==================== block 1
==> block_1/met3.png <==
Drawn at 6 px/um. Cells faint in the background.
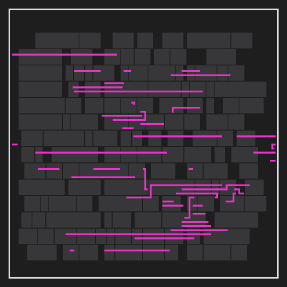

File: config.mk
export PLATFORM = sky130hd
export DESIGN_NAME = con_bus_arbiter
export DESIGN_NICKNAME = d
export VERILOG_FILES = /design/src/rtl/con_bus_arbiter_pkg.sv /design/src/rtl/con_burst_counter.sv /design/src/rtl/con_bus_arbiter.sv
export SDC_FILE = /design/constraint.sdc
export NUM_CORES = 1
export LEC_CHECK = 0
export CORE_UTILIZATION = 43
export CTS_CLUSTER_SIZE = 40
export DETAILED_ROUTE_END_ITERATION = 12
export PLACE_DENSITY = 0.72
export SYNTH_ARGS = -nofsm -noshare
export SYNTH_HDL_FRONTEND = slang
export SYNTH_SLANG_ARGS = --single-unit
File: constraint.sdc
create_clock -name clk -period 1.55 [get_ports clk]
set_input_delay 0.31 -clock clk [delete_from_list [all_inputs] [get_ports clk]]
set_output_delay 0.31 -clock clk [all_outputs]
set_load 0.01 [all_outputs]
File: src/rtl/con_bus_arbiter_pkg.sv
// ---------------------------------------------------------------------------
// con_bus_arbiter_pkg : shared types and defaults for the con bus arbiter
// Revision: 1.0
// ---------------------------------------------------------------------------
`default_nettype none

package con_bus_arbiter_pkg;

  typedef enum logic [2:0] {
    ST_IDLE      = 3'd0,
    ST_IN_GRANT  = 3'd1,
    ST_TURN_OUT  = 3'd2,
    ST_OUT_GRANT = 3'd3,
    ST_TURN_IN   = 3'd4
  } bus_state_e;

  typedef enum logic {
    DIR_IN  = 1'b0,
    DIR_OUT = 1'b1
  } bus_dir_e;

  localparam int unsigned DEFAULT_DATA_WIDTH        = 8;
  localparam int unsigned DEFAULT_MAX_BURST         = 16;
  localparam int unsigned DEFAULT_TURNAROUND_CYCLES = 1;

  typedef struct packed {
    int unsigned data_width;
    int unsigned max_burst;
    int unsigned turnaround_cycles;
  } config_t;

  localparam config_t DEFAULT_CFG = '{
    data_width:        DEFAULT_DATA_WIDTH,
    max_burst:         DEFAULT_MAX_BURST,
    turnaround_cycles: DEFAULT_TURNAROUND_CYCLES
  };

  function automatic logic is_grant(input bus_state_e s);
    return (s == ST_IN_GRANT) || (s == ST_OUT_GRANT);
  endfunction

endpackage : con_bus_arbiter_pkg

`default_nettype wire

File: src/rtl/con_burst_counter.sv
// ---------------------------------------------------------------------------
// con_burst_counter : per-grant beat counter, wraps at MAX_BURST, flags TC
// Revision: 1.0
// ---------------------------------------------------------------------------
`default_nettype none

module con_burst_counter #(
  parameter int unsigned MAX_BURST = 16,
  parameter int unsigned CW        = $clog2(MAX_BURST + 1)
) (
  input  logic          clk,
  input  logic          rst,
  input  logic          clr_i,
  input  logic          inc_i,
  output logic [CW-1:0] cnt_o,
  output logic          tc_o
);

  localparam logic [CW-1:0] LAST = CW'(MAX_BURST - 1);

  logic [CW-1:0] cnt_q;
  logic [CW-1:0] cnt_d;

  always_comb begin
    cnt_d = cnt_q;
    if (clr_i) begin
      cnt_d = '0;
    end else if (inc_i) begin
      cnt_d = (cnt_q == LAST) ? '0 : cnt_q + CW'(1);
    end
  end

  always_ff @(posedge clk) begin
    if (rst) begin
      cnt_q <= '0;
    end else begin
      cnt_q <= cnt_d;
    end
  end

  assign cnt_o = cnt_q;
  assign tc_o  = (cnt_q == LAST);

endmodule : con_burst_counter

`default_nettype wire

File: src/rtl/con_bus_arbiter.sv
// ---------------------------------------------------------------------------
// con_bus_arbiter : direction/ownership arbiter for the shared con_1..3 bus
// Revision: 1.0
// ---------------------------------------------------------------------------
`default_nettype none

module con_bus_arbiter
  import con_bus_arbiter_pkg::*;
#(
  parameter int unsigned MAX_BURST         = DEFAULT_CFG.max_burst,
  parameter int unsigned TURNAROUND_CYCLES = DEFAULT_CFG.turnaround_cycles,
  parameter bit          OUT_PRIORITY      = 1'b1
) (
  input  logic                           clk,
  input  logic                           rst,
  input  logic                           running,
  input  logic                           in_req,
  input  logic                           in_beat,
  input  logic                           out_req,
  input  logic                           out_beat,
  output logic                           in_grant,
  output logic                           out_grant,
  output logic                           dut_driving_cons,
  output logic                           turnaround,
  output logic [$clog2(MAX_BURST+1)-1:0] beat_cnt,
  output logic                           protocol_err
);

  localparam int unsigned   CW        = $clog2(MAX_BURST + 1);
  localparam int unsigned   TW        = (TURNAROUND_CYCLES > 1) ? $clog2(TURNAROUND_CYCLES) : 1;
  localparam logic [TW-1:0] TURN_LOAD = TW'(TURNAROUND_CYCLES - 1);

  bus_state_e    state_q, state_d;
  bus_dir_e      dir_q, dir_d;
  logic [TW-1:0] turn_q, turn_d;

  logic in_grant_q, in_grant_d;
  logic out_grant_q, out_grant_d;
  logic drive_q, drive_d;
  logic turn_flag_q, turn_flag_d;
  logic perr_q, perr_d;

  logic          w_out_wins;
  logic          w_cnt_clr;
  logic          w_cnt_inc;
  logic          w_tc;
  logic [CW-1:0] w_cnt;

  assign w_out_wins = out_req && (OUT_PRIORITY || !in_req);

  // Counter restarts on every grant entry and whenever no grant is held.
  assign w_cnt_clr = !is_grant(state_d) || (state_d != state_q);
  assign w_cnt_inc = (state_q == ST_IN_GRANT) ? in_beat : out_beat;

  con_burst_counter #(
    .MAX_BURST (MAX_BURST),
    .CW        (CW)
  ) u_burst_counter (
    .clk   (clk),
    .rst   (rst),
    .clr_i (w_cnt_clr),
    .inc_i (w_cnt_inc),
    .cnt_o (w_cnt),
    .tc_o  (w_tc)
  );

  always_ff @(posedge clk) begin
    if (rst) begin
      state_q     <= ST_IDLE;
      dir_q       <= DIR_IN;
      turn_q      <= '0;
      in_grant_q  <= 1'b0;
      out_grant_q <= 1'b0;
      drive_q     <= 1'b0;
      turn_flag_q <= 1'b0;
      perr_q      <= 1'b0;
    end else begin
      state_q     <= state_d;
      dir_q       <= dir_d;
      turn_q      <= turn_d;
      in_grant_q  <= in_grant_d;
      out_grant_q <= out_grant_d;
      drive_q     <= drive_d;
      turn_flag_q <= turn_flag_d;
      perr_q      <= perr_d;
    end
  end

  always_comb begin
    state_d = state_q;
    dir_d   = dir_q;
    turn_d  = turn_q;
    if (!running) begin
      state_d = ST_IDLE;
      dir_d   = DIR_IN;
      turn_d  = '0;
    end else begin
      case (state_q)
        ST_IDLE: begin
          if (w_out_wins) begin
            if (dir_q == DIR_OUT) begin
              state_d = ST_OUT_GRANT;
            end else begin
              state_d = ST_TURN_OUT;
              turn_d  = TURN_LOAD;
            end
          end else if (in_req) begin
            if (dir_q == DIR_IN) begin
              state_d = ST_IN_GRANT;
            end else begin
              state_d = ST_TURN_IN;
              turn_d  = TURN_LOAD;
            end
          end
        end
        ST_IN_GRANT: begin
          if (in_beat && w_tc && out_req) begin
            state_d = ST_TURN_OUT;
            turn_d  = TURN_LOAD;
          end else if (!in_req && !in_beat) begin
            state_d = ST_IDLE;
          end
        end
        ST_OUT_GRANT: begin
          if (out_beat && w_tc && in_req) begin
            state_d = ST_TURN_IN;
            turn_d  = TURN_LOAD;
          end else if (!out_req && !out_beat) begin
            state_d = ST_IDLE;
          end
        end
        ST_TURN_OUT: begin
          if (turn_q == '0) begin
            state_d = ST_OUT_GRANT;
            dir_d   = DIR_OUT;
          end else begin
            turn_d = turn_q - TW'(1);
          end
        end
        ST_TURN_IN: begin
          if (turn_q == '0) begin
            state_d = ST_IN_GRANT;
            dir_d   = DIR_IN;
          end else begin
            turn_d = turn_q - TW'(1);
          end
        end
        default: begin
          state_d = ST_IDLE;
          dir_d   = DIR_IN;
          turn_d  = '0;
        end
      endcase
    end
  end

  // Outputs are decoded from the next state so every port comes from a flop.
  always_comb begin
    in_grant_d  = (state_d == ST_IN_GRANT);
    out_grant_d = (state_d == ST_OUT_GRANT);
    turn_flag_d = (state_d == ST_TURN_OUT) || (state_d == ST_TURN_IN);
    case (state_d)
      ST_OUT_GRANT,
      ST_TURN_OUT,
      ST_TURN_IN:  drive_d = 1'b1;
      ST_IN_GRANT: drive_d = 1'b0;
      default:     drive_d = (dir_d == DIR_OUT);
    endcase
    perr_d = perr_q
           | (in_beat && !in_grant_q)
           | (out_beat && !out_grant_q)
           | (in_beat && out_beat);
  end

  assign in_grant         = in_grant_q;
  assign out_grant        = out_grant_q;
  assign dut_driving_cons = drive_q;
  assign turnaround       = turn_flag_q;
  assign beat_cnt         = w_cnt;
  assign protocol_err     = perr_q;

endmodule : con_bus_arbiter

`default_nettype wire

==================== block 2
<file path="config.mk">
export PLATFORM = sky130hd
export DESIGN_NAME = fpadd_share_arbiter
export DESIGN_NICKNAME = d
export VERILOG_FILES = /design/src/rtl/fpadd_share_arbiter.sv
export SDC_FILE = /design/constraint.sdc
export NUM_CORES = 1
export LEC_CHECK = 0
export ABC_CLOCK_PERIOD_IN_PS = 2100
export CORE_AREA = 4 4 157 159
export CTS_BUF_LIST = sky130_fd_sc_hd__clkbuf_2 sky130_fd_sc_hd__clkbuf_4 sky130_fd_sc_hd__clkbuf_8
export CTS_CLUSTER_SIZE = 30
export DETAILED_ROUTE_END_ITERATION = 12
export DIE_AREA = 0 0 161 163
export GPL_ROUTABILITY_DRIVEN = 1
export HOLD_SLACK_MARGIN = 0.02
export PLACE_DENSITY = 0.62
export SLEW_MARGIN = 40
export SYNTH_ARGS = -nofsm -noshare
export SYNTH_HDL_FRONTEND = slang
export SYNTH_SLANG_ARGS = --single-unit
</file>
<file path="constraint.sdc">
create_clock -name clk -period 2.1 [get_ports clk]
set_input_delay 0.315 -clock clk [delete_from_list [all_inputs] [get_ports clk]]
set_output_delay 0.315 -clock clk [all_outputs]
set_load 0.1 [all_outputs]
</file>
<file path="src/rtl/fpadd_share_arbiter.sv">
// fpadd_share_arbiter: round-robin sharing of one pipelined FP adder among
// NREQ requesters. A {valid,id} tag pipe matched to the adder latency steers
// each result back to the requester that issued it.
module fpadd_share_arbiter #(
    parameter int NREQ    = 4,
    parameter int LATENCY = 10,
    parameter int IDW     = 2
) (
    input  logic                          clk,
    input  logic                          reset,
    input  logic                          clk_en,
    input  logic [NREQ-1:0]               req_valid,
    input  logic [NREQ*32-1:0]            req_dataa,
    input  logic [NREQ*32-1:0]            req_datab,
    output logic [NREQ-1:0]               req_ready,
    output logic [31:0]                   add_dataa,
    output logic [31:0]                   add_datab,
    output logic                          add_clk_en,
    output logic                          add_aclr,
    input  logic [31:0]                   add_result,
    output logic [NREQ-1:0]               rsp_valid,
    output logic [31:0]                   rsp_result,
    output logic [IDW-1:0]                rsp_id,
    output logic [$clog2(LATENCY+1)-1:0]  inflight,
    output logic                          busy
);

    localparam int CW = $clog2(LATENCY+1);

    logic [IDW-1:0]                r_rr_ptr;
    logic [LATENCY-1:0]            r_vld_pipe;
    logic [LATENCY-1:0][IDW-1:0]   r_id_pipe;
    logic [CW-1:0]                 r_inflight;

    logic                          w_found;
    logic [IDW-1:0]                w_winner;
    logic [IDW-1:0]                w_sel;
    logic                          w_issue;
    logic [NREQ-1:0]               w_gnt;
    logic                          w_tail_v;
    logic [IDW-1:0]                w_tail_id;
    logic                          w_retire;
    logic [NREQ-1:0]               w_rsp;

    // Round-robin search starting just after the last winner, wrapping mod NREQ.
    always_comb begin
        w_found  = 1'b0;
        w_winner = '0;
        for (int k = 1; k <= NREQ; k++) begin
            if (!w_found && req_valid[(int'(r_rr_ptr) + k) % NREQ]) begin
                w_found  = 1'b1;
                w_winner = IDW'((int'(r_rr_ptr) + k) % NREQ);
            end
        end
    end

    // An issue needs a winner, an enabled cycle and reset released.
    assign w_issue = w_found & clk_en & reset;

    // One-hot grant to the winner.
    always_comb begin
        w_gnt = '0;
        if (w_issue) w_gnt[w_winner] = 1'b1;
    end
    assign req_ready = w_gnt;

    // With no winner the operands of rr_ptr are presented; the invalid tag
    // makes that slot's result a don't-care.
    assign w_sel      = w_found ? w_winner : r_rr_ptr;
    assign add_dataa  = reset ? req_dataa[32*w_sel +: 32] : '0;
    assign add_datab  = reset ? req_datab[32*w_sel +: 32] : '0;
    assign add_clk_en = clk_en;
    assign add_aclr   = ~reset;

    // Pointer follows the most recent winner.
    always_ff @(posedge clk or negedge reset) begin
        if (!reset)       r_rr_ptr <= IDW'(NREQ-1);
        else if (w_issue) r_rr_ptr <= w_winner;
    end

    // Tag pipe advances in lockstep with the adder so the tail lines up with add_result.
    always_ff @(posedge clk or negedge reset) begin
        if (!reset) begin
            r_vld_pipe <= '0;
            r_id_pipe  <= '0;
        end else if (clk_en) begin
            r_vld_pipe <= {r_vld_pipe[LATENCY-2:0], w_issue};
            r_id_pipe  <= {r_id_pipe[LATENCY-2:0], w_winner};
        end
    end

    assign w_tail_v  = r_vld_pipe[LATENCY-1];
    assign w_tail_id = r_id_pipe[LATENCY-1];
    assign w_retire  = w_tail_v & clk_en;

    // Result strobe goes only to the issuer, and only on enabled cycles.
    always_comb begin
        w_rsp = '0;
        if (w_retire) w_rsp[w_tail_id] = 1'b1;
    end
    assign rsp_valid  = w_rsp;
    assign rsp_id     = w_retire ? w_tail_id : '0;
    assign rsp_result = add_result;

    // Occupancy count: +1 on issue, -1 on retire, both cancel.
    always_ff @(posedge clk or negedge reset) begin
        if (!reset) begin
            r_inflight <= '0;
        end else if (clk_en) begin
            case ({w_issue, w_tail_v})
                2'b10:   r_inflight <= r_inflight + CW'(1);
                2'b01:   r_inflight <= r_inflight - CW'(1);
                default: r_inflight <= r_inflight;
            endcase
        end
    end
    assign inflight = r_inflight;
    assign busy     = (r_inflight != '0);

endmodule

</file>
==================== block 3
<file path="config.mk">
export PLATFORM = sky130hd
export DESIGN_NAME = fifo_wr_arbiter
export DESIGN_NICKNAME = d
export VERILOG_FILES = /design/src/rtl/fifo_wr_arbiter.sv
export SDC_FILE = /design/constraint.sdc
export NUM_CORES = 1
export LEC_CHECK = 0
export ABC_CLOCK_PERIOD_IN_PS = 5400
export CORE_MARGIN = 5
export CORE_UTILIZATION = 43
export CTS_CLUSTER_SIZE = 40
export DETAILED_ROUTE_END_ITERATION = 8
export GPL_TIMING_DRIVEN = 0
export PLACE_DENSITY_LB_ADDON = 0.3
export REMOVE_ABC_BUFFERS = 1
export SLEW_MARGIN = 15
export SYNTH_ARGS = -nofsm -noshare
export SYNTH_HDL_FRONTEND = slang
export SYNTH_SLANG_ARGS = --single-unit
export TNS_END_PERCENT = 30
</file>
<file path="constraint.sdc">
create_clock -name wr_clk -period 5.4 [get_ports wr_clk]
set_input_delay 0.81 -clock wr_clk [delete_from_list [all_inputs] [get_ports wr_clk]]
set_output_delay 0.81 -clock wr_clk [all_outputs]
set_load 0.1 [all_outputs]
</file>
<file path="src/rtl/fifo_wr_arbiter.sv">
// ---------------------------------------------------------------------------
// fifo_wr_arbiter
//
// Round-robin arbiter that lets NUM_REQ packet sources share one FIFO write
// port. Ownership is granted to one requester at a time and held for a
// packet, up to MAX_BURST beats, or until the owner stops requesting. The
// next search then starts from the requester after the previous owner.
//
// Build option:
//   FIFO_WR_ARB_STATS_EN  when defined, adds output beat_cnt, which holds one
//                         16-bit wrapping count of accepted beats per
//                         requester. The counts are cleared by rst.
//
// Parameters:
//   NUM_REQ     number of requesters (2..8)
//   DATA_WIDTH  beat width
//   MAX_BURST   maximum beats accepted per grant (1..255)
//
// Ports:
//   wr_clk      write-domain clock, rising edge
//   rst         asynchronous, active-high reset
//   req         per-requester beat valid
//   req_data    flattened beat data, requester i at [i*DATA_WIDTH +: DATA_WIDTH]
//   req_last    per-requester last-beat-of-packet marker
//   req_ack     one-hot; the owner's beat is accepted this cycle
//   fifo_full   FIFO full flag (write side)
//   fifo_wr_en  FIFO write strobe
//   fifo_wdata  FIFO write data (0 while arbitrating or in reset)
//   grant_id    index of the current or most recent owner
//   busy        high while a grant is held
//   beat_cnt    (FIFO_WR_ARB_STATS_EN only) per-requester beat counters
//
// FSM states
//   state    | meaning
//   ---------+--------------------------------------------------------------
//   ST_ARB   | no owner; pick the first active requester from r_rr_ptr up
//   ST_GRANT | r_grant_id owns the write port; beats pass straight through
// ---------------------------------------------------------------------------
module fifo_wr_arbiter #(
  parameter int NUM_REQ    = 4,
  parameter int DATA_WIDTH = 8,
  parameter int MAX_BURST  = 8
) (
  input  logic                          wr_clk,
  input  logic                          rst,
  input  logic [NUM_REQ-1:0]            req,
  input  logic [NUM_REQ*DATA_WIDTH-1:0] req_data,
  input  logic [NUM_REQ-1:0]            req_last,
  output logic [NUM_REQ-1:0]            req_ack,
  input  logic                          fifo_full,
  output logic                          fifo_wr_en,
  output logic [DATA_WIDTH-1:0]         fifo_wdata,
  output logic [$clog2(NUM_REQ)-1:0]    grant_id,
  output logic                          busy
`ifdef FIFO_WR_ARB_STATS_EN
  ,
  output logic [NUM_REQ*16-1:0]         beat_cnt
`endif
);

  localparam int GW = $clog2(NUM_REQ);
  // One extra bit so that (pointer + offset) cannot overflow before the
  // modulo fold.
  localparam int SW = GW + 1;
  localparam logic [7:0] MAX_B = 8'(MAX_BURST);

  localparam logic [0:0] ST_ARB   = 1'b0;
  localparam logic [0:0] ST_GRANT = 1'b1;

  logic [0:0]    r_state;
  logic [GW-1:0] r_rr_ptr;
  logic [GW-1:0] r_grant_id;
  logic [7:0]    r_burst_cnt;

  logic [GW-1:0] w_pick_id;
  logic          w_any_req;
  logic          w_in_grant;
  logic          w_own_req;
  logic          w_own_last;
  logic          w_accept;
  logic          w_cap_hit;
  logic          w_release;
  logic [GW-1:0] w_next_rr;

  // -------------------------------------------------------------------------
  // Round-robin pick. The loop walks offsets from high to low, so the lowest
  // offset from r_rr_ptr that has an active request is the one kept.
  // -------------------------------------------------------------------------
  always_comb begin
    logic [SW-1:0] v_sum;
    logic [GW-1:0] v_idx;
    w_pick_id = r_rr_ptr;
    v_sum     = '0;
    v_idx     = '0;
    for (int k = NUM_REQ - 1; k >= 0; k--) begin
      v_sum = {1'b0, r_rr_ptr} + SW'(k);
      if (v_sum >= SW'(NUM_REQ)) begin
        v_sum = v_sum - SW'(NUM_REQ);
      end
      v_idx = v_sum[GW-1:0];
      if (req[v_idx]) begin
        w_pick_id = v_idx;
      end
    end
  end

  assign w_any_req  = |req;
  assign w_in_grant = (r_state == ST_GRANT);
  assign w_own_req  = req[r_grant_id];
  assign w_own_last = req_last[r_grant_id];

  // The rst term makes the strobe drop in the same cycle as an asynchronous
  // reset, even before the state register has settled back to ST_ARB.
  assign w_accept   = w_in_grant & w_own_req & ~fifo_full & ~rst;

  // This is the MAX_BURST-th beat when the count before the increment is
  // MAX_BURST-1.
  assign w_cap_hit  = ((r_burst_cnt + 8'd1) == MAX_B);

  // Release on a finished packet, on the burst cap, or when the owner has
  // stopped requesting. A stall on fifo_full keeps the grant: w_own_req is
  // still high, and w_accept is low.
  assign w_release  = w_in_grant &
                      (~w_own_req | (w_accept & (w_own_last | w_cap_hit)));

  assign w_next_rr  = (r_grant_id == GW'(NUM_REQ - 1)) ? '0 : (r_grant_id + GW'(1));

  always_ff @(posedge wr_clk or posedge rst) begin
    if (rst) begin
      r_state     <= ST_ARB;
      r_rr_ptr    <= '0;
      r_grant_id  <= '0;
      r_burst_cnt <= '0;
    end else begin
      case (r_state)
        ST_ARB: begin
          if (w_any_req) begin
            r_grant_id  <= w_pick_id;
            r_burst_cnt <= '0;
            r_state     <= ST_GRANT;
          end
        end
        ST_GRANT: begin
          if (w_release) begin
            r_rr_ptr    <= w_next_rr;
            r_burst_cnt <= '0;
            r_state     <= ST_ARB;
          end else if (w_accept) begin
            r_burst_cnt <= r_burst_cnt + 8'd1;
          end
        end
        default: begin
          r_state <= ST_ARB;
        end
      endcase
    end
  end

  // -------------------------------------------------------------------------
  // Outputs
  // -------------------------------------------------------------------------
  assign fifo_wr_en = w_accept;
  assign req_ack    = w_accept ? (NUM_REQ'(1) << r_grant_id) : '0;
  assign busy       = w_in_grant & ~rst;
  assign grant_id   = r_grant_id;
  assign fifo_wdata = (w_in_grant & ~rst) ?
                      req_data[r_grant_id*DATA_WIDTH +: DATA_WIDTH] : '0;

`ifdef FIFO_WR_ARB_STATS_EN
  // -------------------------------------------------------------------------
  // Per-requester accepted-beat counters. Each counter wraps at 16 bits.
  // -------------------------------------------------------------------------
  logic [NUM_REQ*16-1:0] r_beat_cnt;

  always_ff @(posedge wr_clk or posedge rst) begin
    if (rst) begin
      r_beat_cnt <= '0;
    end else if (w_accept) begin
      r_beat_cnt[r_grant_id*16 +: 16] <= r_beat_cnt[r_grant_id*16 +: 16] + 16'd1;
    end
  end

  assign beat_cnt = r_beat_cnt;
`endif

endmodule

</file>
==> block_3/cell_classes.png <==
Drawn at 8 px/um.
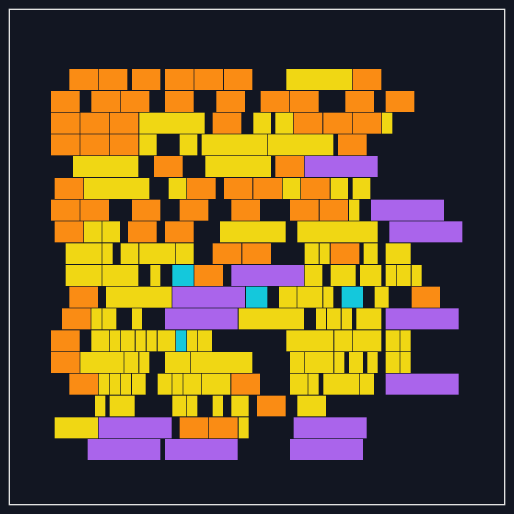
| colour | class | cells | share of their area |
|---|---|---|---|
| orange | other buffers and delay cells | 58 | 33% |
| cyan | clock drivers and dummy loads | 4 | 1.5% |
| purple | flip-flops | 13 | 19% |
| yellow | all other logic | 98 | 46% |

==> Slide: Implementation Results, block 3 <==
Key Metrics from the Run

Route
  • Via Count: 1119
  • Met1 routed wirelength after detailed routing: 1.12 mm

STA
  • Smallest setup slack after layout: 765 ps
  • Unrepaired setup endpoints after global routing: no

Logic synthesis
  • Top comb family, area: multiplexers
  • Netlist area before placement: 1150 um^2
  • Number of different library cells in the post-synthesis netlist: 37
  • Adder and majority cell fraction of the synthesized area: 5.43%

Layout
  • Most frequent logic cell in the layout: clkdlybuf4s50_1
  • Antenna cell count: 0
  • Filler cell count in the final layout: between 150 and 200

Worst setup path
  • Critical Path Max Stage Delay: 1140 ps
  • End of the worst register-to-register path: r_burst_cnt[4]
  • Setup crit start: req[3]
  • Beginning of the worst register-to-register path: grant_id[0]

Floorplanning
  • Initial core utilization: about 46%

Status
  • Outcome: finished clean

GRT
  • Global route total overflow: 0
## block 3: cell usage after synthesis
cell       n
a21oi_1    4
a221oi_1   1
a31oi_1    2
a32o_1     1
a41oi_4    1
and2_1     4
buf_1      2
buf_2      1
buf_4      1
dfrtp_1   13
ha_1       5
inv_1     10
inv_2      1
mux2_4     2
mux2i_1    2
mux4_2    10
nand2_1   10
nand2_2    1
nand2b_1   1
nand3_1    4
nand4_1    1
nand4b_1   1
nor2_1     9
nor2b_1    8
nor3_1     2
nor3_2     1
nor4_1     1
o211ai_1   1
o21ai_0    3
o21ai_1    4
o22ai_1    1
o311ai_2   1
o31ai_4    1
o32ai_1    1
or2_1      1
xnor2_1    1
xor2_1     2
## block 3: per-stage QoR
step | cell area [um^2] | instances | power [W] | hold WS (ps) | utilization, %
after floorplan | 1130 | 111 | 0.000607 | 492 | -
after global placement | 1750 | 199 | 0.000737 | 516 | 69.3
after detailed placement | 1750 | 199 | 0.000744 | 522 | 69.3
after CTS | 1780 | 203 | 0.000806 | 534 | 70.4
after global routing | 1780 | 203 | 0.000847 | 555 | 70.4
final | 1780 | 203 | 0.000802 | 529 | 70.4
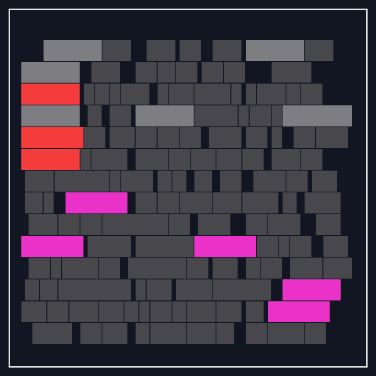
(block_1/registers.png)
Drawn at 8 px/um. Other sequential cells in the stronger grey, the rest of the logic in the fainter grey.
| colour | signal | placed flops |
|---|---|---|
| red | state_q | 3 |
| magenta | u_burst_counter.cnt_o | 5 |

==> block_1/final_placement.png <==
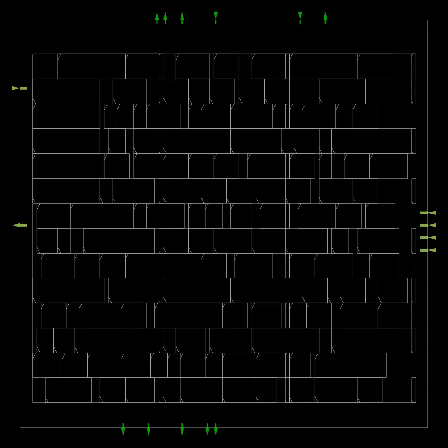
tap cells: 24
Seq cells: 14
filler cell count in the final layout: 85

Notes on block_1/met3.png above:
longest straight run: 23.9 um
nets with wire on the layer: 32
main direction: horizontal

==> Slide: Implementation Results, block 1 <==
Key Metrics from the Run

Layout
  • Most frequent logic cell in the layout: buf_4
  • Antenna cell count: 0
  • Number of nets in the final layout: 146
  • Layout-stage area growth over the synthesis result: 78.7%

Place
  • DP Wirelength: 1.75 mm

Status
  • Outcome: complete, but fails checks
  • Violated checks: setup timing

STA
  • Smallest setup slack after layout: -200 ps
  • Hold slack: 454 ps
  • Setup-violating endpoint count in the final report: 11

Worst setup path
  • Worst endpoint data arrival time: around 2000 ps

Logic synthesis
  • Yosys xor share: 0%
  • Netlist area before placement: 777 um^2
  • Most common library cells after synthesis: dfxtp_1, inv_1, nor2_1
  • Post-synth top flop: dfxtp_1

GRT
  • Largest net degree at the start of global routing: 10
  • Global route total overflow: 0

Route
  • Number of nets with antenna violations after detailed routing: 0

Clocking
  • CTS buffer count: 3

Power and ir drop
  • Top power group: sequential cells

Worst hold path
  • Startpoint of the worst hold path: protocol_err
-- block 1: final cells by class --
cell class	instances	area [um^2]	area share [%]
Multi-Input combinational cell	62	568	40.9
Timing Repair Buffer	51	442	31.8
Sequential cell	14	290	20.9
Clock buffer	4	36.3	2.61
Tap cell	24	30.0	2.16
Inverter	6	22.5	1.62
-- block 1: worst max-delay path, stage by stage, from the launching register on --
cell and delay, ps:
dfxtp_2 370, ha_4 170, and4b_2 310, nand4_1 220
a211oi_4 340, buf_6 150, o211a_1 140
-- block 1: metal layers --
layer / vias to the layer above / global-route usage [%] / share of wire, %
li1: 436 / - / -
met1: 497 / 42.9 / 42
met5: - / 0 / 0
met2: 71 / 52.4 / 47
met4: 0 / 12.7 / 2.2
met3: 11 / 8.98 / 8.4
-- block 1: worst max-delay path by stage --
stage / from / end / slack [ps] / cells past startpoint
CTS: u_burst_counter.cnt_o[0] / turnaround / -30 / 6
global placement: out_req / u_burst_counter.cnt_o[4] / -360 / 6
global route: u_burst_counter.cnt_o[0] / turnaround / -240 / 6
finish: u_burst_counter.cnt_o[0] / turnaround / -200 / 6
floorplan: u_burst_counter.cnt_o[0] / turnaround / 10 / 5
detailed placement: out_req / u_burst_counter.cnt_o[2] / -400 / 6
==> block_2/met3.png <==
Drawn at 1.5 px/um. Cells faint in the background.
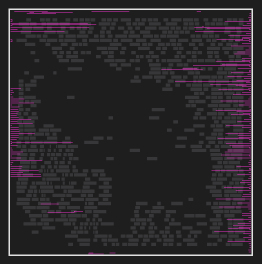
nets with wire on the layer: 180
wire length on this layer: 1830 um
longest straight run: 55.9 um

==> Slide: Implementation Results, block 2 <==
Key Metrics from the Run

Status
  • Outcome: complete, but fails checks
  • Violated checks: setup timing

Worst setup path
  • Register-to-Register Path Depth: 9
  • End point of the critical path: add_dataa[3]
  • End of the worst register-to-register path: r_id_pipe[1]
  • CP required: 1780 ps

Power and ir drop
  • Worst IR Drop VDD: between 0.6 and 0.7 mV

Logic synthesis
  • Async set or reset register ratio after synthesis: 100%

GRT
  • Vias in the first global route: 4653
  • Global-route usage over all layers: 14.0%
  • Largest net degree at the start of global routing: 37

STA
  • Setup-violating endpoint count in the final report: 68
  • Tcrit/Tclk final: 130%
  • Smallest setup slack after layout: -634 ps

Place
  • Post-DP Area: 9340 um^2
  • DP Wirelength: around 16 mm

Layout
  • Portion of the layout cell area used by clock cells: 0.912%

Floorplanning
  • Tap cells: 319

Route
  • Residual DRC count: 0
[block 2: cells in the mapped netlist (all sizes together), types with 3 or more instances]
library cell	count	area (um^2)
mux2	29	327
clkbuf	13	48.8
nor2b	6	37.5
nand2	7	26.3
dfrtp	34	851
mux2i	128	1280
a21oi	5	25.0
xnor2	3	26.3
ha	3	37.5
buf	51	498
o22ai	64	400
or2	3	18.8
nor2	7	26.3
o21ai	4	23.8
inv	3	11.3
[block 2: where the power goes]
group	switching [W]	internal, W
Clock	0.000245	0.000268
Sequential	0.000217	0.000968
Combinational	0.00502	0.00419
[block 2: critical path: stages (launching register included)]
cell,delay (ps)
dfstp_2,560
or2b_4,130
o21ai_4,60
a221oi_4,300
buf_12,170
clkbuf_16,190
clkbuf_16,180
mux2i_4,260
o22ai_4,110
buf_12,170
[block 2: registers in the layout, indices dropped and copies added, names as in the netlist]
signal and flops:
w_tail_id 2, r_rr_ptr 2, r_vld_pipe 10, inflight 4
r_id_pipe 18
[block 2: through the flow]
stage                     util [%]  setup WS [ps]  TNS, ps
after CTS                     43.5           -687   -42680
final                         45.4           -634   -38070
after floorplan                  -           -582   -28920
after global routing          45.4           -777   -45680
after global placement        40.1           -713   -41890
after detailed placement      40.1           -738   -45580

==================== block 4
### config.mk
export PLATFORM = sky130hd
export DESIGN_NAME = control_sequencer_flat
export DESIGN_NICKNAME = d
export VERILOG_FILES = /design/src/rtl/control_sequencer_if.sv /design/src/rtl/control_sequencer.sv /design/src/flat_wrapper.sv
export SDC_FILE = /design/constraint.sdc
export NUM_CORES = 1
export LEC_CHECK = 0
export CELL_PAD_IN_SITES_DETAIL_PLACEMENT = 1
export CELL_PAD_IN_SITES_GLOBAL_PLACEMENT = 2
export CORE_MARGIN = 4
export CORE_UTILIZATION = 21
export DETAILED_ROUTE_END_ITERATION = 10
export GPL_ROUTABILITY_DRIVEN = 0
export GPL_TIMING_DRIVEN = 0
export HOLD_SLACK_MARGIN = 0.05
export PLACE_DENSITY_LB_ADDON = 0.1
export SYNTH_ARGS = -nofsm -noshare
export SYNTH_HDL_FRONTEND = slang
export SYNTH_SLANG_ARGS = --single-unit
### constraint.sdc
create_clock -name clk -period 2.4 [get_ports clk]
set_clock_uncertainty 0.05 [all_clocks]
set_input_delay 0.72 -clock clk [delete_from_list [all_inputs] [get_ports clk]]
set_output_delay 0.72 -clock clk [all_outputs]
set_load 0.02 [all_outputs]
### src/rtl/control_sequencer_if.sv
// ============================================================================
// Module      : control_sequencer_if
// Description : Bundles the control_sequencer handshake and microcode bus.
//               The slave modport is the sequencer side and the master
//               modport is the fetch/ROM/datapath environment.
//               SEQ_SINGLE_STEP_EN adds the step_i single-step strobe.
// Revision    : 1.0 - initial release
// ============================================================================
`default_nettype none

interface control_sequencer_if #(
   parameter int OPCODE_W = 8,
   parameter int STEP_W   = 3,
   parameter int CW_W     = 25
);
   logic                       start_i;
   logic                       instr_valid_i;
   logic [OPCODE_W-1:0]        instr_i;
   logic                       instr_ready_o;
   logic [OPCODE_W+STEP_W-1:0] uaddr_o;
   logic [CW_W+2:0]            uword_i;
   logic [1:0]                 flags_i;
   logic                       mem_ready_i;
   logic [CW_W-1:0]            cw_o;
   logic                       cw_valid_o;
   logic                       halted_o;
   logic                       seq_err_o;
`ifdef SEQ_SINGLE_STEP_EN
   logic                       step_i;

   modport slave (
      input  start_i, instr_valid_i, instr_i, uword_i, flags_i, mem_ready_i, step_i,
      output instr_ready_o, uaddr_o, cw_o, cw_valid_o, halted_o, seq_err_o
   );

   modport master (
      output start_i, instr_valid_i, instr_i, uword_i, flags_i, mem_ready_i, step_i,
      input  instr_ready_o, uaddr_o, cw_o, cw_valid_o, halted_o, seq_err_o
   );
`else
   modport slave (
      input  start_i, instr_valid_i, instr_i, uword_i, flags_i, mem_ready_i,
      output instr_ready_o, uaddr_o, cw_o, cw_valid_o, halted_o, seq_err_o
   );

   modport master (
      output start_i, instr_valid_i, instr_i, uword_i, flags_i, mem_ready_i,
      input  instr_ready_o, uaddr_o, cw_o, cw_valid_o, halted_o, seq_err_o
   );
`endif
endinterface

`default_nettype wire

### src/rtl/control_sequencer.sv
// ============================================================================
// Module      : control_sequencer
// Description : Microcode sequencer. Fetches an opcode over valid/ready,
//               walks {opcode, step} over an external combinational ROM,
//               gates each microword on ALU flags, stalls on memory and
//               halts on the control word's halt bit.
//               Optional feature macro: SEQ_SINGLE_STEP_EN (step_i strobe
//               gates microstep evaluation in EXEC).
// Revision    : 1.0 - initial release
// ============================================================================
`default_nettype none

module control_sequencer #(
   parameter int OPCODE_W = 8,
   parameter int STEP_W   = 3,
   parameter int CW_W     = 25,
   parameter int NEXT_BIT = 0,
   parameter int HALT_BIT = 2
) (
   input  wire                 clk,
   input  wire                 rst_n,
   control_sequencer_if.slave  bus
);

   typedef enum logic [1:0] {
      S_IDLE  = 2'd0,
      S_FETCH = 2'd1,
      S_EXEC  = 2'd2,
      S_HALT  = 2'd3
   } state_t;

   localparam logic [STEP_W-1:0] c_STEP_MAX = {STEP_W{1'b1}};

   state_t              r_state,    w_state_nxt;
   logic [OPCODE_W-1:0] r_opcode,   w_opcode_nxt;
   logic [STEP_W-1:0]   r_step,     w_step_nxt;
   logic [CW_W-1:0]     r_cw,       w_cw_nxt;
   logic                r_cw_valid, w_cw_valid_nxt;
   logic                r_halted,   w_halted_nxt;
   logic                r_seq_err,  w_seq_err_nxt;

   // Microword fields: {wait, cond[1:0], cw}
   logic                w_wait;
   logic [1:0]          w_cond;
   logic [CW_W-1:0]     w_cw;
   logic                w_zero;
   logic                w_carry;
   logic                w_cond_true;
   logic                w_step_en;
   logic                w_stall;
   logic [STEP_W-1:0]   w_uaddr_step;

   assign w_wait  = bus.uword_i[CW_W+2];
   assign w_cond  = bus.uword_i[CW_W+1:CW_W];
   assign w_cw    = bus.uword_i[CW_W-1:0];
   assign w_zero  = bus.flags_i[1];
   assign w_carry = bus.flags_i[0];

`ifdef SEQ_SINGLE_STEP_EN
   assign w_step_en = bus.step_i;
`else
   assign w_step_en = 1'b1;
`endif

   // A waiting step only stalls when it actually executes
   assign w_stall = w_wait && !bus.mem_ready_i;

   // Step field of the ROM address is forced to zero outside EXEC
   assign w_uaddr_step = (r_state == S_EXEC) ? r_step : {STEP_W{1'b0}};

   assign bus.uaddr_o       = {r_opcode, w_uaddr_step};
   assign bus.instr_ready_o = (r_state == S_FETCH);
   assign bus.cw_o          = r_cw;
   assign bus.cw_valid_o    = r_cw_valid;
   assign bus.halted_o      = r_halted;
   assign bus.seq_err_o     = r_seq_err;

   // Decode the branch condition against the ALU flags
   always_comb begin
      w_cond_true = 1'b1;
      case (w_cond)
         2'b00:   w_cond_true = 1'b1;
         2'b01:   w_cond_true = w_zero;
         2'b10:   w_cond_true = w_carry;
         2'b11:   w_cond_true = !w_zero;
         default: w_cond_true = 1'b1;
      endcase
   end

   // Next-state and next-output logic; control word defaults to idle (zero)
   always_comb begin
      w_state_nxt    = r_state;
      w_opcode_nxt   = r_opcode;
      w_step_nxt     = r_step;
      w_cw_nxt       = {CW_W{1'b0}};
      w_cw_valid_nxt = 1'b0;
      w_halted_nxt   = r_halted;
      w_seq_err_nxt  = r_seq_err;

      case (r_state)
         S_IDLE: begin
            if (bus.start_i) begin
               w_state_nxt = S_FETCH;
            end
         end

         S_FETCH: begin
            if (bus.instr_valid_i) begin
               w_opcode_nxt = bus.instr_i;
               w_step_nxt   = {STEP_W{1'b0}};
               w_state_nxt  = S_EXEC;
            end
         end

         S_EXEC: begin
            if (w_step_en) begin
               if (w_cond_true) begin
                  w_cw_nxt       = w_cw;
                  w_cw_valid_nxt = 1'b1;
                  if (w_stall) begin
                     // Re-issue the same step until memory completes
                     w_step_nxt = r_step;
                  end else if (w_cw[HALT_BIT]) begin
                     w_state_nxt  = S_HALT;
                     w_halted_nxt = 1'b1;
                     w_step_nxt   = {STEP_W{1'b0}};
                  end else if (w_cw[NEXT_BIT]) begin
                     w_state_nxt = S_FETCH;
                     w_step_nxt  = {STEP_W{1'b0}};
                  end else if (r_step == c_STEP_MAX) begin
                     w_state_nxt   = S_FETCH;
                     w_step_nxt    = {STEP_W{1'b0}};
                     w_seq_err_nxt = 1'b1;
                  end else begin
                     w_step_nxt = r_step + 1'b1;
                  end
               end else begin
                  // Skipped step: wait, next and halt bits are ignored
                  if (r_step == c_STEP_MAX) begin
                     w_state_nxt   = S_FETCH;
                     w_step_nxt    = {STEP_W{1'b0}};
                     w_seq_err_nxt = 1'b1;
                  end else begin
                     w_step_nxt = r_step + 1'b1;
                  end
               end
            end
         end

         S_HALT: begin
            if (bus.start_i) begin
               w_state_nxt  = S_FETCH;
               w_halted_nxt = 1'b0;
            end
         end

         default: begin
            w_state_nxt = S_IDLE;
         end
      endcase
   end

   // State and output registers with synchronous active-low reset
   always_ff @(posedge clk) begin
      if (!rst_n) begin
         r_state    <= S_IDLE;
         r_opcode   <= {OPCODE_W{1'b0}};
         r_step     <= {STEP_W{1'b0}};
         r_cw       <= {CW_W{1'b0}};
         r_cw_valid <= 1'b0;
         r_halted   <= 1'b0;
         r_seq_err  <= 1'b0;
      end else begin
         r_state    <= w_state_nxt;
         r_opcode   <= w_opcode_nxt;
         r_step     <= w_step_nxt;
         r_cw       <= w_cw_nxt;
         r_cw_valid <= w_cw_valid_nxt;
         r_halted   <= w_halted_nxt;
         r_seq_err  <= w_seq_err_nxt;
      end
   end

endmodule

`default_nettype wire

### src/flat_wrapper.sv
// flat-port wrapper written by rule: the top's interface ports become plain ports
module control_sequencer_flat 
#(
   parameter int OPCODE_W = 8,
   parameter int STEP_W   = 3,
   parameter int CW_W     = 25,
   parameter int NEXT_BIT = 0,
   parameter int HALT_BIT = 2
)
  (clk, rst_n, bus_start_i, bus_instr_valid_i, bus_instr_i, bus_uword_i, bus_flags_i, bus_mem_ready_i, bus_instr_ready_o, bus_uaddr_o, bus_cw_o, bus_cw_valid_o, bus_halted_o, bus_seq_err_o);
  control_sequencer_if #(.OPCODE_W(OPCODE_W), .STEP_W(STEP_W), .CW_W(CW_W)) bus_i ();
  input  wire clk;
  input  wire rst_n;
  input wire logic [$bits(bus_i.start_i)-1:0] bus_start_i;
  input wire logic [$bits(bus_i.instr_valid_i)-1:0] bus_instr_valid_i;
  input wire logic [$bits(bus_i.instr_i)-1:0] bus_instr_i;
  input wire logic [$bits(bus_i.uword_i)-1:0] bus_uword_i;
  input wire logic [$bits(bus_i.flags_i)-1:0] bus_flags_i;
  input wire logic [$bits(bus_i.mem_ready_i)-1:0] bus_mem_ready_i;
  output wire logic [$bits(bus_i.instr_ready_o)-1:0] bus_instr_ready_o;
  output wire logic [$bits(bus_i.uaddr_o)-1:0] bus_uaddr_o;
  output wire logic [$bits(bus_i.cw_o)-1:0] bus_cw_o;
  output wire logic [$bits(bus_i.cw_valid_o)-1:0] bus_cw_valid_o;
  output wire logic [$bits(bus_i.halted_o)-1:0] bus_halted_o;
  output wire logic [$bits(bus_i.seq_err_o)-1:0] bus_seq_err_o;
  assign bus_i.start_i = bus_start_i;
  assign bus_i.instr_valid_i = bus_instr_valid_i;
  assign bus_i.instr_i = bus_instr_i;
  assign bus_i.uword_i = bus_uword_i;
  assign bus_i.flags_i = bus_flags_i;
  assign bus_i.mem_ready_i = bus_mem_ready_i;
  assign bus_instr_ready_o = bus_i.instr_ready_o;
  assign bus_uaddr_o = bus_i.uaddr_o;
  assign bus_cw_o = bus_i.cw_o;
  assign bus_cw_valid_o = bus_i.cw_valid_o;
  assign bus_halted_o = bus_i.halted_o;
  assign bus_seq_err_o = bus_i.seq_err_o;
  control_sequencer #(.OPCODE_W(OPCODE_W), .STEP_W(STEP_W), .CW_W(CW_W), .NEXT_BIT(NEXT_BIT), .HALT_BIT(HALT_BIT)) u_core (.clk(clk), .rst_n(rst_n), .bus(bus_i));
endmodule
==================== block 5
**config.mk**
```make
export PLATFORM = sky130hd
export DESIGN_NAME = uart_transmitter_flat
export DESIGN_NICKNAME = d
export VERILOG_FILES = /design/src/rtl/uart_transmitter_if.sv /design/src/rtl/uart_transmitter.sv /design/src/flat_wrapper.sv
export SDC_FILE = /design/constraint.sdc
export NUM_CORES = 1
export LEC_CHECK = 0
export ABC_CLOCK_PERIOD_IN_PS = 3800
export CELL_PAD_IN_SITES_DETAIL_PLACEMENT = 1
export CELL_PAD_IN_SITES_GLOBAL_PLACEMENT = 2
export CORE_MARGIN = 2
export CORE_UTILIZATION = 39
export DETAILED_ROUTE_END_ITERATION = 16
export GPL_TIMING_DRIVEN = 0
export PLACE_DENSITY_LB_ADDON = 0.08
export SLEW_MARGIN = 20
export SYNTH_ARGS = -nofsm -noshare
export SYNTH_HDL_FRONTEND = slang
export SYNTH_SLANG_ARGS = --single-unit
```
**constraint.sdc**
```tcl
create_clock -name clk -period 3.8 [get_ports clk]
set_clock_uncertainty 0.05 [all_clocks]
set_input_delay 0.38 -clock clk [delete_from_list [all_inputs] [get_ports clk]]
set_output_delay 0.38 -clock clk [all_outputs]
set_load 0.02 [all_outputs]
```
**src/rtl/uart_transmitter_if.sv**
```systemverilog
// Byte-wide valid/ready handshake feeding the UART transmitter.
// The producer (master) offers in_data/in_valid; the transmitter (slave) answers with in_ready.
interface uart_transmitter_if;
   logic [7:0] in_data;
   logic       in_valid;
   logic       in_ready;

   modport master (output in_data, output in_valid, input in_ready);
   modport slave  (input in_data, input in_valid, output in_ready);
endinterface

```
**src/rtl/uart_transmitter.sv**
```systemverilog
// 8N1 UART transmitter: one-entry holding register in front of a shift register,
// so the next byte can be queued while the current frame is on the line.
module uart_transmitter #(
   parameter int unsigned SEND_INTERVAL = 10000,
   parameter int unsigned STOP_BITS     = 1
) (
   input  logic                clk,
   input  logic                reset,
   uart_transmitter_if.slave   in_if,
   output logic                uart_tx,
   output logic                busy
);

   generate
      if (SEND_INTERVAL < 2) begin : g_bad_interval
         $error("uart_transmitter: SEND_INTERVAL must be >= 2");
      end
      if (STOP_BITS != 1 && STOP_BITS != 2) begin : g_bad_stop_bits
         $error("uart_transmitter: STOP_BITS must be 1 or 2");
      end
   endgenerate

   localparam logic [31:0] INTERVAL  = 32'(SEND_INTERVAL);
   localparam logic [2:0]  LAST_STOP = 3'(STOP_BITS - 1);

   typedef enum logic [1:0] {IDLE, START, DATA, STOP} state_t;

   state_t      state, state_next;
   logic [31:0] clock_count;
   logic [2:0]  bit_count, bit_next;
   logic [7:0]  hold_data;
   logic [7:0]  shift;
   logic        hold_full;
   logic        tx_next;
   logic        load_shift;
   logic        bit_boundary;
   logic        interval_done;
   logic        last_bit;
   logic        last_stop;
   logic        accept;

   assign interval_done = !(clock_count + 32'd1 < INTERVAL);
   assign last_bit      = (bit_count == 3'd7);
   assign last_stop     = (bit_count == LAST_STOP);
   assign in_if.in_ready = !hold_full;
   assign accept        = in_if.in_valid && !hold_full;
   assign busy          = (state != IDLE) || hold_full;

   always_ff @(posedge clk or posedge reset) begin
      if (reset) state <= IDLE;
      else       state <= state_next;
   end

   always_comb begin
      state_next = state;
      case (state)
         IDLE:  if (hold_full) state_next = START;
         START: if (interval_done) state_next = DATA;
         DATA:  if (interval_done && last_bit) state_next = STOP;
         STOP:  if (interval_done && last_stop) state_next = hold_full ? START : IDLE;
         default: state_next = IDLE;
      endcase
   end

   // Registered-output controls: uart_tx is always updated from tx_next, so it only moves at bit boundaries.
   always_comb begin
      tx_next      = uart_tx;
      load_shift   = 1'b0;
      bit_boundary = 1'b0;
      bit_next     = bit_count;
      case (state)
         IDLE: begin
            tx_next = 1'b1;
            if (hold_full) begin
               load_shift   = 1'b1;
               bit_boundary = 1'b1;
               bit_next     = 3'd0;
               tx_next      = 1'b0;
            end
         end
         START: begin
            if (interval_done) begin
               bit_boundary = 1'b1;
               bit_next     = 3'd0;
               tx_next      = shift[0];
            end
         end
         DATA: begin
            if (interval_done) begin
               bit_boundary = 1'b1;
               if (last_bit) begin
                  bit_next = 3'd0;
                  tx_next  = 1'b1;
               end else begin
                  bit_next = bit_count + 3'd1;
                  tx_next  = shift[bit_count + 3'd1];
               end
            end
         end
         STOP: begin
            if (interval_done) begin
               bit_boundary = 1'b1;
               if (!last_stop) begin
                  bit_next = bit_count + 3'd1;
                  tx_next  = 1'b1;
               end else if (hold_full) begin
                  load_shift = 1'b1;
                  bit_next   = 3'd0;
                  tx_next    = 1'b0;
               end else begin
                  bit_next = 3'd0;
                  tx_next  = 1'b1;
               end
            end
         end
         default: tx_next = 1'b1;
      endcase
   end

   always_ff @(posedge clk or posedge reset) begin
      if (reset) begin
         uart_tx     <= 1'b1;
         clock_count <= '0;
         bit_count   <= '0;
         shift       <= '0;
         hold_data   <= '0;
         hold_full   <= 1'b0;
      end else begin
         uart_tx   <= tx_next;
         bit_count <= bit_next;
         if (bit_boundary)        clock_count <= '0;
         else if (state != IDLE)  clock_count <= clock_count + 32'd1;
         if (load_shift) shift <= hold_data;
         // accept needs an empty holder and load_shift a full one, so they never coincide
         if (accept) begin
            hold_data <= in_if.in_data;
            hold_full <= 1'b1;
         end else if (load_shift) begin
            hold_full <= 1'b0;
         end
      end
   end

endmodule
```
**src/flat_wrapper.sv**
```systemverilog
// flat-port wrapper written by rule: the top's interface ports become plain ports
module uart_transmitter_flat 
#(
   parameter int unsigned SEND_INTERVAL = 10000,
   parameter int unsigned STOP_BITS     = 1
)
  (clk, reset, uart_tx, busy, in_if_in_data, in_if_in_valid, in_if_in_ready);
  uart_transmitter_if in_if_i ();
  input  logic clk;
  input  logic reset;
  output logic uart_tx;
  output logic busy;
  input wire logic [$bits(in_if_i.in_data)-1:0] in_if_in_data;
  input wire logic [$bits(in_if_i.in_valid)-1:0] in_if_in_valid;
  output wire logic [$bits(in_if_i.in_ready)-1:0] in_if_in_ready;
  assign in_if_i.in_data = in_if_in_data;
  assign in_if_i.in_valid = in_if_in_valid;
  assign in_if_in_ready = in_if_i.in_ready;
  uart_transmitter #(.SEND_INTERVAL(SEND_INTERVAL), .STOP_BITS(STOP_BITS)) u_core (.clk(clk), .reset(reset), .in_if(in_if_i), .uart_tx(uart_tx), .busy(busy));
endmodule
```
==================== block 6
`src/rtl/neuron_pkg.sv`:
```
// Shared neuron datapath widths, types and activation range limits.
package neuron_pkg;

  localparam int unsigned ACC_W  = 17;
  localparam int unsigned DATA_W = 8;

  typedef logic signed [ACC_W-1:0]  acc_t;
  typedef logic signed [DATA_W-1:0] data_t;

  localparam data_t DATA_MAX = data_t'(127);
  localparam data_t DATA_MIN = data_t'(-128);

endpackage

```
`src/rtl/pipe_reg.sv`:
```
// One valid/ready register slice: loads whenever empty or being drained.
module pipe_reg #(
  parameter int unsigned W = 8
) (
  input  logic         clk,
  input  logic         rst,
  input  logic         in_valid,
  output logic         in_ready_c,
  input  logic [W-1:0] in_data,
  output logic         out_valid,
  input  logic         out_ready,
  output logic [W-1:0] out_data
);

  // Slot is free when empty or when its current word leaves this cycle.
  assign in_ready_c = !out_valid || out_ready;

  // Slot register; data only updates with a real word to save toggles.
  always_ff @(posedge clk) begin
    if (rst) begin
      out_valid <= 1'b0;
      out_data  <= '0;
    end else if (in_ready_c) begin
      out_valid <= in_valid;
      if (in_valid) begin
        out_data <= in_data;
      end
    end
  end

endmodule

```
`src/rtl/neuron_requant.sv`:
```
// Streaming requantizer: round-half-up shift, 8-bit saturation, optional ReLU.
module neuron_requant
  import neuron_pkg::*;
#(
  parameter int unsigned IN_W    = ACC_W,
  parameter int unsigned OUT_W   = DATA_W,
  parameter int unsigned SHIFT   = 8,
  parameter int unsigned RELU_EN = 1,
  parameter int unsigned CNT_W   = 16
) (
  input  logic             clk,
  input  logic             rst,
  input  logic             in_valid,
  output logic             in_ready,
  input  logic [IN_W-1:0]  in_data,
  output logic             out_valid,
  input  logic             out_ready,
  output logic [OUT_W-1:0] out_data,
  output logic             out_sat,
  input  logic             clr_count,
  output logic [CNT_W-1:0] sat_count
);

  // One guard bit keeps the rounding add from overflowing.
  localparam int unsigned R_W = IN_W + 1;
  // Half an output LSB; shifting left then right yields 0 when SHIFT is 0.
  localparam logic signed [R_W-1:0] RND = (R_W'(1) << SHIFT) >> 1;
  localparam int MAX_I = (1 << (OUT_W - 1)) - 1;
  localparam int MIN_I = -MAX_I - 1;
  localparam logic signed [R_W-1:0] R_MAX = R_W'(MAX_I);
  localparam logic signed [R_W-1:0] R_MIN = R_W'(MIN_I);
  localparam logic [CNT_W-1:0] CNT_MAX = '1;

  logic signed [R_W-1:0] in_ext;
  logic signed [R_W-1:0] sum;
  logic signed [R_W-1:0] r_c;
  logic signed [R_W-1:0] s1_r;
  logic                  s1_valid;
  logic                  s2_load;
  logic [OUT_W-1:0]      q_c;
  logic                  sat_c;
  logic [OUT_W:0]        s2_word;

  // Stage 1 arithmetic: sign-extend, add rounding constant, arithmetic shift.
  assign in_ext = {in_data[IN_W-1], in_data};
  assign sum    = in_ext + RND;
  assign r_c    = sum >>> SHIFT;

  pipe_reg #(.W(R_W)) u_s1 (
    .clk        (clk),
    .rst        (rst),
    .in_valid   (in_valid),
    .in_ready_c (in_ready),
    .in_data    (r_c),
    .out_valid  (s1_valid),
    .out_ready  (s2_load),
    .out_data   (s1_r)
  );

  // Stage 2 arithmetic: clamp to the activation range, then optional ReLU.
  always_comb begin
    sat_c = 1'b0;
    q_c   = s1_r[OUT_W-1:0];
    if (s1_r > R_MAX) begin
      q_c   = OUT_W'(MAX_I);
      sat_c = 1'b1;
    end else if (s1_r < R_MIN) begin
      q_c   = OUT_W'(MIN_I);
      sat_c = 1'b1;
    end
    if (RELU_EN != 0 && q_c[OUT_W-1]) begin
      q_c = '0;
    end
  end

  pipe_reg #(.W(OUT_W + 1)) u_s2 (
    .clk        (clk),
    .rst        (rst),
    .in_valid   (s1_valid),
    .in_ready_c (s2_load),
    .in_data    ({sat_c, q_c}),
    .out_valid  (out_valid),
    .out_ready  (out_ready),
    .out_data   (s2_word)
  );

  assign out_sat  = s2_word[OUT_W];
  assign out_data = s2_word[OUT_W-1:0];

  // Saturation event counter: clear wins, sticks at all-ones.
  always_ff @(posedge clk) begin
    if (rst || clr_count) begin
      sat_count <= '0;
    end else if (out_valid && out_ready && out_sat && sat_count != CNT_MAX) begin
      sat_count <= sat_count + CNT_W'(1);
    end
  end

endmodule

```
`config.mk`:
```
export PLATFORM = sky130hd
export DESIGN_NAME = neuron_requant
export DESIGN_NICKNAME = d
export VERILOG_FILES = /design/src/rtl/neuron_pkg.sv /design/src/rtl/pipe_reg.sv /design/src/rtl/neuron_requant.sv
export SDC_FILE = /design/constraint.sdc
export NUM_CORES = 1
export LEC_CHECK = 0
export CAP_MARGIN = 40
export CORE_MARGIN = 3
export CORE_UTILIZATION = 48
export CTS_CLUSTER_DIAMETER = 80
export DETAILED_ROUTE_END_ITERATION = 8
export PLACE_DENSITY = 0.79
export REMOVE_ABC_BUFFERS = 1
export SLEW_MARGIN = 20
export SYNTH_ARGS = -nofsm -noshare
export SYNTH_HDL_FRONTEND = slang
export SYNTH_SLANG_ARGS = --single-unit
```
`constraint.sdc`:
```
create_clock -name clk -period 2.2 [get_ports clk]
set_clock_uncertainty 0.05 [all_clocks]
set_input_delay 0.44 -clock clk [delete_from_list [all_inputs] [get_ports clk]]
set_output_delay 0.44 -clock clk [all_outputs]
set_load 0.02 [all_outputs]
```
==================== block 7
===== config.mk =====
export PLATFORM = sky130hd
export DESIGN_NAME = nvl2_countdown_timer
export DESIGN_NICKNAME = d
export VERILOG_FILES = /design/src/rtl/nvl2_countdown_timer.sv
export SDC_FILE = /design/constraint.sdc
export NUM_CORES = 1
export LEC_CHECK = 0
export ABC_AREA = 1
export CAP_MARGIN = 20
export CORE_AREA = 2 2 75 77
export CTS_CLUSTER_SIZE = 25
export DETAILED_ROUTE_END_ITERATION = 7
export DIE_AREA = 0 0 77 79
export PLACE_DENSITY = 0.68
export SETUP_SLACK_MARGIN = 0.2
export SYNTH_ARGS = -nofsm -noshare
export SYNTH_HDL_FRONTEND = slang
export SYNTH_SLANG_ARGS = --single-unit

===== constraint.sdc =====
create_clock -name clk -period 4.8 [get_ports clk]
set_input_delay 0.72 -clock clk [delete_from_list [all_inputs] [get_ports clk]]
set_output_delay 0.72 -clock clk [all_outputs]
set_load 0.005 [all_outputs]

===== src/rtl/nvl2_countdown_timer.sv =====
// nvl2_countdown_timer: microwave cook-time countdown in BCD (MM:SS).
// The keypad loads digits by shifting them in from the right. The timer counts down
// once per second while enable (magnetron Q from nvl2_controle) is high.
// Optional feature macro: NVL2_ALARM_EN. When it is defined, the design holds an
// expiry alarm for ALARM_SECS seconds. Without it, alarm is tied to 0.
module nvl2_countdown_timer #(
  parameter int TICKS_PER_SEC = 50_000_000,
  parameter int ALARM_SECS    = 3
) (
  input  logic       clk,
  input  logic       resetn,
  input  logic       clearn,
  input  logic       digit_vld,
  input  logic [3:0] digit,
  input  logic       enable,
  output logic [3:0] min_tens,
  output logic [3:0] min_ones,
  output logic [3:0] sec_tens,
  output logic [3:0] sec_ones,
  output logic       timer_done,
  output logic       alarm
);

  localparam int PW = (TICKS_PER_SEC > 2) ? $clog2(TICKS_PER_SEC) : 1;
  localparam logic [PW-1:0] PRESC_MAX = PW'(TICKS_PER_SEC - 1);

  typedef enum logic [1:0] {S_IDLE, S_RUN, S_EXPIRED} state_t;

  state_t        state_q, state_d;
  logic [3:0]    mt_q, mt_d, mo_q, mo_d, st_q, st_d, so_q, so_d;
  logic [PW-1:0] presc_q, presc_d;

  logic       time_nz, entry_ok, dec_zero;
  logic [3:0] dec_mt, dec_mo, dec_st, dec_so;

  assign time_nz  = |{mt_q, mo_q, st_q, so_q};
  assign entry_ok = digit_vld && !enable && (digit <= 4'd9);
  assign dec_zero = ~|{dec_mt, dec_mo, dec_st, dec_so};

  // BCD one-second decrement of the current time. It is only consumed when the time is nonzero.
  always_comb begin
    dec_mt = mt_q;
    dec_mo = mo_q;
    dec_st = st_q;
    dec_so = so_q;
    if (so_q != 4'd0) begin
      dec_so = so_q - 4'd1;
    end else if (st_q != 4'd0) begin
      dec_st = st_q - 4'd1;
      dec_so = 4'd9;
    end else begin
      dec_st = 4'd5;
      dec_so = 4'd9;
      if (mo_q != 4'd0) begin
        dec_mo = mo_q - 4'd1;
      end else begin
        dec_mo = 4'd9;
        dec_mt = mt_q - 4'd1;
      end
    end
  end

  // Next state: clear > digit entry > prescaled countdown. A pause keeps the partial second.
  always_comb begin
    state_d = state_q;
    mt_d    = mt_q;
    mo_d    = mo_q;
    st_d    = st_q;
    so_d    = so_q;
    presc_d = presc_q;
    if (!clearn) begin
      state_d = S_IDLE;
      mt_d    = 4'd0;
      mo_d    = 4'd0;
      st_d    = 4'd0;
      so_d    = 4'd0;
      presc_d = '0;
    end else if (entry_ok) begin
      state_d = S_IDLE;
      mt_d    = mo_q;
      mo_d    = st_q;
      st_d    = so_q;
      so_d    = digit;
      presc_d = '0;
    end else if ((state_q != S_EXPIRED) && enable && time_nz) begin
      // The IDLE->RUN cycle counts too, so each enabled cycle advances the prescaler.
      state_d = S_RUN;
      if (presc_q == PRESC_MAX) begin
        presc_d = '0;
        mt_d    = dec_mt;
        mo_d    = dec_mo;
        st_d    = dec_st;
        so_d    = dec_so;
        if (dec_zero) state_d = S_EXPIRED;
      end else begin
        presc_d = presc_q + 1'b1;
      end
    end else if ((state_q == S_RUN) && !enable) begin
      state_d = S_IDLE;
    end
  end

  // Time digits, prescaler and FSM state registers.
  always_ff @(posedge clk) begin
    if (!resetn) begin
      state_q <= S_IDLE;
      mt_q    <= 4'd0;
      mo_q    <= 4'd0;
      st_q    <= 4'd0;
      so_q    <= 4'd0;
      presc_q <= '0;
    end else begin
      state_q <= state_d;
      mt_q    <= mt_d;
      mo_q    <= mo_d;
      st_q    <= st_d;
      so_q    <= so_d;
      presc_q <= presc_d;
    end
  end

  assign min_tens   = mt_q;
  assign min_ones   = mo_q;
  assign sec_tens   = st_q;
  assign sec_ones   = so_q;
  assign timer_done = ~time_nz;

`ifdef NVL2_ALARM_EN
  localparam int ALARM_CYC = ALARM_SECS * TICKS_PER_SEC;
  localparam int AW        = (ALARM_CYC > 2) ? $clog2(ALARM_CYC) : 1;
  localparam logic [AW-1:0] ALARM_LAST = AW'(ALARM_CYC - 1);

  logic          alarm_q, alarm_d, expire_evt;
  logic [AW-1:0] acnt_q, acnt_d;

  assign expire_evt = (state_d == S_EXPIRED) && (state_q != S_EXPIRED);

  // Alarm is held for ALARM_CYC cycles after expiry. It ignores enable. Clear or a new entry cuts it short.
  always_comb begin
    alarm_d = alarm_q;
    acnt_d  = acnt_q;
    if (!clearn || entry_ok) begin
      alarm_d = 1'b0;
      acnt_d  = '0;
    end else if (expire_evt) begin
      alarm_d = 1'b1;
      acnt_d  = ALARM_LAST;
    end else if (alarm_q) begin
      if (acnt_q == '0) alarm_d = 1'b0;
      else              acnt_d  = acnt_q - 1'b1;
    end
  end

  // Alarm registers.
  always_ff @(posedge clk) begin
    if (!resetn) begin
      alarm_q <= 1'b0;
      acnt_q  <= '0;
    end else begin
      alarm_q <= alarm_d;
      acnt_q  <= acnt_d;
    end
  end

  assign alarm = alarm_q;
`else
  logic unused_alarm_cfg;
  assign unused_alarm_cfg = (ALARM_SECS != 0);
  assign alarm            = 1'b0;
`endif

endmodule


==> block_7/cell_classes.png <==
Drawn at 6 px/um.
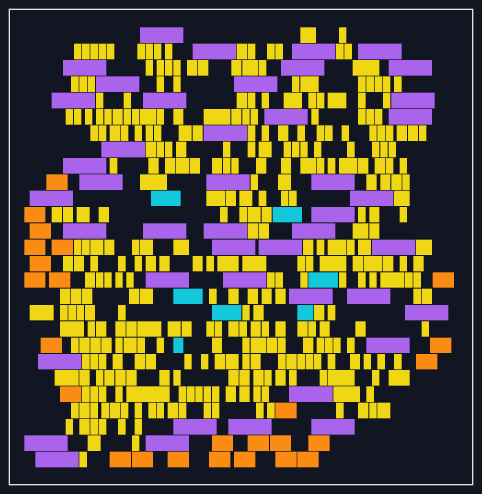
| colour | class | cells | share of their area |
|---|---|---|---|
| cyan | clock drivers and dummy loads | 7 | 2.8% |
| yellow | all other logic | 343 | 58% |
| purple | flip-flops | 44 | 31% |
| orange | other buffers and delay cells | 25 | 8.8% |

==> Slide: Implementation Results, block 7 <==
Key Metrics from the Run

Status
  • Outcome: finished clean

Logic synthesis
  • Yosys top cell by area: dfxtp_1
  • Cell with the most instances after synthesis: nand2_1
  • Total of flip-flops plus latches after synthesis: 44

Layout
  • Filler cell count in the final layout: 584
  • Antenna cell count: 0
  • Multi-input combinational cell count: 292
  • Tally of clock buffers in the finished layout: 5
  • Post-layout instance count excluding filler cells: 491
  • Signal buffers: 25
  • Non-clock buffers, area share: 8.49%
  • Most instantiated logic cells after routing: nand2_1, nor2_1, inv_1
  • FF/Latch Area: 881 um^2

Route
  • Violation tally from detailed-route iteration zero: 170
  • Total detailed-routing wirelength: 6.13 mm
  • Residual DRC count: 0

Floorplanning
  • Core area: 5340 um^2

Clocking
  • H-tree depth: 2
  • CTS-repair resized insts: 0
  • Clock tree from TritonCTS: yes
  • Clock root buffer: clkbuf_8

STA
  • Worst clock skew on the final layout: ~7.6 ps
  • Hold slack: 487 ps

Worst setup path
  • Worst Setup Start Kind: input pin
  • End point of the critical path: presc_q[12]

Place
  • Cell total after placement: 484
  • Post-DP Area: 2870 um^2
  • Total of buffers placed on input and output ports: 25

Power and ir drop
  • Static power due to leakage: 1.05 nW

Worst hold path
  • WHS Endpoint: presc_q[20]
-- block 7: state kept, by name, summed over array words and instances (netlist names) --
| signal | count |
|---|---|
| min_tens | 4 |
| min_ones | 4 |
| presc_q | 26 |
| sec_ones | 4 |
| state_q | 2 |
| sec_tens | 4 |
-- block 7: worst max-delay path: stages --
cell,delay [ps]
clkdlybuf4s50_1,510
inv_1,90
nand3_1,480
inv_1,410
nor2_4,330
nand2_2,340
inv_2,240
o21ai_0,110
a21oi_1,120
-- block 7: metal layers --
layer / GRT usage (%) / up-vias / wire length (um)
li1: - / 1339 / -
met1: 29.1 / 1146 / 3020
met2: 33.7 / 62 / 2820
met3: 2.95 / 6 / 232
met4: 6.07 / 0 / 59
met5: 0 / - / 0
-- block 7: power breakdown --
part           switching (W)  total [W]  internal, W
registers         0.00000555   0.000375     0.000369
clock network       0.000124   0.000223    0.0000987
logic              0.0000704   0.000111    0.0000403
-- block 7: cells by family (layout without fill, tap and decap cells) --
logic type,Yosys count,in the layout,share of synthesized area (%)
other,1,1,0.145
and+or+nand+nor,210,210,37.3
xor gates and xnor gates,6,6,2.03
buffers and inverters,61,83,9.77
AOI/OAI and AO/OA,72,72,15.2
DFF,44,44,34.1
adders and majority gates,3,3,1.45
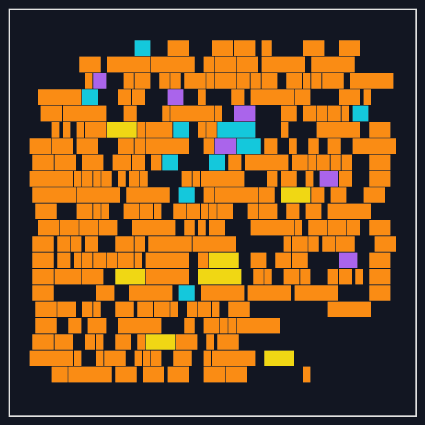
(block_6/drive_strength.png)
Drawn at 6 px/um.
| colour | size | cells | share | most used |
|---|---|---|---|---|
| purple | drive 2 | 6 | 2.3% | a31o_2 |
| orange | drive 1 or less | 239 | 91% | clkdlybuf4s50_1 |
| cyan | drive 3 to 4 | 10 | 3.8% | buf_4 |
| yellow | drive 6 and up | 7 | 2.7% | clkbuf_8 |

==> Slide: Implementation Results, block 6 <==
Key Metrics from the Run

STA
  • Hold slack: 434 ps
  • Final Hold Violating Endpoints: 0
  • Setup-violating endpoint count in the final report: 0
  • Worst rel slew slack: 67.0%

Floorplanning
  • DIE WIDTH: 67.6 um
  • Initial core utilization: roughly 52%

Clocking
  • Maximum count of clock buffers along a single path: 2
  • Clock slew seen by the registers of the worst setup and hold paths: around 70 ps

Logic synthesis
  • Adder and majority cell fraction of the synthesized area: under 10%
  • Yosys cell count: ~220
  • Yosys top cell by area: dfxtp_1
  • Cell with the most instances after synthesis: dfxtp_1
  • Proportion of synthesized area in mux cells: 4.40%

GRT
  • Most Used Layer, Global Route: met2
  • Global route total overflow: 0
  • Wire length of the first global-routing pass: around 7 mm

Worst hold path
  • Worst min path class: flip-flop to flip-flop

Status
  • Outcome: finished clean

Route
  • Wire length on met3: 266 um
  • Top routing layer in use: met4
  • Number of nets with antenna violations after detailed routing: 0
  • Met1 routed wirelength after detailed routing: about 1.9 mm

Worst setup path
  • Cell depth of the worst setup path: 5
  • Ordered list of cells on the worst path: clkdlybuf4s50_1 -> nand3_4 -> or3_4 -> or4_1 -> a21oi_1
  • Critical Path Max Stage Delay: slightly below 600 ps
  • Crit end category: flip-flop

Place
  • Global placement routability congestion: roughly 0.8

Layout
  • Core utilization of the finished layout: 68.3%
[block 6: how the worst min path moves through the flow]
stage                   startpoint              to  slack, ps  depth (start not counted)
finish              u_s1.out_valid  u_s2.out_valid        430                          2
global route        u_s1.out_valid  u_s2.out_valid        480                          2
CTS                 u_s1.out_valid  u_s2.out_valid        430                          2
detailed placement  u_s1.out_valid  u_s2.out_valid        420                          2
global placement    u_s1.out_valid  u_s2.out_valid        420                          2
floorplan           u_s1.out_valid  u_s2.out_valid        400                          2
[block 6: final cells by class]
class	instances	area (um^2)
well taps	46	57.6
clock buffers	8	90.1
repair buffers	49	479
inverters	3	11.3
flip-flops and latches	36	721
multi-input cells	166	1030
fillers	283	1110
[block 6: sequential cells by signal (all words and copies together) (netlist names)]
register,flops
sat_count,16
u_s1.out_data,10
u_s2.out_data,8
u_s1.out_valid,1
u_s2.out_valid,1
[block 6: where the power goes]
| part | switching, W | internal [W] | total, W |
|---|---|---|---|
| clock | 0.000233 | 0.000255 | 0.000488 |
| sequential | 0.0000251 | 0.000677 | 0.000702 |
| combinational | 0.0000841 | 0.0000901 | 0.000174 |
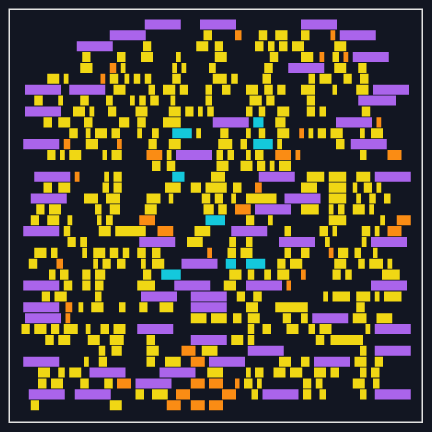
(block_5/cell_classes.png)
Drawn at 4 px/um.
| colour | class | cells | share of their area |
|---|---|---|---|
| purple | flip-flops | 55 | 34% |
| orange | other buffers and delay cells | 39 | 6.8% |
| yellow | all other logic | 331 | 57% |
| cyan | clock drivers and dummy loads | 8 | 2.3% |

==> Slide: Implementation Results, block 5 <==
Key Metrics from the Run

Layout
  • Seq cells: 55
  • Most flop-heavy register: u_core.clock_count
  • Multi-input combinational cell count: 316
  • Multi-input gate share of the layout cell area: 53.2%
  • Flop share of the area: 32.8%

Floorplanning
  • Core area: 9640 um^2
  • Tap cells: about 130
  • Initial core utilization: 39.6%

Logic synthesis
  • Proportion of synthesized area in mux cells: under 10%
  • Number of different library cells in the post-synthesis netlist: 61
  • Total of flip-flops plus latches after synthesis: roughly 55
  • Async set or reset register ratio after synthesis: 100%
  • Yosys cell count: 412
  • Gate count after technology mapping: 412
  • Number of warnings issued by yosys: 0

GRT
  • Global-route usage over all layers: 20.8%
  • Global route total overflow: 0

Status
  • Outcome: finished clean

Power and ir drop
  • Pwr dens: 557 nW/um^2

STA
  • Hold slack: 481 ps
  • Worst rel slew slack: 40.9%
  • Tcrit/Tclk final: 89.4%
  • Time the worst path needs with I/O delays and setup: 3400 ps

Worst setup path
  • Register-to-Register Path Depth: 9
  • Critical Path Max Stage Delay: 680 ps
  • Ordered list of cells on the worst path: ha_1 -> nand4_1 -> nor4_1 -> nand4_1 -> o21ai_0 -> and3_1 -> nand4_1 -> nand2_1 -> mux2_2
  • Worst Setup Start Kind: flip-flop
  • Beginning of the worst register-to-register path: u_core.clock_count[0]
  • CP required: 3970 ps

Clocking
  • Maximum count of clock buffers along a single path: 2
  • CTS buffer count: 5
  • Clock slew seen by the registers of the worst setup and hold paths: 110 ps
  • Post-CTS Setup Inserts: 0
  • Sink count of the clock tree: 55

Route
  • DR vias/cell: 5.58
  • Number of nets with antenna violations after detailed routing: 0

Place
  • Total of buffers placed on input and output ports: 13
  • Post-DP Area: just over 4000 um^2
==> block 5: per-stage QoR <==
stage / instances / worst slack (ps)
2_1_floorplan: 412 / 1090
4_1_cts: 566 / 349
3_3_place_gp: 558 / 350
6_report: 566 / 404
5_1_grt: 566 / 90.9
3_5_place_dp: 558 / 373
==> block 5: worst min-delay path by stage <==
stage	to	cells past startpoint
after global placement	u_core.uart_tx	2
after detailed placement	u_core.uart_tx	2
after floorplan	u_core.shift[4]	2
after global routing	u_core.uart_tx	2
after CTS	u_core.uart_tx	2
final	u_core.hold_data[1]	2
==> block 5: worst max-delay path: cells and delay by family, from the launching register on <==
kind	cells	cell delay, ps
simple gates	6	1800
compound gates	1	370
flops	1	430
mux	1	350
fa+ha+maj	1	300
==> block 5: placed cells by master, fill, tap and decap left out, types with 13 or more instances in the layout <==
cell,instances
and3_1,21
clkbuf_1,13
clkdlybuf4s50_1,13
dfrtp_1,54
inv_1,14
nand2_1,20
nand3_1,32
nand4_1,16
nor2_1,19
nor2_2,30
nor2b_1,13
xnor2_1,22
xor2_1,15
==> block_4/final_placement.png <==
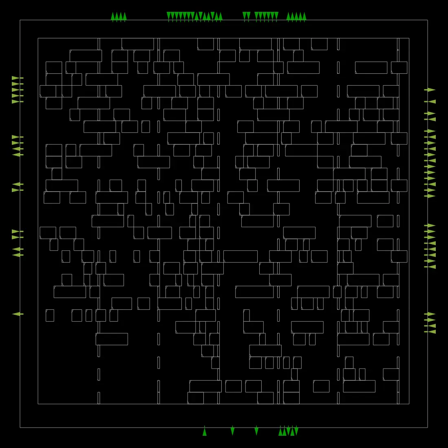
core utilization of the finished layout: 35.6%
tap cells: 99
core area: 7210 um^2
row count: 31

==> block_4/cell_classes.png <==
Drawn at 4 px/um.
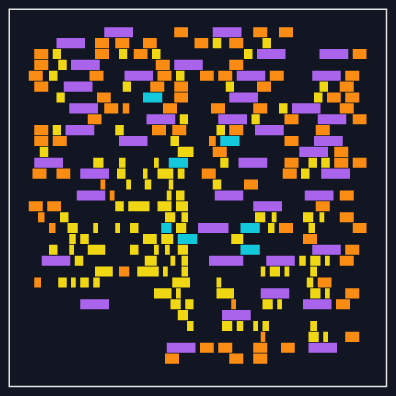
| colour | class | cells | share of their area |
|---|---|---|---|
| cyan | clock drivers and dummy loads | 7 | 3.7% |
| orange | other buffers and delay cells | 88 | 34% |
| purple | flip-flops | 41 | 34% |
| yellow | all other logic | 110 | 29% |

==> Slide: Implementation Results, block 4 <==
Key Metrics from the Run

Logic synthesis
  • Chip area estimate from yosys synthesis: 1550 um^2
  • Yosys xor share: 0%
  • Area fraction in compound gates after synthesis: 11.0%
  • Cell with the most instances after synthesis: dfxtp_1
  • Count of library flops with an enable pin: 0
  • Post-synth top flop: dfxtp_1
  • Total nets after synthesis: 208

Place
  • Pre-CTS setup slack: -388 ps
  • Total of buffers placed on input and output ports: 81

Status
  • Outcome: finished clean

STA
  • Unrepaired setup endpoints after global routing: no
  • Highest attainable clock frequency: 431 MHz
  • Tcrit/Tclk final: 96.6%

Layout
  • Largest register FFs: 25
  • Layout-stage area growth over the synthesis result: 65.6%

Clocking
  • Clock slew seen by the registers of the worst setup and hold paths: around 80 ps
  • Clock root buffer: clkbuf_8

Worst setup path
  • Register-to-Register Path Depth: 7

Floorplanning
  • Count of pins on the block boundary: just over 80
  • Chip area: 8830 um^2

Power and ir drop
  • Worst IR Drop VDD: 0.259 mV

GRT
  • Vias in the first global route: around 1400
## block 4: layout make-up
class,count,area (um^2)
fillers,857,4640
flip-flops and latches,41,826
repair buffers,81,796
multi-input cells,107,691
well taps,99,124
clock buffers,6,82.6
plain buffers,7,32.5
inverters,3,11.3
clock inverters,1,7.51
## block 4: critical path: cells and delay by family
family                 cells  cell delay, ps
AND/OR/NAND/NOR            3            1070
buffers and inverters      1             460
AND-OR/OR-AND              2             240
## block 4: how the worst max path moves through the flow
stage,from,end,slack [ps],cells past startpoint
final,bus_uword_i[26],u_core.r_state[0],80,6
after floorplan,bus_uword_i[26],u_core.r_state[0],370,5
after global placement,bus_uword_i[25],u_core.bus.cw_o[11],-360,8
after CTS,u_core.r_state[0],bus_uaddr_o[1],4,5
after detailed placement,bus_uword_i[25],u_core.bus.cw_o[10],-390,8
after global routing,bus_uword_i[26],u_core.r_state[0],30,6
## block 4: routing by layer
layer  global-route usage, %  up-vias  wire, um  part of all wire [%]
met3                    3.29        4       319                   6.9
met1                    13.5      639      2090                    45
li1                        -      705         -                     -
met5                       0        -         0                     0
met2                    17.0       49      2160                    47
met4                    2.89        0        31                  0.67

==> screenshots <==
Signal wires on met3.
Plate I
Drawn at 3 px/um. Cells faint in the background.
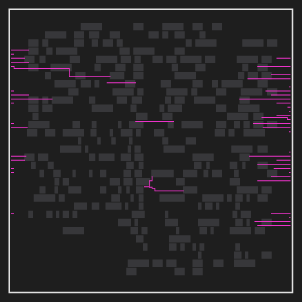
Plate II
Drawn at 3 px/um. Cells faint in the background.
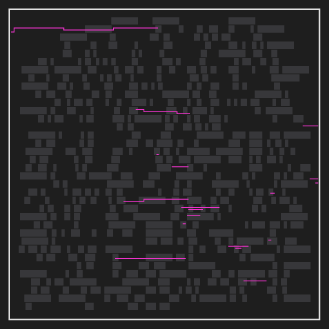
Plate III
Drawn at 4 px/um. Cells faint in the background.
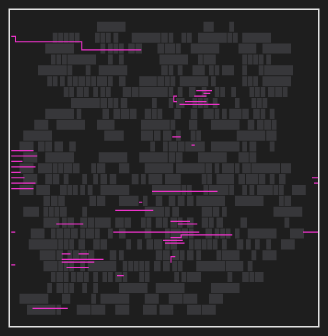
Plate IV
Drawn at 4 px/um. Cells faint in the background.
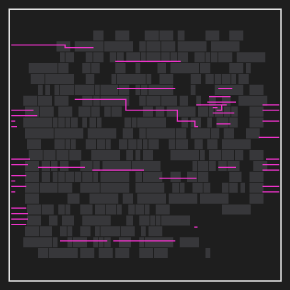
| picture | from |
|---|---|
| Plate III | block 7 |
| Plate IV | block 6 |
| Plate I | block 4 |
| Plate II | block 5 |
The one with the smallest die is Plate IV.
The one with the largest die is Plate II.

Key to Plate II:
nets with wire on the layer: 13
share of all routed wire: 1.7%
wire length on this layer: 169 um
main direction: horizontal


==================== block 8
==> block_8/cell_classes.png <==
Drawn at 4 px/um.
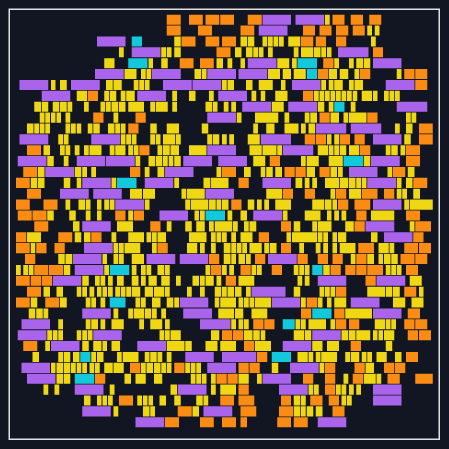

<file path="src/rtl/scaler_frame_ctrl.sv">
// Frame sequencer around streamScaler: start pulse, start-to-data gap, input gating, output pixel counting.
// Latency: frame_req -> sc_start 1 cycle; sc_next_dout follows snk_ready by 1 cycle; frame_done 1 cycle after out_last.
// Backpressure: input side stalls on src_valid/sc_next_din; output side throttled by registered snk_ready.
module scaler_frame_ctrl #(
    parameter int IN_X_W    = 11,
    parameter int IN_Y_W    = 11,
    parameter int OUT_X_W   = 11,
    parameter int OUT_Y_W   = 11,
    parameter int START_LEN = 2,
    parameter int START_GAP = 4
) (
    input  logic               clk,
    input  logic               rst,
    input  logic               frame_req,
    input  logic [IN_X_W-1:0]  in_x_res,
    input  logic [IN_Y_W-1:0]  in_y_res,
    input  logic [OUT_X_W-1:0] out_x_res,
    input  logic [OUT_Y_W-1:0] out_y_res,
    input  logic               src_valid,
    output logic               src_ready,
    output logic               sc_start,
    output logic               sc_din_valid,
    input  logic               sc_next_din,
    input  logic               snk_ready,
    output logic               sc_next_dout,
    input  logic               sc_dout_valid,
    output logic [OUT_X_W-1:0] out_x,
    output logic [OUT_Y_W-1:0] out_y,
    output logic               out_last,
    output logic               busy,
    output logic               frame_done,
    output logic               err
);

    typedef enum logic [2:0] {
        S_IDLE,
        S_START,
        S_GAP,
        S_STREAM,
        S_DRAIN,
        S_DONE
    } state_t;

    localparam int PH_MAX = (START_LEN > START_GAP) ? START_LEN : START_GAP;
    localparam int PH_W   = $clog2(PH_MAX + 1);

    state_t             state;
    logic [PH_W-1:0]    ph_cnt;
    logic [IN_X_W-1:0]  in_x_res_q;
    logic [IN_Y_W-1:0]  in_y_res_q;
    logic [OUT_X_W-1:0] out_x_res_q;
    logic [OUT_Y_W-1:0] out_y_res_q;
    logic [IN_X_W-1:0]  in_x;
    logic [IN_Y_W-1:0]  in_y;
    logic [OUT_X_W-1:0] out_x_cnt;
    logic [OUT_Y_W-1:0] out_y_cnt;
    logic               snk_q;
    logic               err_q;

    logic               active;
    logic               accept;
    logic               in_end;
    logic               out_end;
    logic               out_px;

    // Datapath decodes: output side is live from START through DRAIN; input only accepted in STREAM.
    always_comb begin
        active       = (state == S_START) || (state == S_GAP) ||
                       (state == S_STREAM) || (state == S_DRAIN);
        accept       = (state == S_STREAM) && src_valid && sc_next_din;
        in_end       = (in_x == in_x_res_q) && (in_y == in_y_res_q);
        out_end      = (out_x_cnt == out_x_res_q) && (out_y_cnt == out_y_res_q);
        out_px       = active && sc_dout_valid;
        out_last     = out_px && out_end;
        src_ready    = accept;
        sc_din_valid = (state == S_STREAM) && src_valid;
        sc_start     = (state == S_START);
        sc_next_dout = active && snk_q;
        out_x        = out_x_cnt;
        out_y        = out_y_cnt;
        busy         = (state != S_IDLE);
        frame_done   = (state == S_DONE);
        err          = err_q;
    end

    // Frame sequencer plus input/output pixel counters; config is latched only when a frame launches.
    always_ff @(posedge clk) begin
        if (rst) begin
            state       <= S_IDLE;
            ph_cnt      <= '0;
            in_x_res_q  <= '0;
            in_y_res_q  <= '0;
            out_x_res_q <= '0;
            out_y_res_q <= '0;
            in_x        <= '0;
            in_y        <= '0;
            out_x_cnt   <= '0;
            out_y_cnt   <= '0;
        end else begin
            // Output counters step after each pixel; the last pixel wraps them back to the origin.
            if (out_px) begin
                if (out_x_cnt == out_x_res_q) begin
                    out_x_cnt <= '0;
                    out_y_cnt <= out_end ? '0 : out_y_cnt + OUT_Y_W'(1);
                end else begin
                    out_x_cnt <= out_x_cnt + OUT_X_W'(1);
                end
            end

            case (state)
                S_IDLE: begin
                    if (frame_req) begin
                        in_x_res_q  <= in_x_res;
                        in_y_res_q  <= in_y_res;
                        out_x_res_q <= out_x_res;
                        out_y_res_q <= out_y_res;
                        in_x        <= '0;
                        in_y        <= '0;
                        ph_cnt      <= '0;
                        state       <= S_START;
                    end
                end
                S_START: begin
                    if (ph_cnt == PH_W'(START_LEN - 1)) begin
                        ph_cnt <= '0;
                        state  <= S_GAP;
                    end else begin
                        ph_cnt <= ph_cnt + PH_W'(1);
                    end
                end
                S_GAP: begin
                    if (ph_cnt == PH_W'(START_GAP - 1)) begin
                        ph_cnt <= '0;
                        state  <= S_STREAM;
                    end else begin
                        ph_cnt <= ph_cnt + PH_W'(1);
                    end
                end
                S_STREAM: begin
                    if (accept) begin
                        if (in_x == in_x_res_q) begin
                            in_x <= '0;
                            in_y <= in_y + IN_Y_W'(1);
                        end else begin
                            in_x <= in_x + IN_X_W'(1);
                        end
                    end
                    // Output may finish first; that ends the frame and stops input at once.
                    if (out_last) begin
                        state <= S_DONE;
                    end else if (accept && in_end) begin
                        state <= S_DRAIN;
                    end
                end
                S_DRAIN: begin
                    if (out_last) begin
                        state <= S_DONE;
                    end
                end
                S_DONE: begin
                    out_x_cnt <= '0;
                    out_y_cnt <= '0;
                    if (frame_req) begin
                        in_x_res_q  <= in_x_res;
                        in_y_res_q  <= in_y_res;
                        out_x_res_q <= out_x_res;
                        out_y_res_q <= out_y_res;
                        in_x        <= '0;
                        in_y        <= '0;
                        ph_cnt      <= '0;
                        state       <= S_START;
                    end else begin
                        state <= S_IDLE;
                    end
                end
                default: state <= S_IDLE;
            endcase
        end
    end

    // Sink readiness is registered once; gating to the active window happens in the decode.
    always_ff @(posedge clk) begin
        if (rst) begin
            snk_q <= 1'b0;
        end else begin
            snk_q <= snk_ready;
        end
    end

    // Sticky error: scaler output appearing while no frame is being collected.
    always_ff @(posedge clk) begin
        if (rst) begin
            err_q <= 1'b0;
        end else if (sc_dout_valid && ((state == S_IDLE) || (state == S_DONE))) begin
            err_q <= 1'b1;
        end
    end

endmodule

</file>
<file path="config.mk">
export PLATFORM = sky130hd
export DESIGN_NAME = scaler_frame_ctrl
export DESIGN_NICKNAME = d
export VERILOG_FILES = /design/src/rtl/scaler_frame_ctrl.sv
export SDC_FILE = /design/constraint.sdc
export NUM_CORES = 1
export LEC_CHECK = 0
export ABC_AREA = 1
export CORE_UTILIZATION = 45
export CTS_CLUSTER_DIAMETER = 150
export DETAILED_ROUTE_END_ITERATION = 10
export PLACE_DENSITY_LB_ADDON = 0.15
export SYNTH_ARGS = -nofsm -noshare
export SYNTH_HDL_FRONTEND = slang
export SYNTH_SLANG_ARGS = --single-unit
</file>
<file path="constraint.sdc">
create_clock -name clk -period 2 [get_ports clk]
set_input_delay 0.6 -clock clk [delete_from_list [all_inputs] [get_ports clk]]
set_output_delay 0.6 -clock clk [all_outputs]
set_load 0.02 [all_outputs]
</file>
==================== block 9
`src/rtl/kmp_string_scan.sv`:
```
// Streaming KMP matcher: consumes the target string one byte per accepted
// cycle, pulses o_match with the start index of every occurrence, and
// presents a found/first/count summary once the final byte is taken.
module kmp_string_scan #(
  parameter int MAX_PATTERN = 8,
  parameter int MAX_PAT_ADD = 3,
  parameter int MAX_STRING  = 32,
  parameter int MAX_STR_ADD = 5,
  parameter int BYTE        = 8
) (
  input  logic                             clk,
  input  logic                             reset,
  input  logic                             ff_valid,
  input  logic [MAX_PATTERN*BYTE-1:0]      pattern,
  input  logic [MAX_PAT_ADD-1:0]           last_pat_idx,
  input  logic [MAX_PAT_ADD*MAX_PATTERN-1:0] fail_func,
  input  logic                             str_valid,
  input  logic [BYTE-1:0]                  str_char,
  input  logic                             str_last,
  output logic                             str_ready,
  output logic                             o_match,
  output logic [MAX_STR_ADD-1:0]           o_match_idx,
  output logic                             o_found,
  output logic [MAX_STR_ADD-1:0]           o_first_idx,
  output logic [MAX_STR_ADD:0]             o_match_cnt,
  output logic                             o_valid
);

  typedef enum logic [2:0] {
    IDLE = 3'b001,
    SCAN = 3'b010,
    DONE = 3'b100
  } state_t;

  state_t                   state_q, state_d;
  logic [MAX_PAT_ADD-1:0]   j_q, j_d;
  logic [MAX_STR_ADD-1:0]   pos_q, pos_d;
  logic                     match_d, found_d, valid_d;
  logic [MAX_STR_ADD-1:0]   midx_d, first_d;
  logic [MAX_STR_ADD:0]     cnt_d;

  logic [BYTE-1:0]          p_char;
  logic [MAX_PAT_ADD-1:0]   j_prev, fail_at_j, fail_at_last;
  logic                     in_scan, hit, accept, at_last, match, final_byte;
  logic [MAX_STR_ADD-1:0]   start;

  // Datapath views of the current pattern position and the fail table.
  always_comb begin
    j_prev       = j_q - 1'b1;
    p_char       = pattern[j_q*BYTE +: BYTE];
    fail_at_j    = fail_func[j_prev*MAX_PAT_ADD +: MAX_PAT_ADD];
    fail_at_last = fail_func[last_pat_idx*MAX_PAT_ADD +: MAX_PAT_ADD];
    in_scan      = (state_q == SCAN) && ff_valid;
    hit          = (str_char == p_char);
    // A mismatch with j>0 must fall back before the byte can be judged.
    str_ready    = in_scan && (hit || (j_q == '0));
    accept       = str_valid && str_ready;
    at_last      = (j_q == last_pat_idx);
    match        = accept && hit && at_last;
    start        = pos_q - MAX_STR_ADD'(last_pat_idx);
    final_byte   = str_last || (pos_q == MAX_STR_ADD'(MAX_STRING - 1));
  end

  // Next-state and next-value logic for the FSM and scan registers.
  always_comb begin
    state_d = state_q;
    j_d     = j_q;
    pos_d   = pos_q;
    found_d = o_found;
    first_d = o_first_idx;
    cnt_d   = o_match_cnt;
    match_d = 1'b0;
    midx_d  = o_match_idx;
    valid_d = 1'b0;
    case (state_q)
      IDLE: begin
        if (ff_valid) begin
          state_d = SCAN;
          j_d     = '0;
          pos_d   = '0;
          found_d = 1'b0;
          first_d = '0;
          cnt_d   = '0;
        end
      end
      SCAN: begin
        if (!ff_valid) begin
          state_d = IDLE;
        end else if (accept) begin
          if (!hit)          j_d = '0;
          else if (at_last)  j_d = fail_at_last;
          else               j_d = j_q + 1'b1;
          // pos saturates on the final byte so it never wraps.
          if (final_byte) state_d = DONE;
          else            pos_d   = pos_q + 1'b1;
          if (match) begin
            match_d = 1'b1;
            midx_d  = start;
            cnt_d   = o_match_cnt + 1'b1;
            if (!o_found) begin
              found_d = 1'b1;
              first_d = start;
            end
          end
        end else if (!hit && (j_q != '0)) begin
          j_d = fail_at_j;
        end
      end
      DONE: begin
        if (!ff_valid) state_d = IDLE;
      end
      default: state_d = IDLE;
    endcase
    valid_d = (state_d == DONE);
  end

  // State register.
  always_ff @(posedge clk) begin
    if (reset) state_q <= IDLE;
    else       state_q <= state_d;
  end

  // Scan position and registered outputs.
  always_ff @(posedge clk) begin
    if (reset) begin
      j_q         <= '0;
      pos_q       <= '0;
      o_match     <= 1'b0;
      o_match_idx <= '0;
      o_found     <= 1'b0;
      o_first_idx <= '0;
      o_match_cnt <= '0;
      o_valid     <= 1'b0;
    end else begin
      j_q         <= j_d;
      pos_q       <= pos_d;
      o_match     <= match_d;
      o_match_idx <= midx_d;
      o_found     <= found_d;
      o_first_idx <= first_d;
      o_match_cnt <= cnt_d;
      o_valid     <= valid_d;
    end
  end

endmodule

```
`config.mk`:
```
export PLATFORM = sky130hd
export DESIGN_NAME = kmp_string_scan
export DESIGN_NICKNAME = d
export VERILOG_FILES = /design/src/rtl/kmp_string_scan.sv
export SDC_FILE = /design/constraint.sdc
export NUM_CORES = 1
export LEC_CHECK = 0
export ABC_AREA = 1
export CORE_AREA = 2 2 92 94
export CTS_CLUSTER_DIAMETER = 150
export CTS_CLUSTER_SIZE = 40
export DETAILED_ROUTE_END_ITERATION = 10
export DIE_AREA = 0 0 94 96
export PLACE_DENSITY = 0.76
export SLEW_MARGIN = 20
export SYNTH_ARGS = -nofsm -noshare
export SYNTH_HDL_FRONTEND = slang
export SYNTH_SLANG_ARGS = --single-unit
export TNS_END_PERCENT = 50
```
`constraint.sdc`:
```
create_clock -name clk -period 2.1 [get_ports clk]
set_clock_uncertainty 0.05 [all_clocks]
set_input_delay 0.315 -clock clk [delete_from_list [all_inputs] [get_ports clk]]
set_output_delay 0.315 -clock clk [all_outputs]
set_load 0.01 [all_outputs]
```
==> block_9/final_placement.png <==
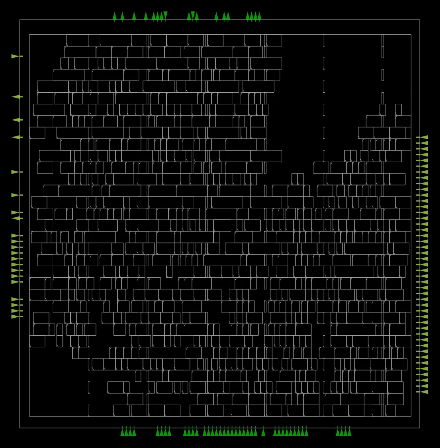
post-layout instance count excluding filler cells: 813
row count: 33
Seq cells: 30

==> Slide: Implementation Results, block 9 <==
Key Metrics from the Run

Status
  • Outcome: complete, but fails checks
  • Violated checks: setup timing

STA
  • Smallest setup slack after layout: -320 ps
  • Final Hold Violating Endpoints: 0
  • Setup-violating endpoint count in the final report: 30

Layout
  • Most flop-heavy register: o_match_cnt
  • Multi-input gate share of the layout cell area: 44.0%
  • Signal buffers: 170

Logic synthesis
  • Most common library cells after synthesis: nand2_1, inv_1, nand3_1
  • Number of warnings issued by yosys: 0
  • Netlist area before placement: 3110 um^2

Power and ir drop
  • Sequential share of power: between 30% and 40%
  • Clock network fraction of design power: just under 30%
  • Worst IR Drop VDD: approximately 0.33 mV

Place
  • Global placement routability congestion: 0.876
## block 9: path summary, 6_finish.rpt
| path | end | slack [ps] | cells after the start |
|---|---|---|---|
| max | str_ready | -320 | 14 |
| min | o_match_idx[2] | 420 | 2 |
| max reg2reg | o_match_cnt[3] | -310 | 18 |
| min reg2reg | o_match_idx[2] | 420 | 2 |
## block 9: critical path, delay by kind of cell (launching register included)
kind            cells  cell delay, ps
simple gates        9             750
flops               1             430
buf+inv             4             390
compound gates      1             180
## block 9: per-layer routing
layer	part of all wire (%)	wire [um]	track usage, %
met1	41	4500	26.9
met2	51	5620	42.9
met3	6.2	678	4.23
met4	1.9	213	4.59
met5	0	0	0
## block 9: kinds of logic after synthesis
group	Yosys count
compound gates	78
xor+xnor	10
fa+ha+maj	10
buf+inv	114
flops	30
simple gates	310
## block 9: through the flow
step / cell area (um^2) / setup slack, ps / cells / setup TNS [ps]
after floorplan: 3130 / -87.7 / 552 / -1060
after global placement: 4660 / -560 / 797 / -12810
after detailed placement: 4660 / -571 / 797 / -13860
after CTS: 4840 / -233 / 806 / -4320
after global routing: 5140 / -448 / 813 / -10590
final: 5140 / -320 / 813 / -6350
==> block_8/drive_strength.png <==
Drawn at 3 px/um.
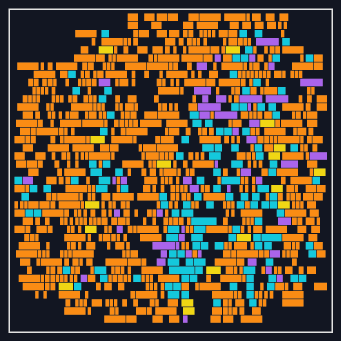
| colour | size | cells | share | most used |
|---|---|---|---|---|
| yellow | drive 6 and up | 17 | 1.9% | clkbuf_8 |
| purple | drive 2 | 48 | 5.4% | nor2_2 |
| cyan | drive 3 to 4 | 125 | 14% | buf_4 |
| orange | drive 1 or less | 707 | 79% | nand2_1 |

==> block_8/wire_density.png <==
Drawn at 3 px/um. The die is cut into 21 by 21 equal tiles; white is low, dark blue is high, scaled to the fullest tile. Values are wire area over tile area, all layers added.
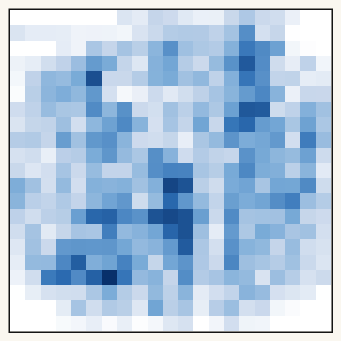
nearly empty tiles: 7.5%
fullest tile: 0.51
tiles over half the peak: 22%

## Picture notes: block_8/cell_classes.png
| colour | class | cells | share of their area |
|---|---|---|---|
| yellow | all other logic | 608 | 46% |
| purple | flip-flops | 96 | 29% |
| orange | other buffers and delay cells | 177 | 22% |
| cyan | clock drivers and dummy loads | 16 | 2.7% |

==> Slide: Implementation Results, block 8 <==
Key Metrics from the Run

Logic synthesis
  • Chip area estimate from yosys synthesis: 4970 um^2
  • Post-Syn Area per Cell: 6.91 um^2
  • Async set or reset register ratio after synthesis: 0%

Clocking
  • # hold bufs at CTS: 0
  • Later-pin clock latency in the skew report: 400 ps

Floorplanning
  • Initial core utilization: a little under half

Status
  • Violated checks: setup timing
  • Outcome: complete, but fails checks

Place
  • Total of buffers placed on input and output ports: 80

Route
  • Initial DRT Pass Iterations: 6
  • Violation tally from detailed-route iteration zero: between 150 and 200
  • Wire per inst: 12.3 um

STA
  • Time the worst path needs with I/O delays and setup: 2260 ps
  • Tcrit/Tclk final: 113%
  • Setup-violating endpoint count in the final report: 4
  • Final Hold Violating Endpoints: 0
  • Smallest setup slack after layout: -260 ps

GRT
  • Number of antenna violations at the first check in global routing: 0
  • Wire length of the first global-routing pass: 21.2 mm

Worst hold path
  • Cell count of the worst hold path: 2

Worst setup path
  • Register-to-Register Path Depth: 14

Layout
  • Most frequent logic cell in the layout: nand2_1
block 8: metrics by stage:
step | worst slack (ps) | instances | cell area [um^2] | util (%)
global placement | -814 | 1013 | 6560 | 60.7
global route | -332 | 1037 | 6910 | 64.1
finish | -260 | 1037 | 6910 | 64.1
detailed placement | -831 | 1013 | 6560 | 60.7
floorplan | 24.1 | 720 | 4970 | -
CTS | -255 | 1038 | 6850 | 63.4
block 8: worst max-delay path, stage by stage, from the launching register on:
cell,delay [ps]
dfxtp_4,370
nor2_4,110
nand2_2,70
nand2_4,90
nand2_4,60
nor3b_4,200
nand4_1,150
inv_1,90
buf_6,110
block 8: report_power, final:
part | switching [W] | leakage [nW] | internal (W) | total, W
Combinational | 0.00163 | 2.16 | 0.00127 | 0.00290
Clock | 0.000760 | 0.0756 | 0.000461 | 0.00122
Sequential | 0.000226 | 0.790 | 0.00222 | 0.00245
block 8: cell type report:
cell class,instances,area (um^2)
clock inverters,7,57.6
multi-input cells,521,2780
fillers,979,3880
clock buffers,9,124
inverters,87,327
well taps,140,175
repair buffers,177,1510
flip-flops and latches,96,1940

==================== block 10
==> block_10/drive_strength.png <==
Drawn at 1.5 px/um.
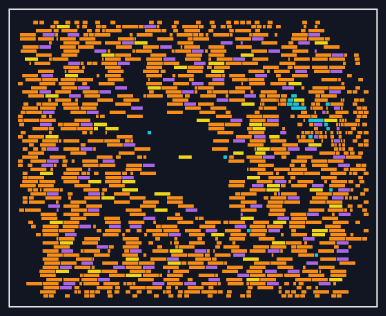

[src/rtl/instruction_dispatcher_if.sv]
// Push and dispatch handshake bundle for the instruction dispatcher.
// The slave modport is the dispatcher side; the master drives instructions in.
interface instruction_dispatcher_if #(
    parameter int OPCODE_WIDTH               = 8,
    parameter int FLAG_WIDTH                 = 8,
    parameter int LENGTH_WIDTH               = 8,
    parameter int HOST_MEMORY_ADDRESS_WIDTH  = 64,
    parameter int LOCAL_MEMORY_ADDRESS_WIDTH = 24
);
    localparam int IW = OPCODE_WIDTH + FLAG_WIDTH + LENGTH_WIDTH
                      + HOST_MEMORY_ADDRESS_WIDTH
                      + LOCAL_MEMORY_ADDRESS_WIDTH;

    logic                                  in_valid;
    logic                                  in_ready;
    logic [IW-1:0]                         in_instruction;
    logic [3:0]                            out_valid;
    logic [3:0]                            out_ready;
    logic [OPCODE_WIDTH-1:0]               out_opcode;
    logic [FLAG_WIDTH-1:0]                 out_flags;
    logic [LENGTH_WIDTH-1:0]               out_length;
    logic [HOST_MEMORY_ADDRESS_WIDTH-1:0]  out_host_addr;
    logic [LOCAL_MEMORY_ADDRESS_WIDTH-1:0] out_local_addr;

    modport slave (
        input  in_valid, in_instruction, out_ready,
        output in_ready, out_valid, out_opcode, out_flags,
        output out_length, out_host_addr, out_local_addr
    );

    modport master (
        output in_valid, in_instruction, out_ready,
        input  in_ready, out_valid, out_opcode, out_flags,
        input  out_length, out_host_addr, out_local_addr
    );
endinterface

[src/rtl/instruction_dispatcher.sv]
// Instruction queue with opcode decode and per-unit dispatch handshakes.
// SYNC waits for all units idle; HALT parks until resume.
module instruction_dispatcher #(
    parameter int OPCODE_WIDTH               = 8,
    parameter int FLAG_WIDTH                 = 8,
    parameter int LENGTH_WIDTH               = 8,
    parameter int HOST_MEMORY_ADDRESS_WIDTH  = 64,
    parameter int LOCAL_MEMORY_ADDRESS_WIDTH = 24,
    parameter int QUEUE_DEPTH                = 4,
    localparam int INSTRUCTION_WIDTH = OPCODE_WIDTH + FLAG_WIDTH
                                     + LENGTH_WIDTH
                                     + HOST_MEMORY_ADDRESS_WIDTH
                                     + LOCAL_MEMORY_ADDRESS_WIDTH,
    localparam int COUNT_WIDTH = $clog2(QUEUE_DEPTH + 1)
) (
    input  logic                   clk,
    input  logic                   rst_n,
    instruction_dispatcher_if.slave bus,
    input  logic [3:0]             unit_busy,
    input  logic                   resume,
    input  logic                   illegal_clear,
    output logic                   halted,
    output logic                   illegal_opcode,
    output logic [COUNT_WIDTH-1:0] queue_count
);
    localparam int PW  = $clog2(QUEUE_DEPTH);
    localparam int LA  = LOCAL_MEMORY_ADDRESS_WIDTH;
    localparam int HA  = HOST_MEMORY_ADDRESS_WIDTH;
    localparam int LN  = LENGTH_WIDTH;
    localparam int FL  = FLAG_WIDTH;
    localparam int IW  = INSTRUCTION_WIDTH;
    localparam int OW  = OPCODE_WIDTH;

    typedef enum logic [1:0] {
        S_RUN,
        S_SYNC,
        S_HALT
    } state_e;

    state_e                 state_q, state_d;
    logic [IW-1:0]          mem_q [QUEUE_DEPTH];
    logic [PW-1:0]          wp_q, wp_d, rp_q, rp_d;
    logic [COUNT_WIDTH-1:0] count_q, count_d;
    logic                   ill_q, ill_d;

    logic          empty, push, pop, ill_set;
    logic [IW-1:0] head;
    logic [OW-1:0] head_op;
    logic [3:0]    unit, valid_d;
    logic op_nop, op_mem, op_wgt, op_mxu, op_act;
    logic op_sync, op_halt, op_ill;

    assign empty       = (count_q == '0);
    assign bus.in_ready = (count_q != COUNT_WIDTH'(QUEUE_DEPTH));
    assign push        = bus.in_valid && bus.in_ready;
    assign head        = empty ? '0 : mem_q[rp_q];
    assign head_op     = head[IW-1 -: OW];

    assign bus.out_opcode     = head_op;
    assign bus.out_flags      = head[LA+HA+LN +: FL];
    assign bus.out_length     = head[LA+HA +: LN];
    assign bus.out_host_addr  = head[LA +: HA];
    assign bus.out_local_addr = head[0 +: LA];
    assign bus.out_valid      = valid_d;

    assign op_nop  = (head_op == OW'(0));
    assign op_mem  = (head_op == OW'(1)) || (head_op == OW'(2));
    assign op_wgt  = (head_op == OW'(3));
    assign op_mxu  = (head_op == OW'(4));
    assign op_act  = (head_op == OW'(5));
    assign op_sync = (head_op == OW'(6));
    assign op_halt = (head_op == OW'(7));
    assign op_ill  = !(op_nop || op_mem || op_wgt || op_mxu
                       || op_act || op_sync || op_halt);

    always_comb begin
        unit = 4'b0000;
        unique case (1'b1)
            op_mem:  unit = 4'b0001;
            op_wgt:  unit = 4'b0010;
            op_mxu:  unit = 4'b0100;
            op_act:  unit = 4'b1000;
            default: unit = 4'b0000;
        endcase
    end

    always_ff @(posedge clk or negedge rst_n) begin
        if (!rst_n) begin
            state_q <= S_RUN;
        end else begin
            state_q <= state_d;
        end
    end

    always_comb begin
        state_d = state_q;
        unique case (state_q)
            S_RUN: begin
                if (!empty && op_sync) state_d = S_SYNC;
                else if (!empty && op_halt) state_d = S_HALT;
            end
            S_SYNC: if (unit_busy == 4'b0000) state_d = S_RUN;
            S_HALT: if (resume) state_d = S_RUN;
            default: state_d = S_RUN;
        endcase
    end

    // Non-dispatching opcodes (NOP/SYNC/HALT/illegal) retire in one cycle.
    always_comb begin
        valid_d = 4'b0000;
        pop     = 1'b0;
        ill_set = 1'b0;
        halted  = (state_q == S_HALT);
        if (state_q == S_RUN && !empty) begin
            if (|unit) begin
                valid_d = unit;
                pop     = |(unit & bus.out_ready);
            end else begin
                pop     = 1'b1;
                ill_set = op_ill;
            end
        end
    end

    always_comb begin
        wp_d    = push ? wp_q + PW'(1) : wp_q;
        rp_d    = pop ? rp_q + PW'(1) : rp_q;
        count_d = count_q + COUNT_WIDTH'(push) - COUNT_WIDTH'(pop);
        ill_d   = ill_set || (ill_q && !illegal_clear);
    end

    always_ff @(posedge clk or negedge rst_n) begin
        if (!rst_n) begin
            wp_q    <= '0;
            rp_q    <= '0;
            count_q <= '0;
            ill_q   <= 1'b0;
        end else begin
            wp_q    <= wp_d;
            rp_q    <= rp_d;
            count_q <= count_d;
            ill_q   <= ill_d;
        end
    end

    // Storage needs no reset: an empty queue masks the head to zero.
    always_ff @(posedge clk) begin
        if (push) mem_q[wp_q] <= bus.in_instruction;
    end

    assign queue_count    = count_q;
    assign illegal_opcode = ill_q;
endmodule

[src/flat_wrapper.sv]
// flat-port wrapper written by rule: the top's interface ports become plain ports
module instruction_dispatcher_flat 
#(
    parameter int OPCODE_WIDTH               = 8,
    parameter int FLAG_WIDTH                 = 8,
    parameter int LENGTH_WIDTH               = 8,
    parameter int HOST_MEMORY_ADDRESS_WIDTH  = 64,
    parameter int LOCAL_MEMORY_ADDRESS_WIDTH = 24,
    parameter int QUEUE_DEPTH                = 4,
    localparam int INSTRUCTION_WIDTH = OPCODE_WIDTH + FLAG_WIDTH
                                     + LENGTH_WIDTH
                                     + HOST_MEMORY_ADDRESS_WIDTH
                                     + LOCAL_MEMORY_ADDRESS_WIDTH,
    localparam int COUNT_WIDTH = $clog2(QUEUE_DEPTH + 1)
)
  (clk, rst_n, unit_busy, resume, illegal_clear, halted, illegal_opcode, queue_count, bus_in_valid, bus_in_instruction, bus_out_ready, bus_in_ready, bus_out_valid, bus_out_opcode, bus_out_flags, bus_out_length, bus_out_host_addr, bus_out_local_addr);
  instruction_dispatcher_if #(.OPCODE_WIDTH(OPCODE_WIDTH), .FLAG_WIDTH(FLAG_WIDTH), .LENGTH_WIDTH(LENGTH_WIDTH), .HOST_MEMORY_ADDRESS_WIDTH(HOST_MEMORY_ADDRESS_WIDTH), .LOCAL_MEMORY_ADDRESS_WIDTH(LOCAL_MEMORY_ADDRESS_WIDTH)) bus_i ();
  input  logic clk;
  input  logic rst_n;
  input  logic [3:0] unit_busy;
  input  logic resume;
  input  logic illegal_clear;
  output logic halted;
  output logic illegal_opcode;
  output logic [COUNT_WIDTH-1:0] queue_count;
  input wire logic [$bits(bus_i.in_valid)-1:0] bus_in_valid;
  input wire logic [$bits(bus_i.in_instruction)-1:0] bus_in_instruction;
  input wire logic [$bits(bus_i.out_ready)-1:0] bus_out_ready;
  output wire logic [$bits(bus_i.in_ready)-1:0] bus_in_ready;
  output wire logic [$bits(bus_i.out_valid)-1:0] bus_out_valid;
  output wire logic [$bits(bus_i.out_opcode)-1:0] bus_out_opcode;
  output wire logic [$bits(bus_i.out_flags)-1:0] bus_out_flags;
  output wire logic [$bits(bus_i.out_length)-1:0] bus_out_length;
  output wire logic [$bits(bus_i.out_host_addr)-1:0] bus_out_host_addr;
  output wire logic [$bits(bus_i.out_local_addr)-1:0] bus_out_local_addr;
  assign bus_i.in_valid = bus_in_valid;
  assign bus_i.in_instruction = bus_in_instruction;
  assign bus_i.out_ready = bus_out_ready;
  assign bus_in_ready = bus_i.in_ready;
  assign bus_out_valid = bus_i.out_valid;
  assign bus_out_opcode = bus_i.out_opcode;
  assign bus_out_flags = bus_i.out_flags;
  assign bus_out_length = bus_i.out_length;
  assign bus_out_host_addr = bus_i.out_host_addr;
  assign bus_out_local_addr = bus_i.out_local_addr;
  instruction_dispatcher #(.OPCODE_WIDTH(OPCODE_WIDTH), .FLAG_WIDTH(FLAG_WIDTH), .LENGTH_WIDTH(LENGTH_WIDTH), .HOST_MEMORY_ADDRESS_WIDTH(HOST_MEMORY_ADDRESS_WIDTH), .LOCAL_MEMORY_ADDRESS_WIDTH(LOCAL_MEMORY_ADDRESS_WIDTH), .QUEUE_DEPTH(QUEUE_DEPTH)) u_core (.clk(clk), .rst_n(rst_n), .bus(bus_i), .unit_busy(unit_busy), .resume(resume), .illegal_clear(illegal_clear), .halted(halted), .illegal_opcode(illegal_opcode), .queue_count(queue_count));
endmodule
[config.mk]
export PLATFORM = sky130hd
export DESIGN_NAME = instruction_dispatcher_flat
export DESIGN_NICKNAME = d
export VERILOG_FILES = /design/src/rtl/instruction_dispatcher_if.sv /design/src/rtl/instruction_dispatcher.sv /design/src/flat_wrapper.sv
export SDC_FILE = /design/constraint.sdc
export NUM_CORES = 1
export LEC_CHECK = 0
export CAP_MARGIN = 0
export CORE_ASPECT_RATIO = 0.8
export CORE_MARGIN = 5
export CORE_UTILIZATION = 40
export DETAILED_ROUTE_END_ITERATION = 8
export PLACE_DENSITY_LB_ADDON = 0.15
export SYNTH_ARGS = -nofsm -noshare
export SYNTH_HDL_FRONTEND = slang
export SYNTH_SLANG_ARGS = --single-unit
[constraint.sdc]
create_clock -name clk -period 5.5 [get_ports clk]
set_clock_uncertainty 0.1 [all_clocks]
set_input_delay 0.55 -clock clk [delete_from_list [all_inputs] [get_ports clk]]
set_output_delay 0.55 -clock clk [all_outputs]
set_load 0.01 [all_outputs]
==================== block 11
[config.mk]
export PLATFORM = sky130hd
export DESIGN_NAME = pipeline_debug_controller
export DESIGN_NICKNAME = d
export VERILOG_FILES = /design/src/rtl/pipeline_debug_controller.sv
export SDC_FILE = /design/constraint.sdc
export NUM_CORES = 1
export LEC_CHECK = 0
export CAP_MARGIN = 0
export CORE_MARGIN = 2
export CORE_UTILIZATION = 25
export CTS_CLUSTER_DIAMETER = 150
export CTS_CLUSTER_SIZE = 28
export DETAILED_ROUTE_END_ITERATION = 12
export PLACE_DENSITY_LB_ADDON = 0.3
export SYNTH_ARGS = -nofsm -noshare
export SYNTH_HDL_FRONTEND = slang
export SYNTH_SLANG_ARGS = --single-unit
[constraint.sdc]
create_clock -name i_clk -period 2.1 [get_ports i_clk]
set_input_delay 0.315 -clock i_clk [delete_from_list [all_inputs] [get_ports i_clk]]
set_output_delay 0.315 -clock i_clk [all_outputs]
set_load 0.02 [all_outputs]
[src/rtl/pipeline_debug_controller.sv]
// Debug-unit sequencer for the 5-stage pipeline: continuous run, single step,
// drain on HALT and a byte-serial dump of the register bank over the UART TX path.
//
//   state  | meaning
//   -------+----------------------------------------------------------------
//   IDLE   | pipeline stopped, accepting commands
//   RUN    | pipeline enabled every cycle until HALT reaches ID
//   STEP   | pipeline enabled for a single cycle
//   DRAIN  | HALT seen; keep enabling until EX/MEM/WB have retired
//   HALTED | program finished; accepts dump or flush
//   DUMP   | streaming register bank bytes, LSB first, then back to caller
module pipeline_debug_controller #(
   parameter int NB_DATA      = 32,
   parameter int NB_REG_ADDR  = 5,
   parameter int N_REGS       = 32,
   parameter int DRAIN_CYCLES = 4
) (
   input  logic                   i_clk,
   input  logic                   i_reset_n,
   input  logic                   i_cmd_valid,
   input  logic [7:0]             i_cmd,
   output logic                   o_cmd_ready,
   input  logic                   i_halt,
   output logic                   o_pipe_enable,
   output logic                   o_pipe_flush,
   output logic [NB_REG_ADDR-1:0] o_dbg_reg_addr,
   input  logic [NB_DATA-1:0]     i_dbg_reg_data,
   output logic                   o_tx_valid,
   output logic [7:0]             o_tx_data,
   input  logic                   i_tx_ready,
   output logic [2:0]             o_state,
   output logic                   o_busy
);

   localparam logic [2:0] IDLE   = 3'd0;
   localparam logic [2:0] RUN    = 3'd1;
   localparam logic [2:0] STEP   = 3'd2;
   localparam logic [2:0] DRAIN  = 3'd3;
   localparam logic [2:0] HALTED = 3'd4;
   localparam logic [2:0] DUMP   = 3'd5;

   localparam logic [7:0] CMD_C = 8'h63;
   localparam logic [7:0] CMD_S = 8'h73;
   localparam logic [7:0] CMD_R = 8'h72;
   localparam logic [7:0] CMD_X = 8'h78;

   localparam int NB_BYTES = NB_DATA / 8;
   localparam int NB_BIDX  = (NB_BYTES > 1) ? $clog2(NB_BYTES) : 1;
   localparam int NB_DRAIN = (DRAIN_CYCLES > 0) ? $clog2(DRAIN_CYCLES + 1) : 1;

   localparam logic [NB_BIDX-1:0]     LAST_BYTE = NB_BIDX'(NB_BYTES - 1);
   localparam logic [NB_REG_ADDR-1:0] LAST_REG  = NB_REG_ADDR'(N_REGS - 1);
   localparam logic [NB_DRAIN-1:0]    DRAIN_LD  = NB_DRAIN'(DRAIN_CYCLES);

   logic [2:0]             state;
   logic [2:0]             ret_state;
   logic [NB_DRAIN-1:0]    drain_cnt;
   logic                   flush_q;
   logic [NB_REG_ADDR-1:0] dump_addr;
   logic [NB_BIDX-1:0]     byte_idx;
   logic [NB_DATA-1:0]     shift_q;
   logic                   tx_valid_q;
   logic                   cmd_hs;

   assign o_cmd_ready    = (state == IDLE) || (state == HALTED);
   assign cmd_hs         = i_cmd_valid && o_cmd_ready;
   assign o_busy         = (state == RUN) || (state == STEP) || (state == DRAIN) || (state == DUMP);
   assign o_state        = state;
   assign o_pipe_flush   = flush_q;
   assign o_dbg_reg_addr = dump_addr;
   assign o_tx_valid     = tx_valid_q;
   assign o_tx_data      = shift_q[7:0];

   // Stage enable: run/step always, drain only while retire cycles remain.
   always_comb begin
      o_pipe_enable = 1'b0;
      case (state)
         RUN, STEP: o_pipe_enable = 1'b1;
         DRAIN:     o_pipe_enable = (drain_cnt != '0);
         default:   o_pipe_enable = 1'b0;
      endcase
   end

   // Sequencer state, drain timer and dump byte engine.
   always_ff @(posedge i_clk or negedge i_reset_n) begin
      if (!i_reset_n) begin
         state      <= IDLE;
         ret_state  <= IDLE;
         drain_cnt  <= '0;
         flush_q    <= 1'b0;
         dump_addr  <= '0;
         byte_idx   <= '0;
         shift_q    <= '0;
         tx_valid_q <= 1'b0;
      end else begin
         flush_q <= cmd_hs && (i_cmd == CMD_X);
         case (state)
            IDLE: begin
               if (cmd_hs) begin
                  case (i_cmd)
                     CMD_C: state <= RUN;
                     CMD_S: state <= STEP;
                     CMD_R: begin
                        state     <= DUMP;
                        ret_state <= IDLE;
                     end
                     default: state <= IDLE;
                  endcase
               end
            end
            HALTED: begin
               if (cmd_hs) begin
                  case (i_cmd)
                     CMD_R: begin
                        state     <= DUMP;
                        ret_state <= HALTED;
                     end
                     CMD_X:   state <= IDLE;
                     default: state <= HALTED;
                  endcase
               end
            end
            RUN: begin
               if (i_halt) begin
                  state     <= DRAIN;
                  drain_cnt <= DRAIN_LD;
               end
            end
            STEP: begin
               if (i_halt) begin
                  state     <= DRAIN;
                  drain_cnt <= DRAIN_LD;
               end else begin
                  state <= IDLE;
               end
            end
            DRAIN: begin
               if (drain_cnt == '0) begin
                  state <= HALTED;
               end else begin
                  drain_cnt <= drain_cnt - 1'b1;
               end
            end
            DUMP: begin
               // The read address was driven for a full cycle before the word is captured.
               if (!tx_valid_q) begin
                  shift_q    <= i_dbg_reg_data;
                  tx_valid_q <= 1'b1;
                  byte_idx   <= '0;
               end else if (i_tx_ready) begin
                  if (byte_idx == LAST_BYTE) begin
                     tx_valid_q <= 1'b0;
                     byte_idx   <= '0;
                     if (dump_addr == LAST_REG) begin
                        dump_addr <= '0;
                        state     <= ret_state;
                     end else begin
                        dump_addr <= dump_addr + 1'b1;
                     end
                  end else begin
                     byte_idx <= byte_idx + 1'b1;
                     shift_q  <= shift_q >> 8;
                  end
               end
            end
            default: state <= IDLE;
         endcase
      end
   end

endmodule

==> block_11/registers.png <==
Drawn at 4 px/um. Other sequential cells in the stronger grey, the rest of the logic in the fainter grey.
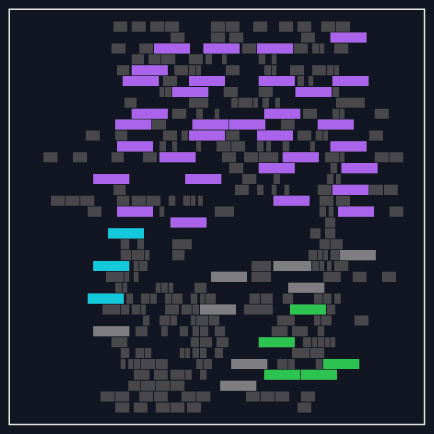
| colour | signal | placed flops |
|---|---|---|
| green | o_dbg_reg_addr | 5 |
| cyan | drain_cnt | 3 |
| purple | shift_q | 32 |
not coloured: 8

==> Slide: Implementation Results, block 11 <==
Key Metrics from the Run

Status
  • Outcome: finished clean

Clocking
  • H-tree depth: 2
  • Clock root buffer: clkbuf_8

Logic synthesis
  • Number of warnings issued by yosys: 0
  • Netlist area before placement: between 2000 and 2500 um^2
  • Gate count after technology mapping: between 200 and 250
  • Yosys top cell by area: dfrtp_1
  • Cell with the most instances after synthesis: dfrtp_1

Layout
  • Filler cell count in the final layout: 964
  • Number of nets in the final layout: between 300 and 400
  • Core utilization of the finished layout: between 30% and 40%
  • Multi-input gate share of the layout cell area: 33.6%
  • FF/Latch Area: 1200 um^2

Power and ir drop
  • Clock Power: 0.000559 W
  • Power in sequential cells: 0.00160 W
  • Static power due to leakage: 1.51 nW
  • Net switching share of the total power: between 30% and 40%

Route
  • Violation tally from detailed-route iteration zero: 72
  • Met2 wire len: 2.58 mm
  • DR vias/cell: 4.38
  • Wire per inst: 12.3 um
  • Met1 routed wirelength after detailed routing: approximately 2.5 mm
  • Residual DRC count: 0

Worst setup path
  • Worst endpoint data arrival time: 1710 ps
  • CP required: ~1800 ps
  • Crit end category: output port
  • Buffers & Inverters on Critical Path: 1
  • End point of the critical path: o_cmd_ready

STA
  • Final Hold Violating Endpoints: 0
  • Unrepaired setup endpoints after global routing: no
  • Summed negative setup slack over all endpoints: 0 ps

Floorplanning
  • Row count: 36
  • Tap cells: 133

Worst hold path
  • Startpoint of the worst hold path: shift_q[14]

GRT
  • Global Route met2 Usage: 15.9%
-- block 11: worst register-to-register path: cells and delay by family, from the launching register on --
family                     cells  cell delay [ps]
AOI/OAI and AO/OA              2              500
adders and majority gates      2              420
DFF                            1              420
and+or+nand+nor                2              380
-- block 11: cell families (layout without fill, tap and decap cells) --
group / after synthesis / in the layout / synth area share (%)
adder cells (fa/ha/maj): 5 / 5 / 2.53
AND-OR/OR-AND: 60 / 60 / 14.9
flip-flops: 48 / 48 / 48.6
multiplexers: 30 / 30 / 12.3
XOR/XNOR: 1 / 1 / 0.354
buffers and inverters: 28 / 89 / 6.02
AND/OR/NAND/NOR: 74 / 74 / 15.3
-- block 11: registers in the layout, indices dropped and copies added, names as in the netlist --
| signal | count |
|---|---|
| o_dbg_reg_addr | 5 |
| byte_idx | 2 |
| ret_state | 1 |
| drain_cnt | 3 |
| shift_q | 32 |
| o_pipe_flush | 1 |
| o_state | 3 |
| o_tx_valid | 1 |
-- block 11: stage by stage --
step                power [W]  cells  hold WS [ps]
floorplan             0.00291    246          19.4
global placement      0.00349    432           313
detailed placement    0.00353    432           313
CTS                   0.00410    440           492
global route          0.00438    440           510
finish                0.00404    440           483
==> block_10/registers.png <==
Drawn at 1.5 px/um. Other sequential cells in the stronger grey, the rest of the logic in the fainter grey.
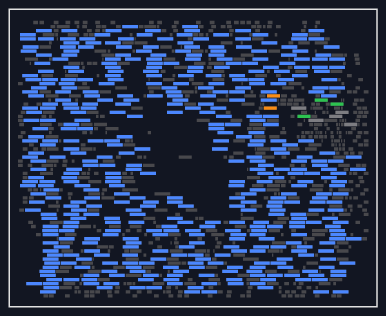
| colour | signal | placed flops |
|---|---|---|
| blue | u_core.mem_q | 448 |
| green | u_core.queue_count | 3 |
| orange | u_core.wp_q | 2 |
not coloured: 5

==> block_10/cell_classes.png <==
Drawn at 2 px/um.
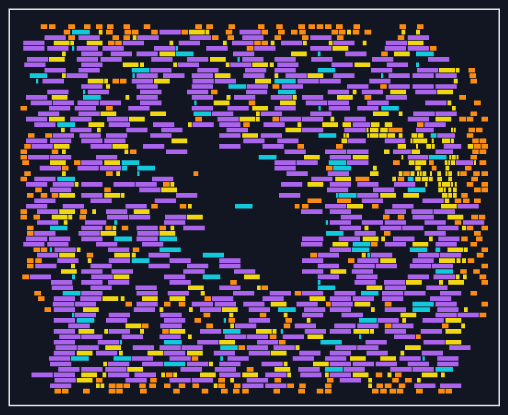
| colour | class | cells | share of their area |
|---|---|---|---|
| purple | flip-flops | 458 | 64% |
| cyan | clock drivers and dummy loads | 83 | 7.0% |
| yellow | all other logic | 289 | 17% |
| orange | other buffers and delay cells | 256 | 12% |

Notes on block_10/drive_strength.png above:
| colour | size | cells | share | most used |
|---|---|---|---|---|
| yellow | drive 6 and up | 58 | 5.3% | clkbuf_16 |
| purple | drive 2 | 126 | 12% | mux4_2 |
| orange | drive 1 or less | 887 | 82% | edfxtp_1 |
| cyan | drive 3 to 4 | 15 | 1.4% | buf_4 |

==> Slide: Implementation Results, block 10 <==
Key Metrics from the Run

STA
  • Summed negative setup slack over all endpoints: 0 ps
  • Setup-violating endpoint count in the final report: 0
  • Slew at the pin with the worst max-slew slack: 933 ps
  • Worst rel slew slack: about 38%

GRT
  • Global route total overflow: 0
  • Vias in the first global route: 8898
  • Wire length of the first global-routing pass: between 50 and 60 mm

Route
  • Number of nets with antenna violations after detailed routing: 0
  • Via Count: 8417

Power and ir drop
  • Combinational share of power: 36.4%
  • Net Sw Power: between 0.003 and 0.004 W
  • Net switching share of the total power: between 20 and 30%

Layout
  • Inverters, non-clock: 11
  • Tally of clock buffers in the finished layout: 54
  • Post-layout instance count excluding filler cells: 1648

Place
  • DP Wirelength: 21.3 mm

Clocking
  • Clock slew seen by the registers of the worst setup and hold paths: roughly 60 ps
  • Clock root buffer: clkbuf_16

Logic synthesis
  • Yosys top cell by area: edfxtp_1
  • Total of flip-flops plus latches after synthesis: 458
  • Top comb family, area: multiplexers
  • Async set or reset register ratio after synthesis: ~2.2%

Floorplanning
  • Initial core utilization: 40.5%
  • DIE WIDTH: 244 um

Worst setup path
  • Ordered list of cells on the worst path: mux4_2 -> nor4_2 -> and2b_2 -> nand2_2 -> nor4_2 -> clkdlybuf4s50_1

Status
  • Outcome: finished clean

Job
  • Max-cap violations: 0
block 10: sequential cells by signal, indices dropped and copies added, names as in the netlist:
signal	cells
u_core.illegal_opcode	1
u_core.mem_q	448
u_core.queue_count	3
u_core.rp_q	2
u_core.state_q	2
u_core.wp_q	2
block 10: power groups by stage:
stage,clock network [W],logic (W),registers [W]
after floorplan,0,0.00266,0.00486
after global placement,0,0.00471,0.00498
after detailed placement,0,0.00470,0.00500
after CTS,0.00319,0.00472,0.00493
after global routing,0.00335,0.00497,0.00498
final,0.00309,0.00459,0.00491
block 10: through the flow:
step / hold slack [ps] / cell area (um^2) / power [W]
after floorplan: 154 / 17600 / 0.00752
after global placement: 356 / 20700 / 0.00969
after detailed placement: 359 / 20700 / 0.00970
after CTS: 226 / 22200 / 0.0128
after global routing: 252 / 22200 / 0.0133
final: 237 / 22200 / 0.0126
block 10: metal layers:
layer  wire [um]  share of wire (%)  up-vias  track usage, %
li1            -                  -     3741               -
met5          48               0.13        -               0
met1       16400                 45     4405            21.4
met2       17000                 47      211            23.0
met4         585                1.6        8            3.09
met3        2520                6.9       52            4.44


## Gallery

Drive-strength map.
picture 1
Drawn at 4 px/um.
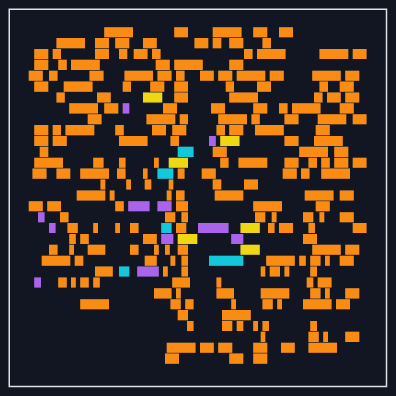
picture 2
Drawn at 4 px/um.
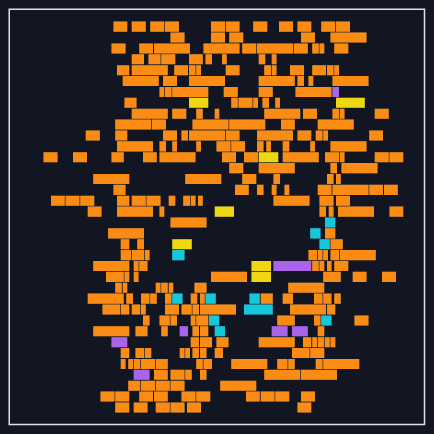
picture 3
Drawn at 2 px/um.
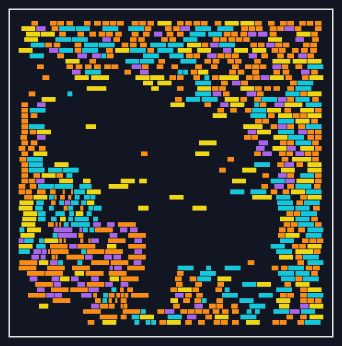
picture 4
Drawn at 4 px/um.
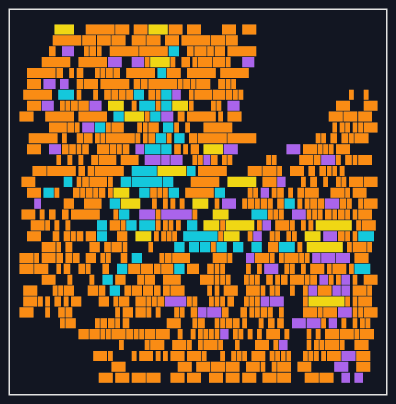
picture 5
Drawn at 8 px/um.
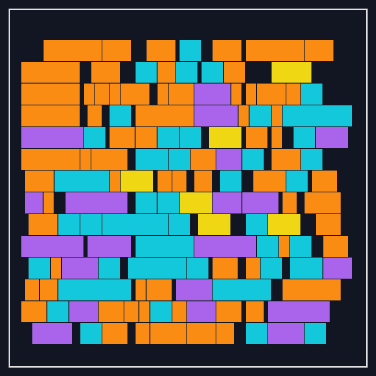
picture 6
Drawn at 4 px/um.
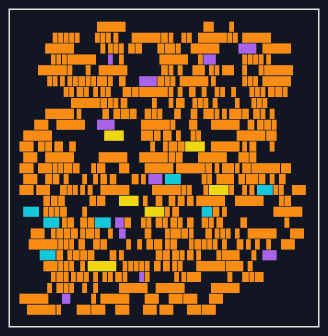
The one with the smallest die is picture 5.
The one with the fewest cells is picture 5.
| picture | from |
|---|---|
| picture 6 | block 7 |
| picture 1 | block 4 |
| picture 4 | block 9 |
| picture 5 | block 1 |
| picture 2 | block 11 |
| picture 3 | block 2 |

Key to picture 4:
| colour | size | cells | share | most used |
|---|---|---|---|---|
| yellow | drive 6 and up | 21 | 3.0% | buf_6 |
| purple | drive 2 | 57 | 8.1% | nand2_2 |
| cyan | drive 3 to 4 | 49 | 6.9% | buf_4 |
| orange | drive 1 or less | 581 | 82% | nand2_1 |


==> notes/layouts.md <==
Pictures saved along the way, in no particular order.

Sequential cells coloured by netlist name.
(a)
Drawn at 6 px/um. Other sequential cells in the stronger grey, the rest of the logic in the fainter grey.
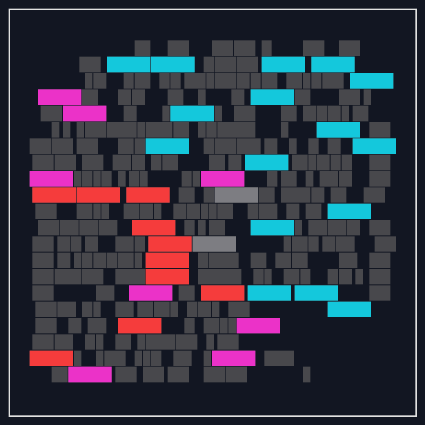
(b)
Drawn at 4 px/um. Other sequential cells in the stronger grey, the rest of the logic in the fainter grey.
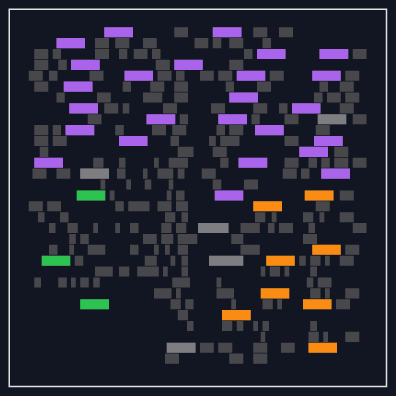
(c)
Drawn at 4 px/um. Other sequential cells in the stronger grey, the rest of the logic in the fainter grey.
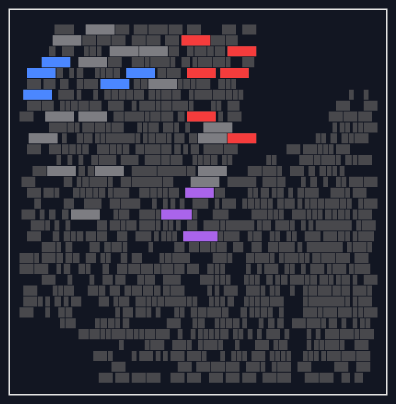
(d)
Drawn at 2 px/um. Other sequential cells in the stronger grey, the rest of the logic in the fainter grey.
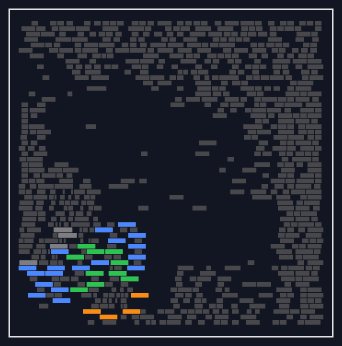
(e)
Drawn at 4 px/um. Other sequential cells in the stronger grey, the rest of the logic in the fainter grey.
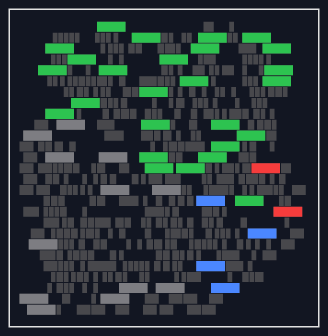
(f)
Drawn at 6 px/um. Other sequential cells in the stronger grey, the rest of the logic in the fainter grey.
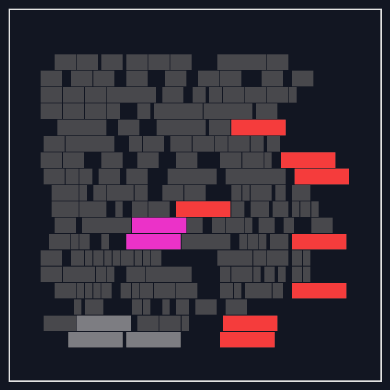
The one with the smallest die is (f).
For block 4, see (b).
For block 7, see (e).
For block 6, see (a).
For block 9, see (c).
For block 3, see (f).
For block 2, see (d).

Key to (f):
| colour | signal | placed flops |
|---|---|---|
| magenta | grant_id | 2 |
| red | r_burst_cnt | 8 |

Power figures rest on the tool's default switching activity, not on a simulated workload.
